######## block 1 ########
### src/rtl/sc_matrix_scan_tx_pkg.sv
// ============================================================================
//  Module      : sc_matrix_scan_tx_pkg
//  Description : MAX7219 register map, init frame table and FSM state codes
//                shared by the matrix scan transmitter.
//  Revision    : 1.0  initial release
// ============================================================================
`default_nettype none

package sc_matrix_scan_tx_pkg;

    localparam logic [7:0] c_REG_DIGIT0    = 8'h01;
    localparam logic [7:0] c_REG_DECODE    = 8'h09;
    localparam logic [7:0] c_REG_INTENSITY = 8'h0A;
    localparam logic [7:0] c_REG_SCANLIMIT = 8'h0B;
    localparam logic [7:0] c_REG_SHUTDOWN  = 8'h0C;
    localparam logic [7:0] c_REG_TEST      = 8'h0F;

    localparam int c_INIT_FRAMES = 5;

    localparam int         c_STW      = 3;
    localparam logic [2:0] c_ST_INIT  = 3'd0;
    localparam logic [2:0] c_ST_IDLE  = 3'd1;
    localparam logic [2:0] c_ST_FETCH = 3'd2;
    localparam logic [2:0] c_ST_SHIFT = 3'd3;
    localparam logic [2:0] c_ST_LATCH = 3'd4;
    localparam logic [2:0] c_ST_DONE  = 3'd5;

    typedef struct packed {
        logic [7:0] addr;
        logic [7:0] data;
    } maxFrame_t;

    function automatic maxFrame_t initFrame(input logic [2:0] idx,
                                            input logic [2:0] scanLimit,
                                            input logic [3:0] intensity);
        maxFrame_t f;
        case (idx)
            3'd0:    f = '{addr: c_REG_SHUTDOWN,  data: 8'h01};
            3'd1:    f = '{addr: c_REG_TEST,      data: 8'h00};
            3'd2:    f = '{addr: c_REG_DECODE,    data: 8'h00};
            3'd3:    f = '{addr: c_REG_SCANLIMIT, data: {5'h00, scanLimit}};
            default: f = '{addr: c_REG_INTENSITY, data: {4'h0, intensity}};
        endcase
        return f;
    endfunction

endpackage

`default_nettype wire

### src/rtl/sc_matrix_scan_tx_if.sv
// ============================================================================
//  Module      : sc_matrix_scan_tx_if
//  Description : Row-bank handshake and 3-wire SPI pins of the matrix
//                transmitter; master = transmitter side.
//  Revision    : 1.0  initial release
// ============================================================================
`default_nettype none

interface sc_matrix_scan_tx_if;

    logic       SC_MatrixTX_start_InLow;
    logic [7:0] SC_MatrixTX_rowdata_InBUS;
    logic [2:0] SC_MatrixTX_rowsel_OutBUS;
    logic       SC_MatrixTX_busy_Out;
    logic       SC_MatrixTX_done_OutLow;
    logic       SC_MatrixTX_spi_din_Out;
    logic       SC_MatrixTX_spi_clk_Out;
    logic       SC_MatrixTX_spi_load_Out;

    modport master (
        input  SC_MatrixTX_start_InLow, SC_MatrixTX_rowdata_InBUS,
        output SC_MatrixTX_rowsel_OutBUS, SC_MatrixTX_busy_Out, SC_MatrixTX_done_OutLow,
               SC_MatrixTX_spi_din_Out, SC_MatrixTX_spi_clk_Out, SC_MatrixTX_spi_load_Out
    );

    modport slave (
        output SC_MatrixTX_start_InLow, SC_MatrixTX_rowdata_InBUS,
        input  SC_MatrixTX_rowsel_OutBUS, SC_MatrixTX_busy_Out, SC_MatrixTX_done_OutLow,
               SC_MatrixTX_spi_din_Out, SC_MatrixTX_spi_clk_Out, SC_MatrixTX_spi_load_Out
    );

endinterface

`default_nettype wire

### src/rtl/sc_spi_frame_shifter.sv
// ============================================================================
//  Module      : sc_spi_frame_shifter
//  Description : 16-bit MSB-first PISO with CLKDIV half-period timing, followed
//                by a load-low / load-high latch phase.
//  Revision    : 1.0  initial release
// ============================================================================
`default_nettype none

module sc_spi_frame_shifter #(
    parameter int CLKDIV = 2
) (
    input  wire logic        clk,
    input  wire logic        rst_n,
    input  wire logic        i_start,
    input  wire logic [15:0] i_word,
    output logic             o_shiftDone,
    output logic             o_frameDone,
    output logic             o_din,
    output logic             o_sck,
    output logic             o_load
);

    localparam int                c_DIVW     = (CLKDIV > 1) ? $clog2(CLKDIV) : 1;
    localparam logic [c_DIVW-1:0] c_DIV_LAST = c_DIVW'(CLKDIV - 1);

    logic [15:0]       r_sr;
    logic [c_DIVW-1:0] r_div;
    logic [3:0]        r_bit;
    logic              r_active;
    logic              r_latch;
    logic              r_latchHi;
    logic              r_din;
    logic              r_sck;
    logic              r_load;
    logic              w_divLast;

    assign w_divLast   = (r_div == c_DIV_LAST);
    assign o_shiftDone = r_active & ~r_latch & r_sck & w_divLast & (r_bit == 4'd15);
    assign o_frameDone = r_active & r_latch & r_latchHi & w_divLast;
    assign o_din       = r_din;
    assign o_sck       = r_sck;
    assign o_load      = r_load;

    // Pin registers reset asynchronously so the link goes idle mid-frame.
    always_ff @(posedge clk or negedge rst_n) begin
        if (!rst_n) begin
            r_sr      <= '0;
            r_div     <= '0;
            r_bit     <= '0;
            r_active  <= 1'b0;
            r_latch   <= 1'b0;
            r_latchHi <= 1'b0;
            r_din     <= 1'b0;
            r_sck     <= 1'b0;
            r_load    <= 1'b1;
        end else if (i_start) begin
            r_sr      <= i_word;
            r_din     <= i_word[15];
            r_sck     <= 1'b0;
            r_load    <= 1'b0;
            r_div     <= '0;
            r_bit     <= '0;
            r_active  <= 1'b1;
            r_latch   <= 1'b0;
            r_latchHi <= 1'b0;
        end else if (r_active) begin
            if (!w_divLast) begin
                r_div <= r_div + c_DIVW'(1);
            end else begin
                r_div <= '0;
                if (r_latch) begin
                    if (r_latchHi) begin
                        r_active <= 1'b0;
                    end else begin
                        r_latchHi <= 1'b1;
                        r_load    <= 1'b1;
                    end
                end else if (!r_sck) begin
                    r_sck <= 1'b1;
                end else begin
                    r_sck <= 1'b0;
                    if (r_bit == 4'd15) begin
                        r_latch <= 1'b1;
                        r_din   <= 1'b0;
                    end else begin
                        r_bit <= r_bit + 4'd1;
                        r_sr  <= {r_sr[14:0], 1'b0};
                        r_din <= r_sr[14];
                    end
                end
            end
        end
    end

endmodule

`default_nettype wire

### src/rtl/sc_matrix_scan_tx.sv
// ============================================================================
//  Module      : sc_matrix_scan_tx
//  Description : Walks the row registers and streams each row as a MAX7219
//                digit frame; runs the 5-frame init sequence after reset.
//                Define SC_MATRIXTX_MIRROR_EN to bit-reverse row data.
//  Revision    : 1.0  initial release
// ============================================================================
`default_nettype none

module sc_matrix_scan_tx
    import sc_matrix_scan_tx_pkg::*;
#(
    parameter int         ROWS           = 8,
    parameter int         DATAWIDTH      = 8,
    parameter int         CLKDIV         = 2,
    parameter logic [3:0] INIT_INTENSITY = 4'h8
) (
    input  wire logic            SC_MatrixTX_CLOCK_50,
    input  wire logic            SC_MatrixTX_RESET_InLow,
    sc_matrix_scan_tx_if.master  matrixBus
);

    localparam logic [2:0] c_SCAN_LIMIT = 3'(ROWS - 1);
    localparam logic [2:0] c_ROW_LAST   = 3'(ROWS - 1);
    localparam logic [2:0] c_INIT_LAST  = 3'(c_INIT_FRAMES - 1);

    logic [c_STW-1:0]     r_state;
    logic [2:0]           r_row;
    logic [2:0]           r_rowsel;
    logic [2:0]           r_initIdx;
    logic                 r_initMode;
    logic                 r_busy;
    logic                 r_done;
    logic [DATAWIDTH-1:0] w_rowData;
    logic [3:0]           w_addr;
    maxFrame_t            w_initFrame;
    logic [15:0]          w_word;
    logic                 w_shiftDone;
    logic                 w_frameDone;

`ifdef SC_MATRIXTX_MIRROR_EN
    for (genvar i = 0; i < DATAWIDTH; i++) begin : g_mirror
        assign w_rowData[i] = matrixBus.SC_MatrixTX_rowdata_InBUS[DATAWIDTH-1-i];
    end
`else
    assign w_rowData = matrixBus.SC_MatrixTX_rowdata_InBUS[DATAWIDTH-1:0];
`endif

    assign w_addr      = {1'b0, r_rowsel} + 4'd1;
    assign w_initFrame = initFrame(r_initIdx, c_SCAN_LIMIT, INIT_INTENSITY);
    assign w_word      = r_initMode ? 16'(w_initFrame) : {4'h0, w_addr, w_rowData};

    sc_spi_frame_shifter #(.CLKDIV(CLKDIV)) u_shifter (
        .clk         (SC_MatrixTX_CLOCK_50),
        .rst_n       (SC_MatrixTX_RESET_InLow),
        .i_start     (r_state == c_ST_FETCH),
        .i_word      (w_word),
        .o_shiftDone (w_shiftDone),
        .o_frameDone (w_frameDone),
        .o_din       (matrixBus.SC_MatrixTX_spi_din_Out),
        .o_sck       (matrixBus.SC_MatrixTX_spi_clk_Out),
        .o_load      (matrixBus.SC_MatrixTX_spi_load_Out)
    );

    assign matrixBus.SC_MatrixTX_rowsel_OutBUS = r_rowsel;
    assign matrixBus.SC_MatrixTX_busy_Out      = r_busy;
    assign matrixBus.SC_MatrixTX_done_OutLow   = r_done;

    // r_row points at the next row to fetch; it wrapping to 0 ends the refresh.
    always_ff @(posedge SC_MatrixTX_CLOCK_50 or negedge SC_MatrixTX_RESET_InLow) begin
        if (!SC_MatrixTX_RESET_InLow) begin
            r_state    <= c_ST_INIT;
            r_row      <= '0;
            r_rowsel   <= '0;
            r_initIdx  <= '0;
            r_initMode <= 1'b0;
            r_busy     <= 1'b1;
            r_done     <= 1'b1;
        end else begin
            case (r_state)
                c_ST_INIT: begin
                    r_state    <= c_ST_FETCH;
                    r_initMode <= 1'b1;
                    r_initIdx  <= '0;
                end
                c_ST_IDLE: begin
                    if (!matrixBus.SC_MatrixTX_start_InLow) begin
                        r_state  <= c_ST_FETCH;
                        r_busy   <= 1'b1;
                        r_rowsel <= r_row;
                    end
                end
                c_ST_FETCH: begin
                    r_state <= c_ST_SHIFT;
                    if (!r_initMode) begin
                        r_row <= (r_row == c_ROW_LAST) ? 3'd0 : r_row + 3'd1;
                    end
                end
                c_ST_SHIFT: begin
                    if (w_shiftDone) begin
                        r_state <= c_ST_LATCH;
                    end
                end
                c_ST_LATCH: begin
                    if (w_frameDone) begin
                        if (r_initMode) begin
                            if (r_initIdx == c_INIT_LAST) begin
                                r_initMode <= 1'b0;
                                r_state    <= c_ST_IDLE;
                                r_busy     <= 1'b0;
                            end else begin
                                r_initIdx <= r_initIdx + 3'd1;
                                r_state   <= c_ST_FETCH;
                            end
                        end else if (r_row == 3'd0) begin
                            r_state <= c_ST_DONE;
                            r_done  <= 1'b0;
                        end else begin
                            r_state  <= c_ST_FETCH;
                            r_rowsel <= r_row;
                        end
                    end
                end
                c_ST_DONE: begin
                    r_state <= c_ST_IDLE;
                    r_done  <= 1'b1;
                    r_busy  <= 1'b0;
                end
                default: begin
                    r_state <= c_ST_INIT;
                end
            endcase
        end
    end

endmodule

`default_nettype wire
### src/flat_wrapper.sv
// flat-port wrapper written by rule: the top's interface ports become plain ports
module sc_matrix_scan_tx_flat import sc_matrix_scan_tx_pkg::*;
#(
    parameter int         ROWS           = 8,
    parameter int         DATAWIDTH      = 8,
    parameter int         CLKDIV         = 2,
    parameter logic [3:0] INIT_INTENSITY = 4'h8
)
  (SC_MatrixTX_CLOCK_50, SC_MatrixTX_RESET_InLow, matrixBus_SC_MatrixTX_start_InLow, matrixBus_SC_MatrixTX_rowdata_InBUS, matrixBus_SC_MatrixTX_rowsel_OutBUS, matrixBus_SC_MatrixTX_busy_Out, matrixBus_SC_MatrixTX_done_OutLow, matrixBus_SC_MatrixTX_spi_din_Out, matrixBus_SC_MatrixTX_spi_clk_Out, matrixBus_SC_MatrixTX_spi_load_Out);
  sc_matrix_scan_tx_if matrixBus_i ();
  input  wire logic SC_MatrixTX_CLOCK_50;
  input  wire logic SC_MatrixTX_RESET_InLow;
  input wire logic [$bits(matrixBus_i.SC_MatrixTX_start_InLow)-1:0] matrixBus_SC_MatrixTX_start_InLow;
  input wire logic [$bits(matrixBus_i.SC_MatrixTX_rowdata_InBUS)-1:0] matrixBus_SC_MatrixTX_rowdata_InBUS;
  output wire logic [$bits(matrixBus_i.SC_MatrixTX_rowsel_OutBUS)-1:0] matrixBus_SC_MatrixTX_rowsel_OutBUS;
  output wire logic [$bits(matrixBus_i.SC_MatrixTX_busy_Out)-1:0] matrixBus_SC_MatrixTX_busy_Out;
  output wire logic [$bits(matrixBus_i.SC_MatrixTX_done_OutLow)-1:0] matrixBus_SC_MatrixTX_done_OutLow;
  output wire logic [$bits(matrixBus_i.SC_MatrixTX_spi_din_Out)-1:0] matrixBus_SC_MatrixTX_spi_din_Out;
  output wire logic [$bits(matrixBus_i.SC_MatrixTX_spi_clk_Out)-1:0] matrixBus_SC_MatrixTX_spi_clk_Out;
  output wire logic [$bits(matrixBus_i.SC_MatrixTX_spi_load_Out)-1:0] matrixBus_SC_MatrixTX_spi_load_Out;
  assign matrixBus_i.SC_MatrixTX_start_InLow = matrixBus_SC_MatrixTX_start_InLow;
  assign matrixBus_i.SC_MatrixTX_rowdata_InBUS = matrixBus_SC_MatrixTX_rowdata_InBUS;
  assign matrixBus_SC_MatrixTX_rowsel_OutBUS = matrixBus_i.SC_MatrixTX_rowsel_OutBUS;
  assign matrixBus_SC_MatrixTX_busy_Out = matrixBus_i.SC_MatrixTX_busy_Out;
  assign matrixBus_SC_MatrixTX_done_OutLow = matrixBus_i.SC_MatrixTX_done_OutLow;
  assign matrixBus_SC_MatrixTX_spi_din_Out = matrixBus_i.SC_MatrixTX_spi_din_Out;
  assign matrixBus_SC_MatrixTX_spi_clk_Out = matrixBus_i.SC_MatrixTX_spi_clk_Out;
  assign matrixBus_SC_MatrixTX_spi_load_Out = matrixBus_i.SC_MatrixTX_spi_load_Out;
  sc_matrix_scan_tx #(.ROWS(ROWS), .DATAWIDTH(DATAWIDTH), .CLKDIV(CLKDIV), .INIT_INTENSITY(INIT_INTENSITY)) u_core (.SC_MatrixTX_CLOCK_50(SC_MatrixTX_CLOCK_50), .SC_MatrixTX_RESET_InLow(SC_MatrixTX_RESET_InLow), .matrixBus(matrixBus_i));
endmodule
### config.mk
export PLATFORM = sky130hd
export DESIGN_NAME = sc_matrix_scan_tx_flat
export DESIGN_NICKNAME = d
export VERILOG_FILES = /design/src/rtl/sc_matrix_scan_tx_pkg.sv /design/src/rtl/sc_matrix_scan_tx_if.sv /design/src/rtl/sc_spi_frame_shifter.sv /design/src/rtl/sc_matrix_scan_tx.sv /design/src/flat_wrapper.sv
export SDC_FILE = /design/constraint.sdc
export NUM_CORES = 1
export LEC_CHECK = 0
export ABC_CLOCK_PERIOD_IN_PS = 2800
export CORE_AREA = 2 2 66 68
export DETAILED_ROUTE_END_ITERATION = 7
export DIE_AREA = 0 0 68 70
export GPL_ROUTABILITY_DRIVEN = 1
export HOLD_SLACK_MARGIN = 0.08
export PLACE_DENSITY = 0.85
export SETUP_SLACK_MARGIN = 0.4
export SYNTH_ARGS = -nofsm -noshare
export SYNTH_HDL_FRONTEND = slang
export SYNTH_SLANG_ARGS = --single-unit
### constraint.sdc
create_clock -name SC_MatrixTX_CLOCK_50 -period 2.8 [get_ports SC_MatrixTX_CLOCK_50]
set_input_delay 0.84 -clock SC_MatrixTX_CLOCK_50 [delete_from_list [all_inputs] [get_ports SC_MatrixTX_CLOCK_50]]
set_output_delay 0.84 -clock SC_MatrixTX_CLOCK_50 [all_outputs]
set_load 0.005 [all_outputs]
######## block 2 ########
$ cat src/rtl/rr_arbiter_4_pkg.sv
// Shared definitions for the four-way round-robin arbiter: state encoding,
// counter width, inactive grant pattern and the rotating priority pick.
package rr_arbiter_4_pkg;

  typedef enum logic [1:0] {
    StIdle  = 2'b00,
    StGrant = 2'b01,
    StGap   = 2'b10
  } state_e;

  localparam int unsigned HOLD_W     = 8;
  localparam logic [3:0]  GNT_NONE_L = 4'b1111;

  // First active-high request in the order last+1, last+2, last+3, last (mod 4).
  // Scanning from the lowest priority upwards lets the last hit win.
  function automatic logic [1:0] rr_pick(input logic [3:0] req, input logic [1:0] last);
    logic [1:0] idx;
    logic [1:0] pick;
    pick = last;
    for (int i = 4; i >= 1; i--) begin
      idx = last + 2'(i);
      if (req[idx]) begin
        pick = idx;
      end
    end
    return pick;
  endfunction

endpackage

$ cat src/rtl/dec2to4_l.sv
// 2-to-4 decoder with active-low enable and active-low one-hot outputs.
module dec2to4_l
  import rr_arbiter_4_pkg::*;
(
  input  logic [1:0] sel,
  input  logic       en_l,
  output logic [3:0] y_l
);

  always_comb begin
    y_l = GNT_NONE_L;
    if (!en_l) begin
      y_l[sel] = 1'b0;
    end
  end

endmodule

$ cat src/rtl/rr_arbiter_4.sv
// Four-way round-robin arbiter with active-low requests/grants, a bounded hold
// time under contention and one dead cycle between consecutive grants.
module rr_arbiter_4
  import rr_arbiter_4_pkg::*;
#(
  parameter int unsigned MAX_HOLD = 8
) (
  input  logic       CLK,
  input  logic       RESET_L,
  input  logic [3:0] REQ_L,
  output logic [3:0] GNT_L,
  output logic [1:0] GNT_IDX,
  output logic       BUSY
);

  localparam logic [HOLD_W-1:0] HoldMax = HOLD_W'(MAX_HOLD - 1);

  state_e            state_q;
  logic [1:0]        gnt_idx_q;
  logic [1:0]        last_q;
  logic [HOLD_W-1:0] hold_q;
  logic              busy_q;

  logic [3:0] req;
  logic       req_any;
  logic [1:0] pick;
  logic [3:0] others;
  logic       gnt_en_l;

  assign req     = ~REQ_L;
  assign req_any = |req;
  assign pick    = rr_pick(req, last_q);
  assign others  = req & ~(4'b0001 << gnt_idx_q);

  always_ff @(posedge CLK or negedge RESET_L) begin
    if (!RESET_L) begin
      state_q   <= StIdle;
      gnt_idx_q <= 2'b00;
      last_q    <= 2'b11;
      hold_q    <= '0;
      busy_q    <= 1'b0;
    end else begin
      case (state_q)
        StIdle, StGap: begin
          if (req_any) begin
            state_q   <= StGrant;
            gnt_idx_q <= pick;
            last_q    <= pick;
            hold_q    <= '0;
            busy_q    <= 1'b1;
          end else begin
            state_q <= StIdle;
            busy_q  <= 1'b0;
          end
        end
        StGrant: begin
          if (!req[gnt_idx_q]) begin
            state_q <= StGap;
            busy_q  <= 1'b0;
          end else if (hold_q == HoldMax && |others) begin
            state_q <= StGap;
            busy_q  <= 1'b0;
          end else if (hold_q != HoldMax) begin
            // Saturating so a lone holder keeps the grant indefinitely.
            hold_q <= hold_q + 1'b1;
          end
        end
        default: begin
          state_q <= StIdle;
          busy_q  <= 1'b0;
        end
      endcase
    end
  end

  assign gnt_en_l = ~busy_q;

  dec2to4_l u_dec (
    .sel  (gnt_idx_q),
    .en_l (gnt_en_l),
    .y_l  (GNT_L)
  );

  assign GNT_IDX = gnt_idx_q;
  assign BUSY    = busy_q;

endmodule

$ cat config.mk
export PLATFORM = sky130hd
export DESIGN_NAME = rr_arbiter_4
export DESIGN_NICKNAME = d
export VERILOG_FILES = /design/src/rtl/rr_arbiter_4_pkg.sv /design/src/rtl/dec2to4_l.sv /design/src/rtl/rr_arbiter_4.sv
export SDC_FILE = /design/constraint.sdc
export NUM_CORES = 1
export LEC_CHECK = 0
export CAP_MARGIN = 30
export CORE_ASPECT_RATIO = 1.25
export CORE_MARGIN = 3
export CORE_UTILIZATION = 50
export CTS_CLUSTER_DIAMETER = 100
export CTS_CLUSTER_SIZE = 8
export DETAILED_ROUTE_END_ITERATION = 6
export HOLD_SLACK_MARGIN = 0.08
export PLACE_DENSITY = 0.85
export SLEW_MARGIN = 5
export SYNTH_ARGS = -nofsm -noshare
export SYNTH_HDL_FRONTEND = slang
export SYNTH_SLANG_ARGS = --single-unit
$ cat constraint.sdc
create_clock -name CLK -period 2.48 [get_ports CLK]
set_input_delay 0.744 -clock CLK [delete_from_list [all_inputs] [get_ports CLK]]
set_output_delay 0.744 -clock CLK [all_outputs]
set_load 0.05 [all_outputs]
Block 1, ports around the boundary:
Pins as bars across the die edge, other pins in grey.
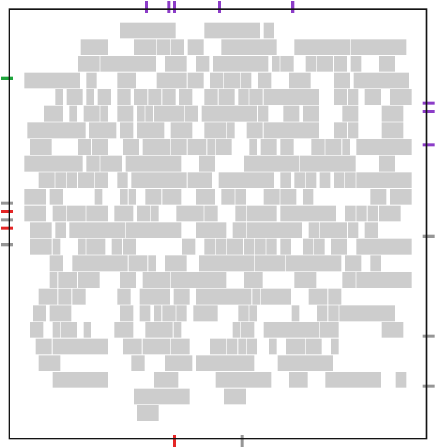
Key: matrixBus_SC_MatrixTX_rowsel_OutBUS = red [pins 3, direction output, edge 2 west, 1 south]; matrixBus_SC_MatrixTX_rowdata_InBUS = purple [pins 8, direction input, edge 5 north, 3 east]; SC_MatrixTX_CLOCK_50 = green [pins 1, direction input, edge west]
All pins by edge: 6 west, 6 east, 5 north, 2 south.
die width: 68 microns
Port-buffer cells: 18
die height: 70 microns

==> results.txt, block 1 <==
Pin count of the biggest net entering global routing = 26
FP Util = 57.4%
Dominant logic cell type in the layout = dfrtp_1
CTS resizes = 0
Aoi share = 20.9%
Core area = 4140 sq um
Worst Setup EP = matrixBus_SC_MatrixTX_done_OutLow
Final nets = 283
Chip area = 4760 sq um
Synthesis Warnings = 0
Max Cap Viol = 0
Largest area contributor in the netlist = dfrtp_1
Final non-filler cell total = 316
Ys cells = 252
Largest logic family = simple AND/OR/NAND/NOR gates
RSZ-0062 raised after global routing = false
GRT Overall Usage = 24.7%
Worst-margin pin slew = 0.707 ns
Post-synth EDFFs = 0
Setup ws final = 0.638 ns
YS chip area = 2380 sq um
Total net switching power = 221 uW
Largest reg by FF count = u_core.u_shifter.r_sr
Routed vias/inst = 6.32
Max FFs per register = 15
Core Util, Final = 64.7%
Crit path launch type = flip-flop
WHS = 0.465 ns
Aggregate negative setup slack = 0 ns
Clock Skews = 0.00443 ns
Status = complete, no violations
Reg-to-reg setup timing slack = 0.77 ns
H-tree depth = 2
Placed instance count = 308
Fa+ha+maj area frac = 4.73%
Tcrit/Tclk final = 77.2%
Tool warning count = 29
Synth cell count leaders = dfrtp_1 (38), nand3_1 (18), nand2_1 (13), o211ai_1 (13)
Final Slew Violations = 0
Finish-stage setup viols = 0
Post-CTS Setup Inserts = 0
Yosys cell types = 58
Register share after synthesis = 43.3%
Mux share = 0.473%
Layout cell share with drive strength beyond 1 = 10.6%
Top cells, area = dfrtp_1 (40%), ha_1 (4.7%), o211ai_1 (4.1%), nand3_1 (3.8%), dfstp_2 (3.3%)
block 1: per-layer routing:
| layer | routed length, microns | vias up |
|---|---|---|
| met3 | 213 | 7 |
| met5 | 0 | - |
| met2 | 2640 | 55 |
| met1 | 2380 | 965 |
| met4 | 72 | 0 |
| li1 | - | 971 |
block 1: area by class of cell:
type	count	area, sq um	share of cell area [%]
Clock buffer	7	96.3	3.59
Clock inverter	1	5.00	0.187
Inverter	10	37.5	1.40
Multi-Input combinational cell	180	1220	45.5
Sequential cell	41	1030	38.4
Tap cell	52	65.1	2.43
Timing Repair Buffer	25	228	8.49
Block 2, routed metal, one colour a layer:
Bar = 10 microns.
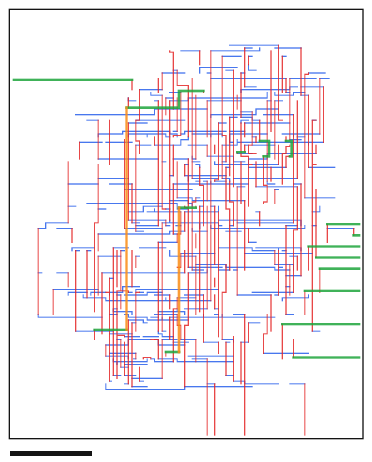
Key: met1 = blue [wire length 778 microns]; met3 = green [wire length 86.1 microns]; met2 = red [wire length 1010 microns]; met4 = orange [wire length 44.9 microns]

==> results.txt, block 2 <==
Worst Setup EP = BUSY
Clock Skews = 0.00516 ns
RePlAce Congestion = 0.856
Status = complete, no violations
Post-synth EDFFs = 0
Pre-Repair DR Iteration Count = 4
First-pass GRT wire length = 3.44 mm
GRT Overall Usage = 20.5%
Clock buffer depth = 2
Synth Area in Simple Gates = 28.0%
Die height = 52.4 microns
Commonest non-fill, non-tap cells in the layout = nand2_1 (17), dfrtp_1 (13), nor2_1 (12)
Met3 WL = 86 microns
Synth top cell by count = nand2_1
Total net switching power = 573 uW
Register share after synthesis = 43.8%
Cts hold-fix bufs = 0
WL final = 1.92 mm
M1 wire length = 777 microns
Dpl hpwl = 1.50 mm
Grt met1 use = 21.7%
Chip area = 2260 sq um
Part of the power in the clock network = 11.4%
Clk sinks = 15
## block 2: area by class of cell
| cell class | count | area share, % |
|---|---|---|
| flip-flops and latches | 15 | 35.7 |
| well taps | 18 | 2.13 |
| repair buffers | 19 | 16.0 |
| inverters | 1 | 0.355 |
| multi-input cells | 75 | 43.3 |
| clock buffers | 4 | 2.49 |
## block 2: registers in the layout, indices dropped and copies added (netlist names)
signal,count
BUSY,1
last_q,2
hold_q,8
GNT_IDX,2
state_q,2

######## block 3 ########
### config.mk
export PLATFORM = sky130hd
export DESIGN_NAME = ram_arbiter
export DESIGN_NICKNAME = d
export VERILOG_FILES = /design/src/rtl/ram_arb_pkg.sv /design/src/rtl/arb_starve_ctr.sv /design/src/rtl/ram_arbiter.sv
export SDC_FILE = /design/constraint.sdc
export NUM_CORES = 1
export LEC_CHECK = 0
export CELL_PAD_IN_SITES_DETAIL_PLACEMENT = 0
export CELL_PAD_IN_SITES_GLOBAL_PLACEMENT = 1
export CORE_AREA = 2 2 92 94
export CTS_CLUSTER_DIAMETER = 100
export DETAILED_ROUTE_END_ITERATION = 6
export DIE_AREA = 0 0 94 96
export DONT_BUFFER_PORTS = 1
export PLACE_DENSITY_LB_ADDON = 0.08
export SYNTH_ARGS = -nofsm -noshare
export SYNTH_HDL_FRONTEND = slang
export SYNTH_SLANG_ARGS = --single-unit
### constraint.sdc
create_clock -name clk -period 2.5 [get_ports clk]
set_input_delay 0.75 -clock clk [delete_from_list [all_inputs] [get_ports clk]]
set_output_delay 0.75 -clock clk [all_outputs]
set_load 0.1 [all_outputs]
### src/rtl/ram_arb_pkg.sv
// Shared types and default widths for the RAM arbiter.
package ram_arb_pkg;

   typedef enum logic {NORMAL = 1'b0, FORCE = 1'b1} arb_state_t;
   typedef enum logic {PORT0 = 1'b0, PORT1 = 1'b1} port_t;

   localparam int AW_DEF = 10;
   localparam int DW_DEF = 32;

endpackage

### src/rtl/arb_starve_ctr.sv
// Port-1 starvation guard: counts consecutive denied port-1 request cycles
// and raises force_grant once the count reaches STARVE_LIMIT.
module arb_starve_ctr
   import ram_arb_pkg::*;
#(
   parameter int STARVE_LIMIT = 4
) (
   input  logic clk,
   input  logic rst,
   input  logic p1_req,
   input  logic p1_gnt,
   output logic force_grant
);

   localparam logic [3:0] LIMIT = 4'(STARVE_LIMIT);

   logic [3:0] starve_cnt_q, starve_cnt_d;
   arb_state_t state_q, state_d;

   // Force takes effect in the same cycle the count hits the limit; a dropped request cancels it.
   always_comb begin
      force_grant = p1_req && ((state_q == FORCE) || (starve_cnt_q == LIMIT));
   end

   // Next count and next state: clear on grant or idle, saturate at the limit.
   always_comb begin
      starve_cnt_d = starve_cnt_q;
      if (!p1_req || p1_gnt) begin
         starve_cnt_d = '0;
      end else if (starve_cnt_q != LIMIT) begin
         starve_cnt_d = starve_cnt_q + 4'd1;
      end
      // FORCE is only held across an edge if the forced grant has not happened yet.
      state_d = NORMAL;
      if (force_grant && !p1_gnt) begin
         state_d = FORCE;
      end
   end

   // Counter and force-state registers.
   always_ff @(posedge clk or negedge rst) begin
      if (!rst) begin
         starve_cnt_q <= '0;
         state_q      <= NORMAL;
      end else begin
         starve_cnt_q <= starve_cnt_d;
         state_q      <= state_d;
      end
   end

endmodule

### src/rtl/ram_arbiter.sv
// Two-port arbiter for the single-port data RAM. Port 0 (CPU) has fixed
// priority; port 1 is forced through after STARVE_LIMIT denied cycles.
// Read data returns one cycle after the grant. Optional grant/force
// performance counters are built when RAM_ARB_PERF_EN is defined.
module ram_arbiter
   import ram_arb_pkg::*;
#(
   parameter int AW           = AW_DEF,
   parameter int DW           = DW_DEF,
   parameter int STARVE_LIMIT = 4
) (
   input  logic          clk,
   input  logic          rst,
   input  logic          p0_req,
   input  logic          p0_we,
   input  logic [AW-1:0] p0_addr,
   input  logic [DW-1:0] p0_wdata,
   output logic          p0_gnt,
   output logic          p0_rvalid,
   output logic [DW-1:0] p0_rdata,
   input  logic          p1_req,
   input  logic          p1_we,
   input  logic [AW-1:0] p1_addr,
   input  logic [DW-1:0] p1_wdata,
   output logic          p1_gnt,
   output logic          p1_rvalid,
   output logic [DW-1:0] p1_rdata,
   output logic          ram_en,
   output logic          ram_we,
   output logic [AW-1:0] ram_addr,
   output logic [DW-1:0] ram_wdata,
   input  logic [DW-1:0] ram_rdata
`ifdef RAM_ARB_PERF_EN
   ,
   input  logic          perf_clr,
   output logic [15:0]   p0_gnt_cnt,
   output logic [15:0]   p1_gnt_cnt,
   output logic [15:0]   force_cnt
`endif
);

   logic  force_grant;
   logic  rd_pend_q, rd_pend_d;
   port_t rd_port_q, rd_port_d;

   arb_starve_ctr #(
      .STARVE_LIMIT (STARVE_LIMIT)
   ) u_starve (
      .clk         (clk),
      .rst         (rst),
      .p1_req      (p1_req),
      .p1_gnt      (p1_gnt),
      .force_grant (force_grant)
   );

   // Combinational grant; held low during reset so every output is quiet.
   always_comb begin
      p0_gnt = 1'b0;
      p1_gnt = 1'b0;
      if (rst) begin
         if (p1_req && (force_grant || !p0_req)) begin
            p1_gnt = 1'b1;
         end else if (p0_req) begin
            p0_gnt = 1'b1;
         end
      end
   end

   // RAM bus mux from the granted port; all zero when nobody is granted.
   always_comb begin
      ram_en    = p0_gnt | p1_gnt;
      ram_we    = 1'b0;
      ram_addr  = '0;
      ram_wdata = '0;
      if (p0_gnt) begin
         ram_we    = p0_we;
         ram_addr  = p0_addr;
         ram_wdata = p0_wdata;
      end else if (p1_gnt) begin
         ram_we    = p1_we;
         ram_addr  = p1_addr;
         ram_wdata = p1_wdata;
      end
   end

   // Track which port owns the read data arriving next cycle.
   always_comb begin
      rd_pend_d = ram_en && !ram_we;
      rd_port_d = rd_port_q;
      if (rd_pend_d) begin
         rd_port_d = p1_gnt ? PORT1 : PORT0;
      end
   end

   // Read-return registers; reset drops any read in flight.
   always_ff @(posedge clk or negedge rst) begin
      if (!rst) begin
         rd_pend_q <= 1'b0;
         rd_port_q <= PORT0;
      end else begin
         rd_pend_q <= rd_pend_d;
         rd_port_q <= rd_port_d;
      end
   end

   // Route returning RAM data to its owner; the other port sees zero.
   always_comb begin
      p0_rvalid = rd_pend_q && (rd_port_q == PORT0);
      p1_rvalid = rd_pend_q && (rd_port_q == PORT1);
      p0_rdata  = p0_rvalid ? ram_rdata : '0;
      p1_rdata  = p1_rvalid ? ram_rdata : '0;
   end

`ifdef RAM_ARB_PERF_EN
   logic [15:0] p0_gnt_cnt_q, p0_gnt_cnt_d;
   logic [15:0] p1_gnt_cnt_q, p1_gnt_cnt_d;
   logic [15:0] force_cnt_q, force_cnt_d;

   // Wrapping event counters; a clear wins over any increment in the same cycle.
   always_comb begin
      p0_gnt_cnt_d = p0_gnt_cnt_q + {15'd0, p0_gnt};
      p1_gnt_cnt_d = p1_gnt_cnt_q + {15'd0, p1_gnt};
      force_cnt_d  = force_cnt_q + {15'd0, (force_grant && p1_gnt)};
      if (perf_clr) begin
         p0_gnt_cnt_d = '0;
         p1_gnt_cnt_d = '0;
         force_cnt_d  = '0;
      end
   end

   // Performance counter registers.
   always_ff @(posedge clk or negedge rst) begin
      if (!rst) begin
         p0_gnt_cnt_q <= '0;
         p1_gnt_cnt_q <= '0;
         force_cnt_q  <= '0;
      end else begin
         p0_gnt_cnt_q <= p0_gnt_cnt_d;
         p1_gnt_cnt_q <= p1_gnt_cnt_d;
         force_cnt_q  <= force_cnt_d;
      end
   end

   assign p0_gnt_cnt = p0_gnt_cnt_q;
   assign p1_gnt_cnt = p1_gnt_cnt_q;
   assign force_cnt  = force_cnt_q;
`endif

endmodule
######## block 4 ########
===== src/rtl/instr_decode_stage.sv =====
// MIPS decode stage: field split, immediate extension, jump/branch targets.
// Registered output with optional two-entry skid buffer and handshake counter.
module instr_decode_stage #(
  parameter int XLEN  = 32,
  parameter int SKID  = 1,
  parameter int CNT_W = 16
) (
  input  logic             clk,
  input  logic             rst,
  input  logic             flush,
  input  logic             in_valid,
  output logic             in_ready,
  input  logic [31:0]      instruction,
  input  logic [XLEN-1:0]  pc,
  output logic             out_valid,
  input  logic             out_ready,
  output logic [5:0]       opcode,
  output logic [4:0]       rs,
  output logic [4:0]       rt,
  output logic [4:0]       rd,
  output logic [4:0]       shamt,
  output logic [5:0]       funct,
  output logic [XLEN-1:0]  imm_ext,
  output logic [XLEN-1:0]  jump_target,
  output logic [XLEN-1:0]  branch_target,
  output logic             is_r,
  output logic             is_i,
  output logic             is_j,
  output logic             is_link,
  output logic [CNT_W-1:0] dec_count
);

  typedef struct packed {
    logic [5:0]      opcode;
    logic [4:0]      rs;
    logic [4:0]      rt;
    logic [4:0]      rd;
    logic [4:0]      shamt;
    logic [5:0]      funct;
    logic [XLEN-1:0] imm_ext;
    logic [XLEN-1:0] jump_target;
    logic [XLEN-1:0] branch_target;
    logic            is_r;
    logic            is_i;
    logic            is_j;
    logic            is_link;
  } dec_t;

  typedef enum logic [1:0] {
    EMPTY,
    ONE,
    FULL
  } state_t;

  state_t          state, state_n;
  dec_t            dec, out_q, skid_q;
  logic            ld_out, ld_skid, from_skid;
  logic            hs, acc;
  logic [5:0]      op, fn;
  logic [XLEN-1:0] pc4, sext, zext;
  logic [CNT_W-1:0] cnt_q;

  assign op   = instruction[31:26];
  assign fn   = instruction[5:0];
  assign pc4  = pc + XLEN'(4);
  assign sext = {{(XLEN-16){instruction[15]}}, instruction[15:0]};
  assign zext = {{(XLEN-16){1'b0}}, instruction[15:0]};

  always_comb begin
    dec               = '0;
    dec.opcode        = op;
    dec.jump_target   = {pc4[XLEN-1:28], instruction[25:0], 2'b00};
    dec.branch_target = pc4 + (sext << 2);
    unique case (1'b1)
      (op == 6'h00): begin
        dec.is_r    = 1'b1;
        dec.rs      = instruction[25:21];
        dec.rt      = instruction[20:16];
        dec.rd      = instruction[15:11];
        dec.shamt   = instruction[10:6];
        dec.funct   = fn;
        dec.is_link = (fn == 6'h09);
      end
      (op == 6'h02 || op == 6'h03): begin
        dec.is_j    = 1'b1;
        dec.is_link = op[0];
      end
      default: begin
        dec.is_i    = 1'b1;
        dec.rs      = instruction[25:21];
        dec.rt      = instruction[20:16];
        // logical immediates are unsigned
        dec.imm_ext = (op == 6'h0C || op == 6'h0D || op == 6'h0E)
                    ? zext : sext;
      end
    endcase
  end

  assign out_valid = (state != EMPTY);
  assign in_ready  = (SKID != 0) ? (state != FULL)
                                 : (!out_valid || out_ready);
  assign hs        = out_valid && out_ready;
  assign acc       = in_valid && in_ready;

  always_ff @(posedge clk) begin
    if (rst) state <= EMPTY;
    else     state <= state_n;
  end

  always_comb begin
    state_n   = state;
    ld_out    = 1'b0;
    ld_skid   = 1'b0;
    from_skid = 1'b0;
    if (flush) begin
      state_n = EMPTY;
    end else begin
      unique case (state)
        EMPTY: begin
          if (acc) begin
            state_n = ONE;
            ld_out  = 1'b1;
          end
        end
        ONE: begin
          if (acc && hs) begin
            ld_out = 1'b1;
          end else if (acc) begin
            state_n = FULL;
            ld_skid = 1'b1;
          end else if (hs) begin
            state_n = EMPTY;
          end
        end
        FULL: begin
          if (hs) begin
            state_n   = ONE;
            from_skid = 1'b1;
          end
        end
        default: state_n = EMPTY;
      endcase
    end
  end

  always_ff @(posedge clk) begin
    if (rst) begin
      out_q  <= '0;
      skid_q <= '0;
    end else begin
      if (ld_out)         out_q <= dec;
      else if (from_skid) out_q <= skid_q;
      if (ld_skid)        skid_q <= dec;
    end
  end

  // a handshake coinciding with flush is not counted
  always_ff @(posedge clk) begin
    if (rst)              cnt_q <= '0;
    else if (hs && !flush) cnt_q <= cnt_q + CNT_W'(1);
  end

  assign opcode        = out_q.opcode;
  assign rs            = out_q.rs;
  assign rt            = out_q.rt;
  assign rd            = out_q.rd;
  assign shamt         = out_q.shamt;
  assign funct         = out_q.funct;
  assign imm_ext       = out_q.imm_ext;
  assign jump_target   = out_q.jump_target;
  assign branch_target = out_q.branch_target;
  assign is_r          = out_q.is_r;
  assign is_i          = out_q.is_i;
  assign is_j          = out_q.is_j;
  assign is_link       = out_q.is_link;
  assign dec_count     = cnt_q;

endmodule


===== config.mk =====
export PLATFORM = sky130hd
export DESIGN_NAME = instr_decode_stage
export DESIGN_NICKNAME = d
export VERILOG_FILES = /design/src/rtl/instr_decode_stage.sv
export SDC_FILE = /design/constraint.sdc
export NUM_CORES = 1
export LEC_CHECK = 0
export CAP_MARGIN = 5
export CORE_MARGIN = 2
export CORE_UTILIZATION = 57
export CTS_CLUSTER_DIAMETER = 40
export DETAILED_ROUTE_END_ITERATION = 12
export HOLD_SLACK_MARGIN = 0.03
export PLACE_DENSITY_LB_ADDON = 0.12
export SYNTH_ARGS = -nofsm -noshare
export SYNTH_HDL_FRONTEND = slang
export SYNTH_SLANG_ARGS = --single-unit

===== constraint.sdc =====
create_clock -name clk -period 8.09 [get_ports clk]
set_clock_uncertainty 0.2 [all_clocks]
set_input_delay 0.809 -clock clk [delete_from_list [all_inputs] [get_ports clk]]
set_output_delay 0.809 -clock clk [all_outputs]
set_load 0.01 [all_outputs]

######## block 5 ########
$ cat src/rtl/legv8_pkg.sv
// Shared definitions for the LEGv8 fetch path: data widths, PC increment,
// fetch FSM encoding and the word-alignment helper.
package legv8_pkg;

    localparam int INST_W  = 32;
    localparam int ADDR_W  = 64;
    localparam int PC_INC  = 4;
    localparam int ENTRY_W = ADDR_W + INST_W;

    typedef enum logic [1:0] {
        IDLE = 2'd0,
        WAIT = 2'd1,
        DROP = 2'd2
    } ifq_state_t;

    function automatic logic [ADDR_W-1:0] word_align(input logic [ADDR_W-1:0] addr);
        return addr & ~ADDR_W'(3);
    endfunction

endpackage

$ cat src/rtl/ifq_fifo.sv
// Synchronous FIFO holding {pc, instruction} entries for the fetch queue,
// with a single-cycle flush that empties it.
module ifq_fifo
    import legv8_pkg::*;
#(
    parameter int DEPTH = 4,
    parameter int WIDTH = ENTRY_W
) (
    input  logic                     clock,
    input  logic                     reset_n,
    input  logic                     flush,
    input  logic                     push,
    input  logic                     pop,
    input  logic [WIDTH-1:0]         wdata,
    output logic [WIDTH-1:0]         rdata,
    output logic [$clog2(DEPTH):0]   count
);

    localparam int AW = $clog2(DEPTH);
    localparam int CW = AW + 1;

    logic [WIDTH-1:0] mem [DEPTH];
    logic [AW-1:0]    wr_ptr;
    logic [AW-1:0]    rd_ptr;

    always_ff @(posedge clock or negedge reset_n) begin
        if (!reset_n) begin
            wr_ptr <= '0;
            rd_ptr <= '0;
            count  <= '0;
        end else if (flush) begin
            wr_ptr <= '0;
            rd_ptr <= '0;
            count  <= '0;
        end else begin
            if (push) wr_ptr <= wr_ptr + AW'(1);
            if (pop)  rd_ptr <= rd_ptr + AW'(1);
            case ({push, pop})
                2'b10:   count <= count + CW'(1);
                2'b01:   count <= count - CW'(1);
                default: count <= count;
            endcase
        end
    end

    // Storage is data-only and carries no reset; count gates its visibility.
    always_ff @(posedge clock) begin
        if (push && !flush) mem[wr_ptr] <= wdata;
    end

    assign rdata = mem[rd_ptr];

endmodule

$ cat src/rtl/ifetch_queue.sv
// Instruction fetch unit: single-outstanding memory request FSM plus queue.
// Define IFETCH_QUEUE_BYPASS_EN to forward an ack straight to the head when empty.
module ifetch_queue
    import legv8_pkg::*;
#(
    parameter int                DEPTH    = 4,
    parameter logic [ADDR_W-1:0] RESET_PC = 64'h0
) (
    input  logic                    clock,
    input  logic                    reset_n,
    output logic                    imem_req,
    output logic [ADDR_W-1:0]       imem_addr,
    input  logic                    imem_ack,
    input  logic [INST_W-1:0]       imem_rdata,
    input  logic                    redirect_en,
    input  logic [ADDR_W-1:0]       redirect_addr,
    input  logic                    stall,
    output logic                    inst_valid,
    output logic [INST_W-1:0]       inst_out,
    output logic [ADDR_W-1:0]       inst_pc,
    output logic [$clog2(DEPTH):0]  q_count
);

    localparam int              CW       = $clog2(DEPTH) + 1;
    localparam logic [CW-1:0]   FULL_CNT = CW'(DEPTH);

    ifq_state_t          state;
    ifq_state_t          state_nxt;
    logic [ADDR_W-1:0]   fetch_pc;
    logic [ADDR_W-1:0]   req_addr;
    logic                run;
    logic                full;
    logic                issue;
    logic                accept;
    logic                bypass;
    logic                push;
    logic                pop;
    logic [ENTRY_W-1:0]  head;

    assign full   = (q_count == FULL_CNT);
    // run delays the first request by one cycle after reset release.
    assign issue  = (state == IDLE) && run && !full && !redirect_en;
    assign accept = (state == WAIT) && imem_ack && !redirect_en;

`ifdef IFETCH_QUEUE_BYPASS_EN
    assign bypass = accept && (q_count == '0) && !stall;
`else
    assign bypass = 1'b0;
`endif

    assign push       = accept && !bypass;
    assign pop        = (q_count != '0) && !stall && !redirect_en;
    assign imem_req   = (state != IDLE) || issue;
    assign imem_addr  = (state == IDLE) ? fetch_pc : req_addr;
    assign inst_valid = (q_count != '0) || bypass;

    always_comb begin
        inst_out = '0;
        inst_pc  = '0;
        if (q_count != '0) begin
            inst_out = head[INST_W-1:0];
            inst_pc  = head[ENTRY_W-1:INST_W];
        end
`ifdef IFETCH_QUEUE_BYPASS_EN
        if (bypass) begin
            inst_out = imem_rdata;
            inst_pc  = fetch_pc;
        end
`endif
    end

    always_comb begin
        state_nxt = state;
        case (state)
            IDLE:    if (issue) state_nxt = WAIT;
            WAIT: begin
                if (imem_ack)         state_nxt = IDLE;
                else if (redirect_en) state_nxt = DROP;
            end
            DROP:    if (imem_ack) state_nxt = IDLE;
            default: state_nxt = IDLE;
        endcase
    end

    always_ff @(posedge clock or negedge reset_n) begin
        if (!reset_n) begin
            state    <= IDLE;
            fetch_pc <= RESET_PC;
            run      <= 1'b0;
        end else begin
            run   <= 1'b1;
            state <= state_nxt;
            if (redirect_en)
                fetch_pc <= word_align(redirect_addr);
            else if (accept)
                fetch_pc <= fetch_pc + ADDR_W'(PC_INC);
        end
    end

    // Latched at issue so the address stays put even if fetch_pc is redirected.
    always_ff @(posedge clock) begin
        if (issue) req_addr <= fetch_pc;
    end

    ifq_fifo #(
        .DEPTH (DEPTH),
        .WIDTH (ENTRY_W)
    ) u_fifo (
        .clock   (clock),
        .reset_n (reset_n),
        .flush   (redirect_en),
        .push    (push),
        .pop     (pop),
        .wdata   ({fetch_pc, imem_rdata}),
        .rdata   (head),
        .count   (q_count)
    );

    a_no_push_when_full: assert property (@(posedge clock) disable iff (!reset_n) push |-> !full);

endmodule
$ cat config.mk
export PLATFORM = sky130hd
export DESIGN_NAME = ifetch_queue
export DESIGN_NICKNAME = d
export VERILOG_FILES = /design/src/rtl/legv8_pkg.sv /design/src/rtl/ifq_fifo.sv /design/src/rtl/ifetch_queue.sv
export SDC_FILE = /design/constraint.sdc
export NUM_CORES = 1
export LEC_CHECK = 0
export CAP_MARGIN = 5
export CORE_MARGIN = 1
export CORE_UTILIZATION = 59
export DETAILED_ROUTE_END_ITERATION = 16
export PLACE_DENSITY = 0.84
export SLEW_MARGIN = 30
export SYNTH_ARGS = -nofsm -noshare
export SYNTH_HDL_FRONTEND = slang
export SYNTH_SLANG_ARGS = --single-unit
$ cat constraint.sdc
create_clock -name clock -period 18.3 [get_ports clock]
set_input_delay 3.66 -clock clock [delete_from_list [all_inputs] [get_ports clock]]
set_output_delay 3.66 -clock clock [all_outputs]
set_load 0.02 [all_outputs]

==> layout pictures side by side <==
Ports around the boundary.
Pins as bars across the die edge, other pins in grey.
picture 1
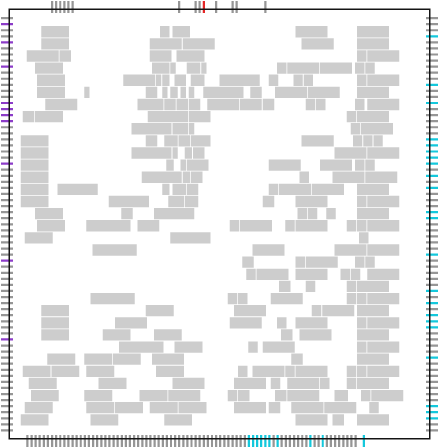
picture 2
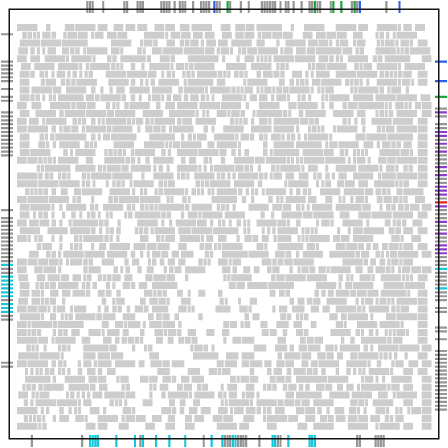
picture 3
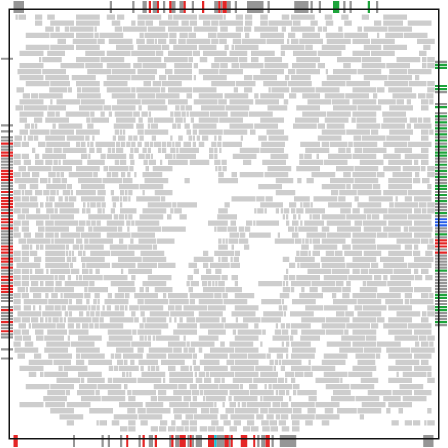
- picture 3 = block 5
- picture 2 = block 4
- picture 1 = block 3

Block 3, cell placement:
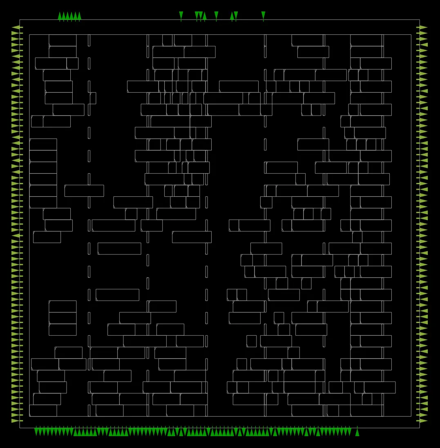
core area: 8050 sq um
Tapcells: 105
flop share of the area: 4.97%
registers: 7
Rows: 33

==> results.txt, block 3 <==
Reg2reg end = rd_pend_q$_DFF_PN0_
Cell Chain, Critical Path = inv_2 > ha_4 > and4b_4 > a211oi_4 > buf_6 > buf_16 > a22o_4
Finish-stage setup viols = 44
Failing checks = setup timing
Initial DRC count = 43
Fa+ha+maj area frac = 1.93%
Total grt overflow = 0
Synth cell count leaders = a22o_1 (36), and2_1 (33), and3_1 (32)
Worst path arrival time = 1.92 ns
Gate power share = 84.1%
Setup ws final = -0.169 ns
WL final = 8.28 mm
Yosys xor share = 1.35%
Synthesis Warnings = 0
Largest area contributor in the netlist = a22o_1
Tcrit/Tclk final = 107%
Status = finished with violations
Routed Antenna Nets = 0
Top cells, area = a22o_1 (24%), and2_1 (16%), and3_1 (15%), dfrtp_1 (14%), a22o_2 (5.4%)
Count of plain and timing-repair buffers = 94
Chip area = 9020 sq um
==> block 3: routing by layer <==
layer  global-route usage [%]  vias to the layer above  wire length (microns)  part of all wire (%)
li1                         -                      779                      -                     -
met1                     15.8                      845                   2640                    32
met2                     33.3                      151                   4460                    54
met3                     7.20                        5                   1120                    14
met4                     2.66                        0                     57                  0.69
met5                        0                        -                      0                     0
==> block 3: what timing repair did <==
item / 4_1_cts / 5_1_grt
buffers inserted: 4 / 2
pin swaps: 11 / 9
endpoints found under the setup margin: 44 / 44
gates cloned: 4 / 2
hold endpoints to repair: 0 / 0
gates resized: 13 / 5
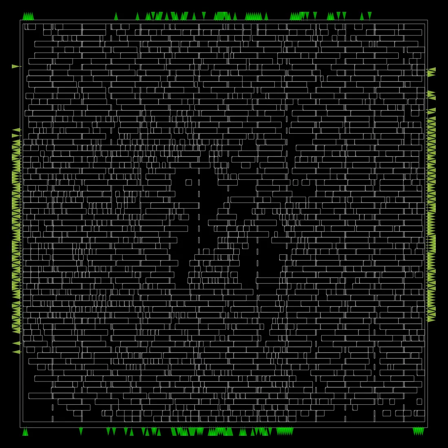
Block 5: cell placement
Rows: 69
fillers: 2179
Tapcells: 461
final non-filler cell total: 2027

Block 5, routed metal, one colour a layer:
Bar = 50 microns.
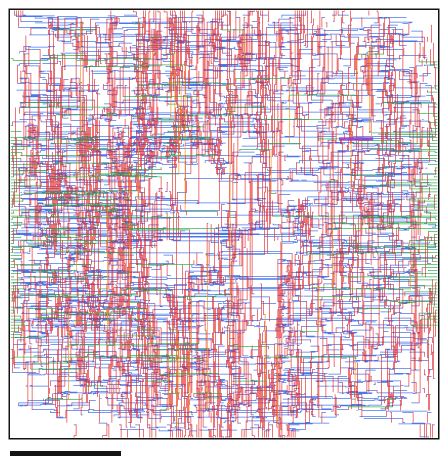
Key: met1 = blue [wire length 20.1 mm]; met5 = purple [wire length 13.8 microns]; met2 = red [wire length 23.5 mm]; met4 = orange [wire length 1150 microns]; met3 = green [wire length 3710 microns]
Routed WL per cell: 23.9 microns
vias: 12486

==> results.txt, block 5 <==
Worst hold path type = flip-flop to flip-flop
Mapped cell area = 21400 sq um
RSZ-0062 raised after global routing = false
Worst Path Required = 14.64 ns
CP max FO = 64
Pre-Repair DR Iteration Count = 5
Part of the power in the clock network = 28.6%
Pwr dens = 134 nW/um^2
Setup ws final = 9.42 ns
Synth Flop Type = edfxtp_1
Comb group = 1090 uW
Tool warning count = 34
Clock Root Buffer = clkbuf_16
Yosys cell types = 52
Core Util, Final = 73.3%
Antenna Cells = 1
Worst-margin pin slew = 0.976 ns
Die height = 192 microns
Clk sinks = 510
Inverters, non-clock = 7
Gate power share = 31.3%
Reg2reg end = req_addr[6]$_DFFE_PP_
Initial DRC count = 1036
Status = complete, no violations
Max Cap Viol = 0
Critical path's slowest cell = clkdlybuf4s50_1
Signal buf overhead = 10.6%
-- block 5: layer usage --
layer	GRT usage, %	wire (microns)	vias to the layer above
li1	-	-	5477
met1	36.6	20100	6401
met2	43.0	23500	516
met3	4.77	3710	90
met4	8.27	1150	2
met5	0	13	-
-- block 5: state kept, by name, indices dropped and copies added (netlist names) --
name           count
u_fifo.wr_ptr      2
run                1
u_fifo.rd_ptr      2
u_fifo.mem       376
u_fifo.count       3
req_addr          62
state              2
fetch_pc          62
Block 4, cell placement:
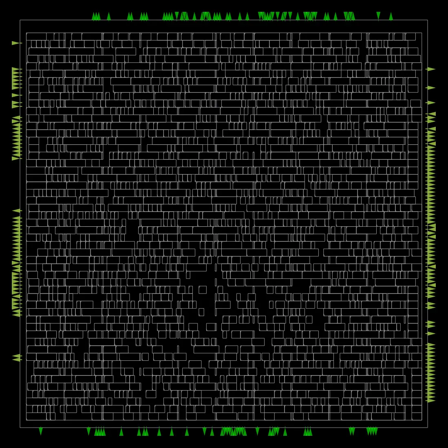
flop share of the area: 32.6%
core area: 20400 sq um
Tapcells: 270

==> results.txt, block 4 <==
M1 wire length = 15.7 mm
Registers = 248
Crit Path Category = primary input to flip-flop
RePlAce Congestion = 0.909
WL final = 35.9 mm
Comb area share = 42.3%
Synthesis Warnings = 0
Top cells, area = dfxtp_1 (42%), nand2_1 (12%), a21oi_1 (9.1%), a311oi_1 (4.5%), ha_1 (4.0%)
Reg clk slew, reported paths = 0.05 ns
Finish-stage setup viols = 0
Synth top cell by count = nand2_1
I/O pins = 219
First-pass GRT wire length = 56.4 mm
Largest logic family = simple AND/OR/NAND/NOR gates
Final Slew Violations = 0
Vias = 11870
Worst hold path type = flip-flop to flip-flop
Met3 WL = 2.83 mm
Hold EP = skid_q[22]$_SDFFE_PP0P_
Crit. End Element = flip-flop
Grt met1 use = 43.0%
Leak = 0.00538 uW
R2r startpoint = state[0]$_SDFFE_PP0P_
Critical path's slowest cell = clkdlybuf4s50_1
Cell Chain, Critical Path = clkdlybuf4s50_1 > and4_1 > nand4_1 > nor2_1 > nand3_1 > nor2_1 > nand3_1 > xnor2_1 > ha_1 > nand2_1 > nor4_1 > o2111ai_1 > a31oi_1 > a21boi_0 > xnor2_1 > a22o_1
Ys cells = 1561
Die width = 149 microns
Clk sinks = 248
Pre-Repair DR Iteration Count = 5
Status = complete, no violations
Initial antenna violation count = 0
## block 4: power breakdown
| group | switching, uW | leakage [uW] | internal (uW) |
|---|---|---|---|
| Clock | 560 | 0.000570 | 972 |
| Sequential | 25.3 | 0.00202 | 1260 |
| Combinational | 264 | 0.00279 | 198 |
| Total | 850 | 0.00538 | 2430 |
## block 4: metrics by stage
step	instances	hold slack [ns]	power (uW)
3_5_place_dp	1931	0.247	1770
5_1_grt	1994	0.267	3400
4_1_cts	1994	0.253	3290
2_1_floorplan	1562	0.236	1560
3_3_place_gp	1931	0.241	1760
6_report	1994	0.254	3280

######## block 6 ########
Block 6, sequential cells coloured by netlist name:
Other cells in grey.
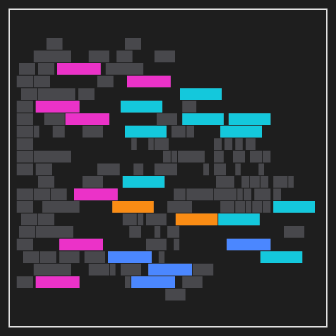

### config.mk
export PLATFORM = sky130hd
export DESIGN_NAME = seg7_scan_mux4
export DESIGN_NICKNAME = d
export VERILOG_FILES = /design/src/rtl/seg7_scan_mux4.sv
export SDC_FILE = /design/constraint.sdc
export NUM_CORES = 1
export LEC_CHECK = 0
export CORE_UTILIZATION = 25
export DETAILED_ROUTE_END_ITERATION = 10
export PLACE_DENSITY = 0.49
export SKIP_CTS_REPAIR_TIMING = 1
export SLEW_MARGIN = 15
export SYNTH_ARGS = -nofsm -noshare
export SYNTH_HDL_FRONTEND = slang
export SYNTH_SLANG_ARGS = --single-unit
### constraint.sdc
create_clock -name clock -period 1.73 [get_ports clock]
set_input_delay 0.346 -clock clock [delete_from_list [all_inputs] [get_ports clock]]
set_output_delay 0.346 -clock clock [all_outputs]
set_load 0.02 [all_outputs]
### src/rtl/seg7_scan_mux4.sv
// seg7_scan_mux4: time-multiplexed driver for a 4-digit common-anode
// seven-segment display. It scans digits 0..3 and switches each one every PRESCALE
// clocks. It drives one shared segment bus {A..G} and four active-low anodes.
// Outputs are registered, so they appear one clock after the selected digit changes.
// Optional feature: define DIGIT_BLANK_EN to turn off every anode and segment for the
// first BLANK_CYCLES clocks of each digit slot. This suppresses ghosting.
module seg7_scan_mux4 #(
    parameter int unsigned PRESCALE     = 1000,
    parameter int unsigned BLANK_CYCLES = 4
) (
    input  logic clock,
    input  logic reset,
    input  logic A0, input logic B0, input logic C0, input logic D0,
    input  logic E0, input logic F0, input logic G0,
    input  logic A1, input logic B1, input logic C1, input logic D1,
    input  logic E1, input logic F1, input logic G1,
    input  logic A2, input logic B2, input logic C2, input logic D2,
    input  logic E2, input logic F2, input logic G2,
    input  logic A3, input logic B3, input logic C3, input logic D3,
    input  logic E3, input logic F3, input logic G3,
    output logic A,  output logic B,  output logic C,  output logic D,
    output logic E,  output logic F,  output logic G,
    output logic An0, output logic An1, output logic An2, output logic An3
);

    localparam int unsigned CNT_W = $clog2(PRESCALE);
    localparam logic [CNT_W-1:0] CNT_LAST = CNT_W'(PRESCALE - 1);

    // Reject parameter sets that would break the slot timing
    if (PRESCALE < 2 || BLANK_CYCLES >= PRESCALE) begin : g_bad_param
        $error("seg7_scan_mux4: need PRESCALE >= 2 and BLANK_CYCLES < PRESCALE");
    end

    logic [CNT_W-1:0] cnt_q, cnt_d;
    logic [1:0]       idx_q, idx_d;
    logic [3:0]       an_q,  an_d;
    logic [6:0]       seg_q, seg_d;
    logic [6:0]       dig_c [4];
    logic             blank_c;

    // Pack the per-digit segment inputs in {A..G} order
    always_comb begin
        dig_c[0] = {A0, B0, C0, D0, E0, F0, G0};
        dig_c[1] = {A1, B1, C1, D1, E1, F1, G1};
        dig_c[2] = {A2, B2, C2, D2, E2, F2, G2};
        dig_c[3] = {A3, B3, C3, D3, E3, F3, G3};
    end

    // Prescaler wraps at PRESCALE-1; the digit index advances on the same edge
    always_comb begin
        cnt_d = cnt_q + CNT_W'(1);
        idx_d = idx_q;
        if (cnt_q == CNT_LAST) begin
            cnt_d = '0;
            idx_d = idx_q + 2'd1;
        end
    end

    // Anti-ghosting blank window at the start of each slot
    always_comb begin
`ifdef DIGIT_BLANK_EN
        blank_c = (cnt_q < CNT_W'(BLANK_CYCLES));
`else
        blank_c = 1'b0;
`endif
    end

    // Next output drive: one anode low for the current index, segments passed through
    always_comb begin
        an_d  = 4'b1111;
        seg_d = 7'b1111111;
        if (!blank_c) begin
            an_d[idx_q] = 1'b0;
            seg_d       = dig_c[idx_q];
        end
    end

    // State and output registers; reset blanks the display immediately
    always_ff @(posedge clock or posedge reset) begin
        if (reset) begin
            cnt_q <= '0;
            idx_q <= 2'd0;
            an_q  <= 4'b1111;
            seg_q <= 7'b1111111;
        end else begin
            cnt_q <= cnt_d;
            idx_q <= idx_d;
            an_q  <= an_d;
            seg_q <= seg_d;
        end
    end

    assign {A, B, C, D, E, F, G} = seg_q;
    assign An0 = an_q[0];
    assign An1 = an_q[1];
    assign An2 = an_q[2];
    assign An3 = an_q[3];

endmodule

######## block 7 ########
<file path="config.mk">
export PLATFORM = sky130hd
export DESIGN_NAME = throw_ctl
export DESIGN_NICKNAME = d
export VERILOG_FILES = /design/src/rtl/throw_ctl.sv
export SDC_FILE = /design/constraint.sdc
export NUM_CORES = 1
export LEC_CHECK = 0
export CAP_MARGIN = 40
export CORE_UTILIZATION = 40
export CTS_CLUSTER_DIAMETER = 120
export DETAILED_ROUTE_END_ITERATION = 8
export PLACE_DENSITY = 0.7
export RECOVER_POWER = 25
export SLEW_MARGIN = 20
export SYNTH_ARGS = -nofsm -noshare
export SYNTH_HDL_FRONTEND = slang
export SYNTH_SLANG_ARGS = --single-unit
</file>
<file path="constraint.sdc">
create_clock -name clk -period 7 [get_ports clk]
set_input_delay 2.1 -clock clk [delete_from_list [all_inputs] [get_ports clk]]
set_output_delay 2.1 -clock clk [all_outputs]
set_load 0.02 [all_outputs]
</file>
<file path="src/rtl/throw_ctl.sv">
// Turn-based throw sequencer: aim -> flight -> hit/miss -> turn switch.
// Optional wind input enabled by defining THROW_WIND_EN.
module throw_ctl #(
  parameter int SCREEN_W  = 800,
  parameter int SCREEN_H  = 600,
  parameter int GROUND_Y  = 550,
  parameter int PROJ_Y0   = 500,
  parameter int CAT_X     = 100,
  parameter int DOG_X     = 650,
  parameter int TARGET_W  = 64,
  parameter int TARGET_H  = 64,
  parameter int VX        = 4,
  parameter int GRAVITY   = 1,
  parameter int POWER_MAX = 63
) (
  input  logic              clk,
  input  logic              rst,
  input  logic              vsync,
  input  logic              mouse_left,
`ifdef THROW_WIND_EN
  input  logic signed [2:0] wind,
`endif
  output logic [11:0]       xpos,
  output logic [11:0]       ypos,
  output logic              proj_en,
  output logic              turn,
  output logic [5:0]        power,
  output logic              hit,
  output logic [3:0]        cat_score,
  output logic [3:0]        dog_score,
  output logic              busy
);

  typedef enum logic [2:0] {
    S_IDLE, S_AIM, S_FLIGHT, S_HIT, S_MISS, S_SWITCH
  } state_t;

  localparam logic signed [12:0] XMAX = 13'(SCREEN_W - 1);
  localparam logic signed [12:0] YMAX = 13'(SCREEN_H - 1);
  localparam logic signed [12:0] GY   = 13'(GROUND_Y);
  localparam logic signed [12:0] Y0   = 13'(PROJ_Y0);
  localparam logic signed [12:0] CX   = 13'(CAT_X);
  localparam logic signed [12:0] DX   = 13'(DOG_X);
  localparam logic signed [12:0] BTOP = 13'(GROUND_Y - TARGET_H);
  localparam logic signed [12:0] BW   = 13'(TARGET_W - 1);
  localparam logic [5:0]         PMAX = 6'(POWER_MAX);
  localparam logic signed [8:0]  GRV  = 9'(GRAVITY);

  state_t            state_q;
  logic              turn_q, proj_en_q, hit_q;
  logic [5:0]        power_q;
  logic [3:0]        cat_q, dog_q;
  logic [11:0]       xpos_q, ypos_q;
  logic signed [12:0] x_q, y_q;
  logic signed [7:0] vx_q, vy_q;

  logic ml_meta_q, ml_sync_q, ml_prev_q;
  logic ml_rise_q, ml_fall_q;
  logic vs_prev_q, tick_q;
  logic [1:0] arm_cnt_q;
  logic armed_q;

  logic signed [12:0] nx, ny, x_launch, opp_x;
  logic signed [8:0]  vy_sum;
  logic signed [7:0]  vy_n, vx_l;
  logic               in_box, out_miss;

  function automatic logic [11:0] clamp(
    input logic signed [12:0] v,
    input logic signed [12:0] hi
  );
    if (v < 13'sd0) return 12'd0;
    else if (v > hi) return hi[11:0];
    else return v[11:0];
  endfunction

  assign x_launch = turn_q ? DX : CX;
  assign opp_x    = turn_q ? CX : DX;
  assign nx       = x_q + {{5{vx_q[7]}}, vx_q};
  assign ny       = y_q + {{5{vy_q[7]}}, vy_q};
  assign vy_sum   = {vy_q[7], vy_q} + GRV;
  assign vy_n     = (vy_sum > 9'sd127) ? 8'sd127 : vy_sum[7:0];
  assign in_box   = (nx >= opp_x) && (nx <= opp_x + BW) &&
                    (ny >= BTOP) && (ny <= GY - 13'sd1);
  assign out_miss = (ny >= GY) || (nx < 13'sd0) || (nx > XMAX);

  // launch velocity: fixed speed toward the opponent, plus optional wind
  always_comb begin
    vx_l = turn_q ? 8'(-VX) : 8'(VX);
`ifdef THROW_WIND_EN
    vx_l = vx_l + {{5{wind[2]}}, wind};
`endif
  end

  // button sync + edge detect; rises only count once the button was seen low
  always_ff @(posedge clk or posedge rst) begin
    if (rst) begin
      ml_meta_q <= 1'b0;
      ml_sync_q <= 1'b0;
      ml_prev_q <= 1'b0;
      ml_rise_q <= 1'b0;
      ml_fall_q <= 1'b0;
      vs_prev_q <= 1'b0;
      tick_q    <= 1'b0;
      arm_cnt_q <= 2'd0;
      armed_q   <= 1'b0;
    end else begin
      ml_meta_q <= mouse_left;
      ml_sync_q <= ml_meta_q;
      ml_prev_q <= ml_sync_q;
      ml_rise_q <= armed_q & ml_sync_q & ~ml_prev_q;
      ml_fall_q <= ml_prev_q & ~ml_sync_q;
      vs_prev_q <= vsync;
      tick_q    <= vsync & ~vs_prev_q;
      if (arm_cnt_q != 2'd2) arm_cnt_q <= arm_cnt_q + 2'd1;
      if (arm_cnt_q == 2'd2 && !ml_sync_q) armed_q <= 1'b1;
    end
  end

  // game sequencer with registered outputs
  always_ff @(posedge clk or posedge rst) begin
    if (rst) begin
      state_q   <= S_IDLE;
      turn_q    <= 1'b0;
      x_q       <= CX;
      y_q       <= Y0;
      vx_q      <= 8'sd0;
      vy_q      <= 8'sd0;
      xpos_q    <= CX[11:0];
      ypos_q    <= Y0[11:0];
      proj_en_q <= 1'b0;
      hit_q     <= 1'b0;
      power_q   <= 6'd0;
      cat_q     <= 4'd0;
      dog_q     <= 4'd0;
    end else begin
      hit_q <= 1'b0;
      unique case (state_q)
        S_IDLE: begin
          proj_en_q <= 1'b0;
          x_q       <= x_launch;
          y_q       <= Y0;
          xpos_q    <= x_launch[11:0];
          ypos_q    <= Y0[11:0];
          if (ml_rise_q) begin
            state_q <= S_AIM;
            power_q <= 6'd0;
          end
        end
        S_AIM: begin
          if (ml_fall_q) begin
            state_q   <= S_FLIGHT;
            vx_q      <= vx_l;
            vy_q      <= -$signed({2'b00, power_q});
            proj_en_q <= 1'b1;
          end else if (tick_q && ml_sync_q && power_q != PMAX) begin
            power_q <= power_q + 6'd1;
          end
        end
        S_FLIGHT: begin
          if (tick_q) begin
            x_q    <= nx;
            y_q    <= ny;
            vy_q   <= vy_n;
            xpos_q <= clamp(nx, XMAX);
            ypos_q <= clamp(ny, YMAX);
            if (in_box) begin
              state_q <= S_HIT;
              hit_q   <= 1'b1;
            end else if (out_miss) begin
              state_q <= S_MISS;
            end
          end
        end
        S_HIT: begin
          if (turn_q) begin
            if (dog_q != 4'd15) dog_q <= dog_q + 4'd1;
          end else begin
            if (cat_q != 4'd15) cat_q <= cat_q + 4'd1;
          end
          proj_en_q <= 1'b0;
          state_q   <= S_SWITCH;
        end
        S_MISS: begin
          proj_en_q <= 1'b0;
          state_q   <= S_SWITCH;
        end
        S_SWITCH: begin
          proj_en_q <= 1'b0;
          if (tick_q) begin
            turn_q  <= ~turn_q;
            state_q <= S_IDLE;
          end
        end
        default: state_q <= S_IDLE;
      endcase
    end
  end

  assign xpos      = xpos_q;
  assign ypos      = ypos_q;
  assign proj_en   = proj_en_q;
  assign turn      = turn_q;
  assign power     = power_q;
  assign hit       = hit_q;
  assign cat_score = cat_q;
  assign dog_score = dog_q;
  assign busy      = (state_q != S_IDLE);

endmodule
</file>
######## block 8 ########
**config.mk**
```make
export PLATFORM = sky130hd
export DESIGN_NAME = risc_core_multicycle_flat
export DESIGN_NICKNAME = d
export VERILOG_FILES = /design/src/rtl/risc_core_multicycle_if.sv /design/src/rtl/risc_core_multicycle.sv /design/src/flat_wrapper.sv
export SDC_FILE = /design/constraint.sdc
export NUM_CORES = 1
export LEC_CHECK = 0
export CAP_MARGIN = 15
export CORE_ASPECT_RATIO = 1.75
export CORE_MARGIN = 2
export CORE_UTILIZATION = 55
export DETAILED_ROUTE_END_ITERATION = 8
export GPL_ROUTABILITY_DRIVEN = 0
export PLACE_DENSITY = 0.9
export SYNTH_ARGS = -nofsm -noshare
export SYNTH_HDL_FRONTEND = slang
export SYNTH_SLANG_ARGS = --single-unit
```
**constraint.sdc**
```tcl
create_clock -name clk -period 3.5 [get_ports clk]
set_clock_uncertainty 0.1 [all_clocks]
set_input_delay 0.525 -clock clk [delete_from_list [all_inputs] [get_ports clk]]
set_output_delay 0.525 -clock clk [all_outputs]
set_load 0.02 [all_outputs]
```
**src/rtl/risc_core_multicycle_if.sv**
```systemverilog
// Program-memory bus between the multicycle core and its external
// combinational instruction store, plus the fetch stall request.
interface risc_core_multicycle_if #(
   parameter int PC_W    = 4,
   parameter int INSTR_W = 9
);
   logic [PC_W-1:0]    imem_addr;
   logic [INSTR_W-1:0] imem_data;
   logic               stall;

   modport master (
      output imem_addr,
      input  imem_data,
      input  stall
   );

   modport slave (
      input  imem_addr,
      output imem_data,
      output stall
   );
endinterface

```
**src/rtl/risc_core_multicycle.sv**
```systemverilog
// Two-state (fetch/execute) sequenced RISC core with a parametrised
// register file, carry/zero flags, load-immediate, BEQZ and HALT.
module risc_core_multicycle #(
   parameter int DATA_W  = 4,
   parameter int REG_AW  = 2,
   parameter int PC_W    = 4,
   parameter int INSTR_W = 3 + 3*REG_AW
) (
   input  logic                  clk,
   input  logic                  rst_n,
   risc_core_multicycle_if.master imem,
   output logic [PC_W-1:0]       pc,
   output logic                  halted,
   output logic                  wb_en,
   output logic [REG_AW-1:0]     wb_addr,
   output logic [DATA_W-1:0]     wb_data,
   output logic                  flag_z,
   output logic                  flag_c
);

   localparam int NREG = 1 << REG_AW;

   localparam logic [1:0] ST_FETCH = 2'd0;
   localparam logic [1:0] ST_EXEC  = 2'd1;
   localparam logic [1:0] ST_HALT  = 2'd2;

   localparam logic [2:0] OP_ADD  = 3'b000;
   localparam logic [2:0] OP_SUB  = 3'b001;
   localparam logic [2:0] OP_AND  = 3'b010;
   localparam logic [2:0] OP_OR   = 3'b011;
   localparam logic [2:0] OP_XOR  = 3'b100;
   localparam logic [2:0] OP_LDI  = 3'b101;
   localparam logic [2:0] OP_BEQZ = 3'b110;
   localparam logic [2:0] OP_HALT = 3'b111;

   logic [1:0]         state;
   logic [INSTR_W-1:0] ir;
   logic [DATA_W-1:0]  regs [NREG];

   logic [2:0]         opcode;
   logic [REG_AW-1:0]  rs1;
   logic [REG_AW-1:0]  rs2;
   logic [REG_AW-1:0]  rd;
   logic [DATA_W-1:0]  op_a;
   logic [DATA_W-1:0]  op_b;

   logic [DATA_W:0]    sum_ext;
   logic [DATA_W-1:0]  result;
   logic               res_c;
   logic               res_z;
   logic               do_write;
   logic               upd_flags;
   logic               branch_taken;
   logic               write_fire;
   logic [PC_W-1:0]    pc_next;

   logic [REG_AW-1:0]  wb_addr_hold;
   logic [DATA_W-1:0]  wb_data_hold;

   assign opcode = ir[INSTR_W-1 -: 3];
   assign rs1    = ir[3*REG_AW-1 -: REG_AW];
   assign rs2    = ir[2*REG_AW-1 -: REG_AW];
   assign rd     = ir[REG_AW-1:0];

   // Reads are combinational so rd==rs1/rs2 sees the pre-write values.
   assign op_a = regs[rs1];
   assign op_b = regs[rs2];

   assign imem.imem_addr = pc;

   // Decode the latched instruction into a result, flag values and control.
   always_comb begin
      sum_ext      = '0;
      result       = '0;
      res_c        = flag_c;
      res_z        = flag_z;
      do_write     = 1'b0;
      upd_flags    = 1'b0;
      branch_taken = 1'b0;
      case (opcode)
         OP_ADD: begin
            sum_ext   = {1'b0, op_a} + {1'b0, op_b};
            result    = sum_ext[DATA_W-1:0];
            res_c     = sum_ext[DATA_W];
            do_write  = 1'b1;
            upd_flags = 1'b1;
         end
         OP_SUB: begin
            result    = op_a - op_b;
            res_c     = (op_a < op_b);
            do_write  = 1'b1;
            upd_flags = 1'b1;
         end
         OP_AND: begin
            result    = op_a & op_b;
            res_c     = 1'b0;
            do_write  = 1'b1;
            upd_flags = 1'b1;
         end
         OP_OR: begin
            result    = op_a | op_b;
            res_c     = 1'b0;
            do_write  = 1'b1;
            upd_flags = 1'b1;
         end
         OP_XOR: begin
            result    = op_a ^ op_b;
            res_c     = 1'b0;
            do_write  = 1'b1;
            upd_flags = 1'b1;
         end
         OP_LDI: begin
            result   = DATA_W'({rs1, rs2});
            do_write = 1'b1;
         end
         OP_BEQZ: begin
            branch_taken = (op_a == '0);
         end
         default: begin
         end
      endcase
      if (upd_flags) begin
         res_z = (result == '0);
      end
   end

   assign write_fire = (state == ST_EXEC) && do_write;
   assign pc_next    = branch_taken ? PC_W'({rs2, rd}) : pc + PC_W'(1);

   // Write-back port is live during a writing EXEC and otherwise shows the last write.
   always_comb begin
      wb_en   = write_fire;
      wb_addr = write_fire ? rd     : wb_addr_hold;
      wb_data = write_fire ? result : wb_data_hold;
   end

   // Fetch/execute sequencer with PC, IR, flags and register file state.
   always_ff @(posedge clk or negedge rst_n) begin
      if (!rst_n) begin
         state        <= ST_FETCH;
         ir           <= '0;
         pc           <= '0;
         halted       <= 1'b0;
         flag_z       <= 1'b0;
         flag_c       <= 1'b0;
         wb_addr_hold <= '0;
         wb_data_hold <= '0;
         for (int unsigned i = 0; i < NREG; i++) begin
            regs[i] <= '0;
         end
      end else begin
         case (state)
            ST_FETCH: begin
               if (!imem.stall) begin
                  ir    <= imem.imem_data;
                  state <= ST_EXEC;
               end
            end
            ST_EXEC: begin
               if (write_fire) begin
                  regs[rd]     <= result;
                  wb_addr_hold <= rd;
                  wb_data_hold <= result;
               end
               if (upd_flags) begin
                  flag_z <= res_z;
                  flag_c <= res_c;
               end
               if (opcode == OP_HALT) begin
                  halted <= 1'b1;
                  state  <= ST_HALT;
               end else begin
                  pc    <= pc_next;
                  state <= ST_FETCH;
               end
            end
            ST_HALT: begin
               state <= ST_HALT;
            end
            default: begin
               state <= ST_FETCH;
            end
         endcase
      end
   end

endmodule

```
**src/flat_wrapper.sv**
```systemverilog
// flat-port wrapper written by rule: the top's interface ports become plain ports
module risc_core_multicycle_flat 
#(
   parameter int DATA_W  = 4,
   parameter int REG_AW  = 2,
   parameter int PC_W    = 4,
   parameter int INSTR_W = 3 + 3*REG_AW
)
  (clk, rst_n, pc, halted, wb_en, wb_addr, wb_data, flag_z, flag_c, imem_imem_addr, imem_imem_data, imem_stall);
  risc_core_multicycle_if #(.PC_W(PC_W), .INSTR_W(INSTR_W)) imem_i ();
  input  logic clk;
  input  logic rst_n;
  output logic [PC_W-1:0] pc;
  output logic halted;
  output logic wb_en;
  output logic [REG_AW-1:0] wb_addr;
  output logic [DATA_W-1:0] wb_data;
  output logic flag_z;
  output logic flag_c;
  output wire logic [$bits(imem_i.imem_addr)-1:0] imem_imem_addr;
  input wire logic [$bits(imem_i.imem_data)-1:0] imem_imem_data;
  input wire logic [$bits(imem_i.stall)-1:0] imem_stall;
  assign imem_imem_addr = imem_i.imem_addr;
  assign imem_i.imem_data = imem_imem_data;
  assign imem_i.stall = imem_stall;
  risc_core_multicycle #(.DATA_W(DATA_W), .REG_AW(REG_AW), .PC_W(PC_W), .INSTR_W(INSTR_W)) u_core (.clk(clk), .rst_n(rst_n), .imem(imem_i), .pc(pc), .halted(halted), .wb_en(wb_en), .wb_addr(wb_addr), .wb_data(wb_data), .flag_z(flag_z), .flag_c(flag_c));
endmodule
```
######## block 9 ########
<file path="config.mk">
export PLATFORM = sky130hd
export DESIGN_NAME = alu8
export DESIGN_NICKNAME = d
export VERILOG_FILES = /design/src/rtl/alu8_pkg.sv /design/src/rtl/alu8_addsub.sv /design/src/rtl/alu8.sv
export SDC_FILE = /design/constraint.sdc
export NUM_CORES = 1
export LEC_CHECK = 0
export CAP_MARGIN = 20
export CORE_MARGIN = 8
export CORE_UTILIZATION = 65
export CTS_CLUSTER_DIAMETER = 100
export DETAILED_ROUTE_END_ITERATION = 10
export DONT_BUFFER_PORTS = 1
export GPL_ROUTABILITY_DRIVEN = 0
export PLACE_DENSITY_LB_ADDON = 0.1
export SYNTH_ARGS = -nofsm -noshare
export SYNTH_HDL_FRONTEND = slang
export SYNTH_SLANG_ARGS = --single-unit
</file>
<file path="constraint.sdc">
create_clock -name clk -period 6.75 [get_ports clk]
set_input_delay 1.35 -clock clk [delete_from_list [all_inputs] [get_ports clk]]
set_output_delay 1.35 -clock clk [all_outputs]
set_load 0.02 [all_outputs]
</file>
<file path="src/rtl/alu8_pkg.sv">
// alu8_pkg: shared types for the alu8 datapath ALU.
//   alu_op_e    - 3-bit opcode encoding (ADD..LSR = 0..7)
//   alu_flags_t - packed status flags {z, n, v, c}
package alu8_pkg;

  typedef enum logic [2:0] {
    OP_ADD = 3'd0,
    OP_SUB = 3'd1,
    OP_AND = 3'd2,
    OP_OR  = 3'd3,
    OP_XOR = 3'd4,
    OP_NOT = 3'd5,
    OP_LSL = 3'd6,
    OP_LSR = 3'd7
  } alu_op_e;

  typedef struct packed {
    logic z;
    logic n;
    logic v;
    logic c;
  } alu_flags_t;

endpackage

</file>
<file path="src/rtl/alu8_addsub.sv">
// alu8_addsub: shared WIDTH+1-bit adder for ADD/SUB.
//   a, b  - operands; b is inverted when sub=1 (a + ~b + cin)
//   cin   - carry in (for SUB, 1 = no borrow in)
//   sum   - WIDTH-bit result
//   cout  - carry out (for SUB, 1 = no borrow out)
//   ovf   - signed overflow
module alu8_addsub #(
  parameter int WIDTH = 8
) (
  input  logic [WIDTH-1:0] a,
  input  logic [WIDTH-1:0] b,
  input  logic             sub,
  input  logic             cin,
  output logic [WIDTH-1:0] sum,
  output logic             cout,
  output logic             ovf
);

  logic [WIDTH-1:0] b_eff;

  assign b_eff       = sub ? ~b : b;
  assign {cout, sum} = {1'b0, a} + {1'b0, b_eff} + {{WIDTH{1'b0}}, cin};
  // Overflow when both addends share a sign that the result does not.
  // With b inverted this is exactly the SUB rule (a, b signs differ).
  assign ovf = (a[WIDTH-1] == b_eff[WIDTH-1]) && (sum[WIDTH-1] != a[WIDTH-1]);

endmodule

</file>
<file path="src/rtl/alu8.sv">
// alu8: parameterised integer ALU with live and registered status flags.
//   clk, rst      - flag register clock; async active-high reset clears it
//   A, B          - operands (B[SHW-1:0] is the shift amount for LSL/LSR)
//   OP            - opcode (alu_op_e)
//   C_in          - carry in, ADD/SUB only
//   EN            - enable; 0 forces Y to zero and shows held flags
//   update_flags  - 1: flags live and register loads; 0: flags held
//   Y             - combinational result
//   C_out,Z,N,V   - carry, zero, negative, signed-overflow flags
// Build option: define ALU_SHIFT_CARRY_EN to have LSL/LSR report the last
// bit shifted out on C_out (0 for a zero shift).
module alu8
  import alu8_pkg::*;
#(
  parameter int WIDTH = 8
) (
  input  logic             clk,
  input  logic             rst,
  input  logic [WIDTH-1:0] A,
  input  logic [WIDTH-1:0] B,
  input  logic [2:0]       OP,
  input  logic             C_in,
  input  logic             EN,
  input  logic             update_flags,
  output logic [WIDTH-1:0] Y,
  output logic             C_out,
  output logic             Z,
  output logic             N,
  output logic             V
);

  localparam int SHW = $clog2(WIDTH);

  alu_op_e          op_e;
  logic [SHW-1:0]   sh;
  logic [WIDTH-1:0] as_sum;
  logic             as_c;
  logic             as_v;
  logic [WIDTH-1:0] res;
  alu_flags_t       calc;
  alu_flags_t       flags_q;
  alu_flags_t       flags_o;
  logic             live;

  assign op_e = alu_op_e'(OP);
  assign sh   = B[SHW-1:0];

  alu8_addsub #(.WIDTH(WIDTH)) u_addsub (
    .a    (A),
    .b    (B),
    .sub  (op_e == OP_SUB),
    .cin  (C_in),
    .sum  (as_sum),
    .cout (as_c),
    .ovf  (as_v)
  );

`ifdef ALU_SHIFT_CARRY_EN
  // One extra bit on the far side of each shift catches the last bit out;
  // a zero shift leaves that bit at 0.
  logic [WIDTH:0] lsl_w;
  logic [WIDTH:0] lsr_w;
  assign lsl_w = {1'b0, A} << sh;
  assign lsr_w = {A, 1'b0} >> sh;
`endif

  always_comb begin
    res  = '0;
    calc = '0;
    case (op_e)
      OP_ADD, OP_SUB: begin
        res    = as_sum;
        calc.c = as_c;
        calc.v = as_v;
      end
      OP_AND: res = A & B;
      OP_OR:  res = A | B;
      OP_XOR: res = A ^ B;
      OP_NOT: res = ~A;
`ifdef ALU_SHIFT_CARRY_EN
      OP_LSL: begin
        res    = lsl_w[WIDTH-1:0];
        calc.c = lsl_w[WIDTH];
      end
      OP_LSR: begin
        res    = lsr_w[WIDTH:1];
        calc.c = lsr_w[0];
      end
`else
      OP_LSL: res = A << sh;
      OP_LSR: res = A >> sh;
`endif
      default: res = '0;
    endcase
    calc.z = (res == '0);
    calc.n = res[WIDTH-1];
  end

  assign live = EN && update_flags;

  always_ff @(posedge clk or posedge rst) begin
    if (rst)       flags_q <= '0;
    else if (live) flags_q <= calc;
  end

  assign flags_o = live ? calc : flags_q;
  assign Y       = EN ? res : '0;
  assign Z       = flags_o.z;
  assign N       = flags_o.n;
  assign V       = flags_o.v;
  assign C_out   = flags_o.c;

endmodule

</file>
Block 7, cell placement:
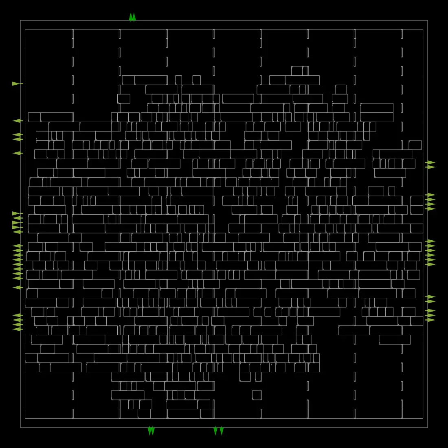
registers: 89
Rows: 42
fillers: 1269
Tapcells: 176
flop share of the area: 34.8%

Block 7, routed metal, one colour a layer:
Bar = 20 microns.
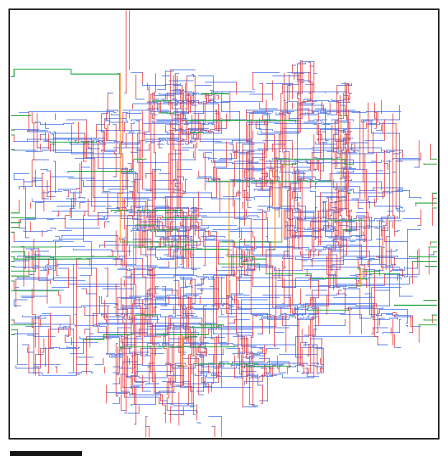
Key: met3 = green [wire length 683 microns]; met2 = red [wire length 5930 microns]; met1 = blue [wire length 6090 microns]; met4 = orange [wire length 233 microns]

==> results.txt, block 7 <==
Cts hold-fix bufs = 0
Final Hold Fails = 0
Ys cells = 570
Mux share = 1.13%
DRC = 0
Worst Path Required = 4.90 ns
Comb area share = 47.7%
Dpl ws = 3.15 ns
Pin count of the biggest net entering global routing = 49
Post-Syn Area per Cell = 9.70 sq um
Synth Area in Simple Gates = 16.0%
Crit path launch type = flip-flop
Buf/Inv on CP = 2
RSZ-0062 raised after global routing = false
GRT Overall Usage = 19.2%
Critical path's slowest cell = clkdlybuf4s50_1
Comb gates = 430
Clock Root Buffer = clkbuf_16
Crit Path Category = flip-flop to output port
Post-route cell area = 6470 sq um
FP Util = 41.4%
H-tree depth = 3
Multi-input gate area in the final layout = 3090 sq um
Max Cap Viol = 2
Top cells, area = dfrtp_1 (32%), ha_1 (8.6%), dfstp_2 (8.6%), o21ai_0 (4.0%), a21oi_1 (3.3%)
Cell Chain, Critical Path = nor3_1 > inv_1 > clkdlybuf4s50_1
Post-CTS Setup Inserts = 0
Yosys xor share = 5.50%
Total grt overflow = 0
First-pass GRT wire length = 21.9 mm
YS chip area = 5530 sq um
Met3 WL = 682 microns
Die width = 120 microns
Worst-margin pin slew = 1.80 ns
Vias = 4574
Status = finished with violations
Syn Nets = 614
Fa+ha+maj area frac = 9.32%
Layer with the highest usage = met2
Inverters, non-clock = 31
Port-buffer cells = 45
Final non-filler cell total = 792
Top cell category = logic gates
Placed instance count = 776
Met2 wire len = 5.93 mm
CP delay by family, top = buffers and inverters
Syn Inst Count = 570
Core area = 13300 sq um
Setup crit start = state_q[1]$_DFFE_PP0P_
Mapped cell area = 5530 sq um
Clk sinks = 89
Post-synth EDFFs = 0
Final Slew Violations = 91
WL final = 12.9 mm
Synth top cell by count = dfrtp_1
R2r startpoint = state_q[0]$_DFFE_PP0P_
Signal buf overhead = 7.48%
Reg clk slew, reported paths = 0.07 ns
Failing checks = capacitance limit, slew limit
Dominant cell area share = 32.1%
CP max FO = 17
Yosys cell types = 77
## block 7: path summary, 6_finish.rpt
check | to | slack (ns) | depth (start not counted)
setup reg to reg | xpos[7]$_DFFE_PP0P_ | 2.95 | 8
setup / recovery | busy | 2.77 | 3
min in group asynchronous | power[0]$_DFFE_PP0P_ | 2.63 | 2
hold reg to reg | ml_sync_q$_DFF_PP0_ | 0.36 | 0
max in group asynchronous | ypos[3]$_DFFE_PP0P_ | 3.07 | 3
hold / removal | ml_sync_q$_DFF_PP0_ | 0.36 | 0
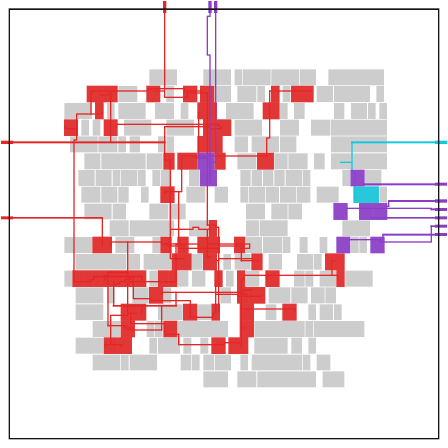
Block 9: wires at chosen ports, followed through buffers
Key: OP = red [bits 3, direction input, edge 2 west, 1 north, end cells 58, buffers 0, wire 560 microns]; N = cyan [bits 1, direction output, edge east, end cells 1, buffers 0, wire 25.3 microns]; Y = purple [bits 8, direction output, edge 6 east, 2 north, end cells 8, buffers 0, wire 126 microns]

==> results.txt, block 9 <==
Clock Skews = 0 ns
Largest reg by FF count = flags_q
Core area = 2730 sq um
Total grt overflow = 0
CTS resizes = 0
Chip area = 4810 sq um
Status = complete, no violations
Die width = 69.4 microns
Synth top cell by count = ha_1
Dominant logic cell type in the layout = ha_1
Crit-path max cell delay = 0.57 ns
Signal buf overhead = 0.811%
Worst Path Required = 5.40 ns
Finish-stage setup viols = 0
Routed vias/inst = 6.94
Synth Flop Type = dfrtp_1
Inverters, non-clock = 23
Cell Chain, Critical Path = nor2_1 > and2_1 > xnor2_1 > fa_1 > inv_1 > fa_1 > a21o_1 > a211oi_1 > nor2_1 > o21ai_0 > nand3_1 > or4b_1 > o41ai_2
CP delay by family, top = simple AND/OR/NAND/NOR gates
Mapped cell area = 1850 sq um
H-tree depth = 1
Clk latency late pin = 0.23 ns
block 9: metal layers:
layer	routed length, microns	GRT usage, %
met5	0	0
met3	525	4.72
met4	42	4.56
met2	2480	33.1
met1	2160	25.6
block 9: metrics by stage:
step	utilization (%)	instances	hold WS, ns
2_1_floorplan	-	247	0.509
3_3_place_gp	66.9	266	0.535
3_5_place_dp	66.9	266	0.562
4_1_cts	67.7	269	0.577
5_1_grt	67.7	269	0.610
6_report	67.7	269	0.572
Block 6, wires at chosen ports, followed through buffers:
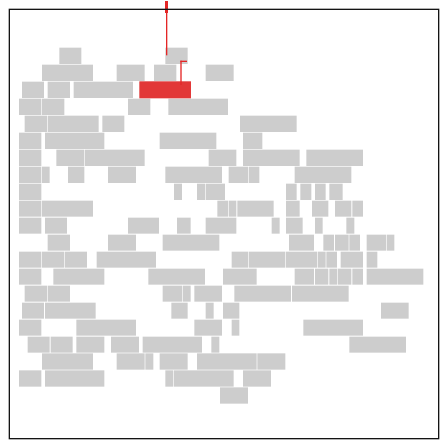
Key: G0 = red [bits 1, direction input, edge north, end cells 1, buffers 1, wire 11.6 microns]
I/O pins: 41
Port-buffer cells: 40

## Picture notes: 'sequential cells coloured by netlist name' of block 6
Key: seg_q = magenta [flops 7]; cnt_q = cyan [flops 10]; idx_q = orange [flops 2]; an_q = blue [flops 4, where south]

==> results.txt, block 6 <==
Status = complete, no violations
Initial antenna violation count = 0
Routed vias/inst = 4.61
Routed Antenna Nets = 0
Minimum clock period = 1.52 ns
Clock-cell share = 2.93%
Worst Setup EP = idx_q[1]$_DFFE_PP0N_
Reg-to-reg setup timing slack = 0.21 ns
Final non-filler cell total = 179
Worst-margin pin slew = 0.296 ns
Syn Inst Count = 83
Worst hold path type = primary input to async pin
M2 GR Usage = 16.4%
DRC = 0
Reg2reg end = idx_q[1]$_DFFE_PP0N_
Setup ws final = 0.207 ns
Setup crit start = cnt_q[0]$_DFF_PP0_
Met2 wire len = 922 microns
Crit. End Element = flip-flop
Registers = 23
WHS = 0.414 ns
Layer with the highest usage = met2
Critical path's slowest cell = dfrtp_1
Highest routed metal layer = met4
Number of clock buffers in the layout = 3
Antenna Cells = 0
Clock Skews = 0.00548 ns
Post-Syn Area per Cell = 13.3 sq um
CP delay by family, top = simple AND/OR/NAND/NOR gates
Largest area contributor in the netlist = dfrtp_1
Crit path launch type = flip-flop
Clk sinks = 23
Async S/R FF share, synth = 100%
Placed instance count = 175
TritonCTS clock tree = done
Ys cells = 83
Chip area = 4700 sq um
Final Hold Fails = 0
Dominant cell area share = 27.1%
block 6: tightest hold or removal path, delay by kind of cell:
kind,cells,cell delay (ns)
buffers and inverters,3,0.72
block 6: state kept, by name, summed over array words and instances, names as in the netlist:
register and flops:
cnt_q 10, an_q 4, seg_q 7, idx_q 2
Block 8, routed metal, one colour a layer:
Bar = 20 microns.
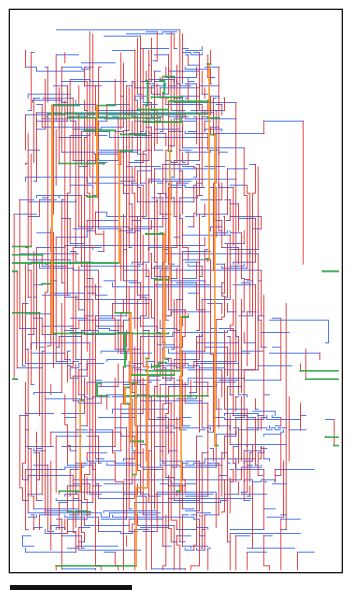
Key: met4 = orange [wire length 313 microns]; met1 = blue [wire length 2310 microns]; met3 = green [wire length 250 microns]; met2 = red [wire length 3840 microns]

==> results.txt, block 8 <==
Status = finished with violations
Failing checks = setup timing
Cell Chain, Critical Path = buf_6 > mux4_2 > inv_2 > ha_4 > inv_2 > fa_2 > nand2b_4 > a32oi_1 > o32a_1 > o22ai_2 > mux2_4 > buf_6
M2 GR Usage = 53.7%
Clock Root Buffer = clkbuf_8
Post-Syn Area per Cell = 11.2 sq um
Dpl hpwl = 4.73 mm
Setup crit start = u_core.ir[4]$_DFFE_PN0P_
Comb gates = 152
Yosys cell types = 45
Grt met3 use = 4.23%
Worst Setup EP = wb_data[2]
Dominant cell area share = 41.0%
Fa+ha+maj area frac = 8.30%
Dominant logic cell type in the layout = dfrtp_1
Synth cell count leaders = dfrtp_1 (40), mux2_2 (29), nand2_1 (28)
Setup ws final = -0.0726 ns
Finish-stage setup viols = 3
Tool warning count = 36
Worst reg-to-reg path cell count = 11
WL final = 6.71 mm
Crit. End Element = output port
Syn Inst Count = 218
[block 8: per-stage QoR]
stage               hold slack, ns  worst slack, ns
floorplan                    0.129            0.243
detailed placement           0.379           -0.297
finish                       0.235          -0.0726
CTS                          0.263          -0.0837
global route                 0.342           -0.181
global placement             0.353           -0.209


==> gallery <==
Cell placement.
(a)
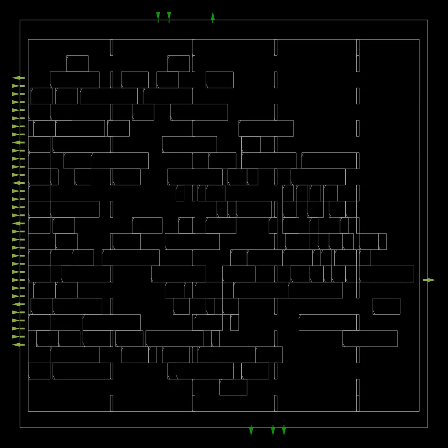
(b)
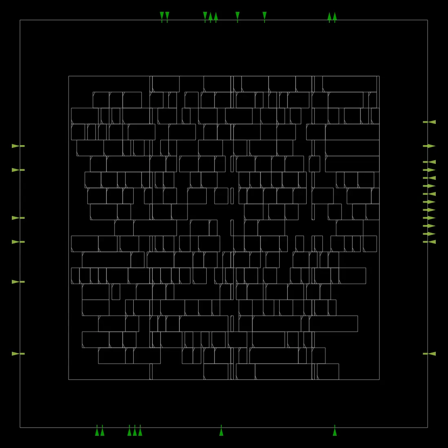
(c)
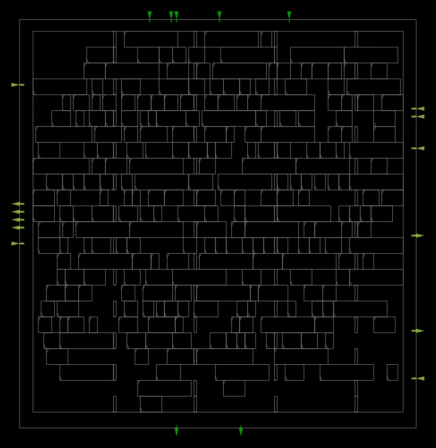
| picture | from |
|---|---|
| (a) | block 6 |
| (c) | block 1 |
| (b) | block 9 |


==> screenshots <==
Ports around the boundary.
Pins as bars across the die edge, other pins in grey.
Plate I
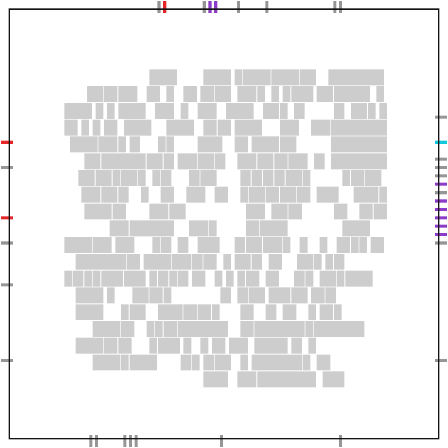
Plate II
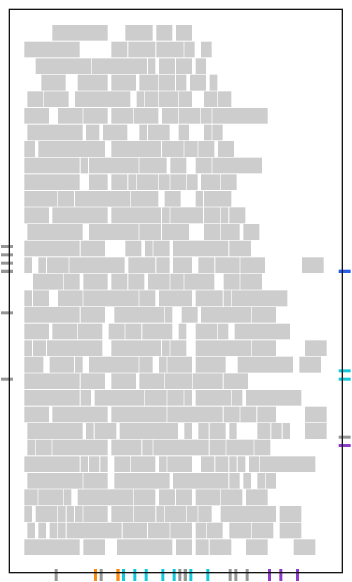
Plate III
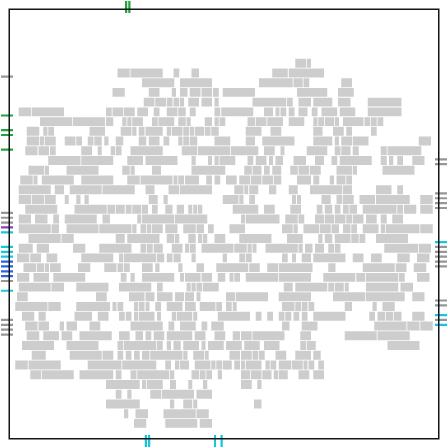
Plate IV
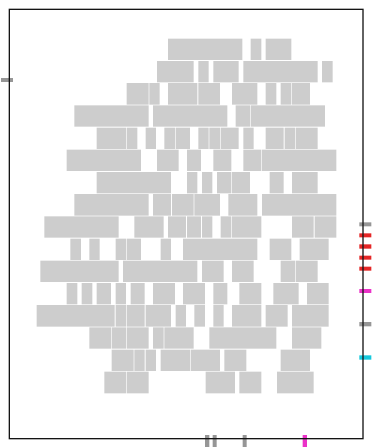
Plate IV comes from block 2.
Plate I comes from block 9.
Plate II comes from block 8.
Plate III comes from block 7.

Power figures rest on the tool's default switching activity, not on a simulated workload.
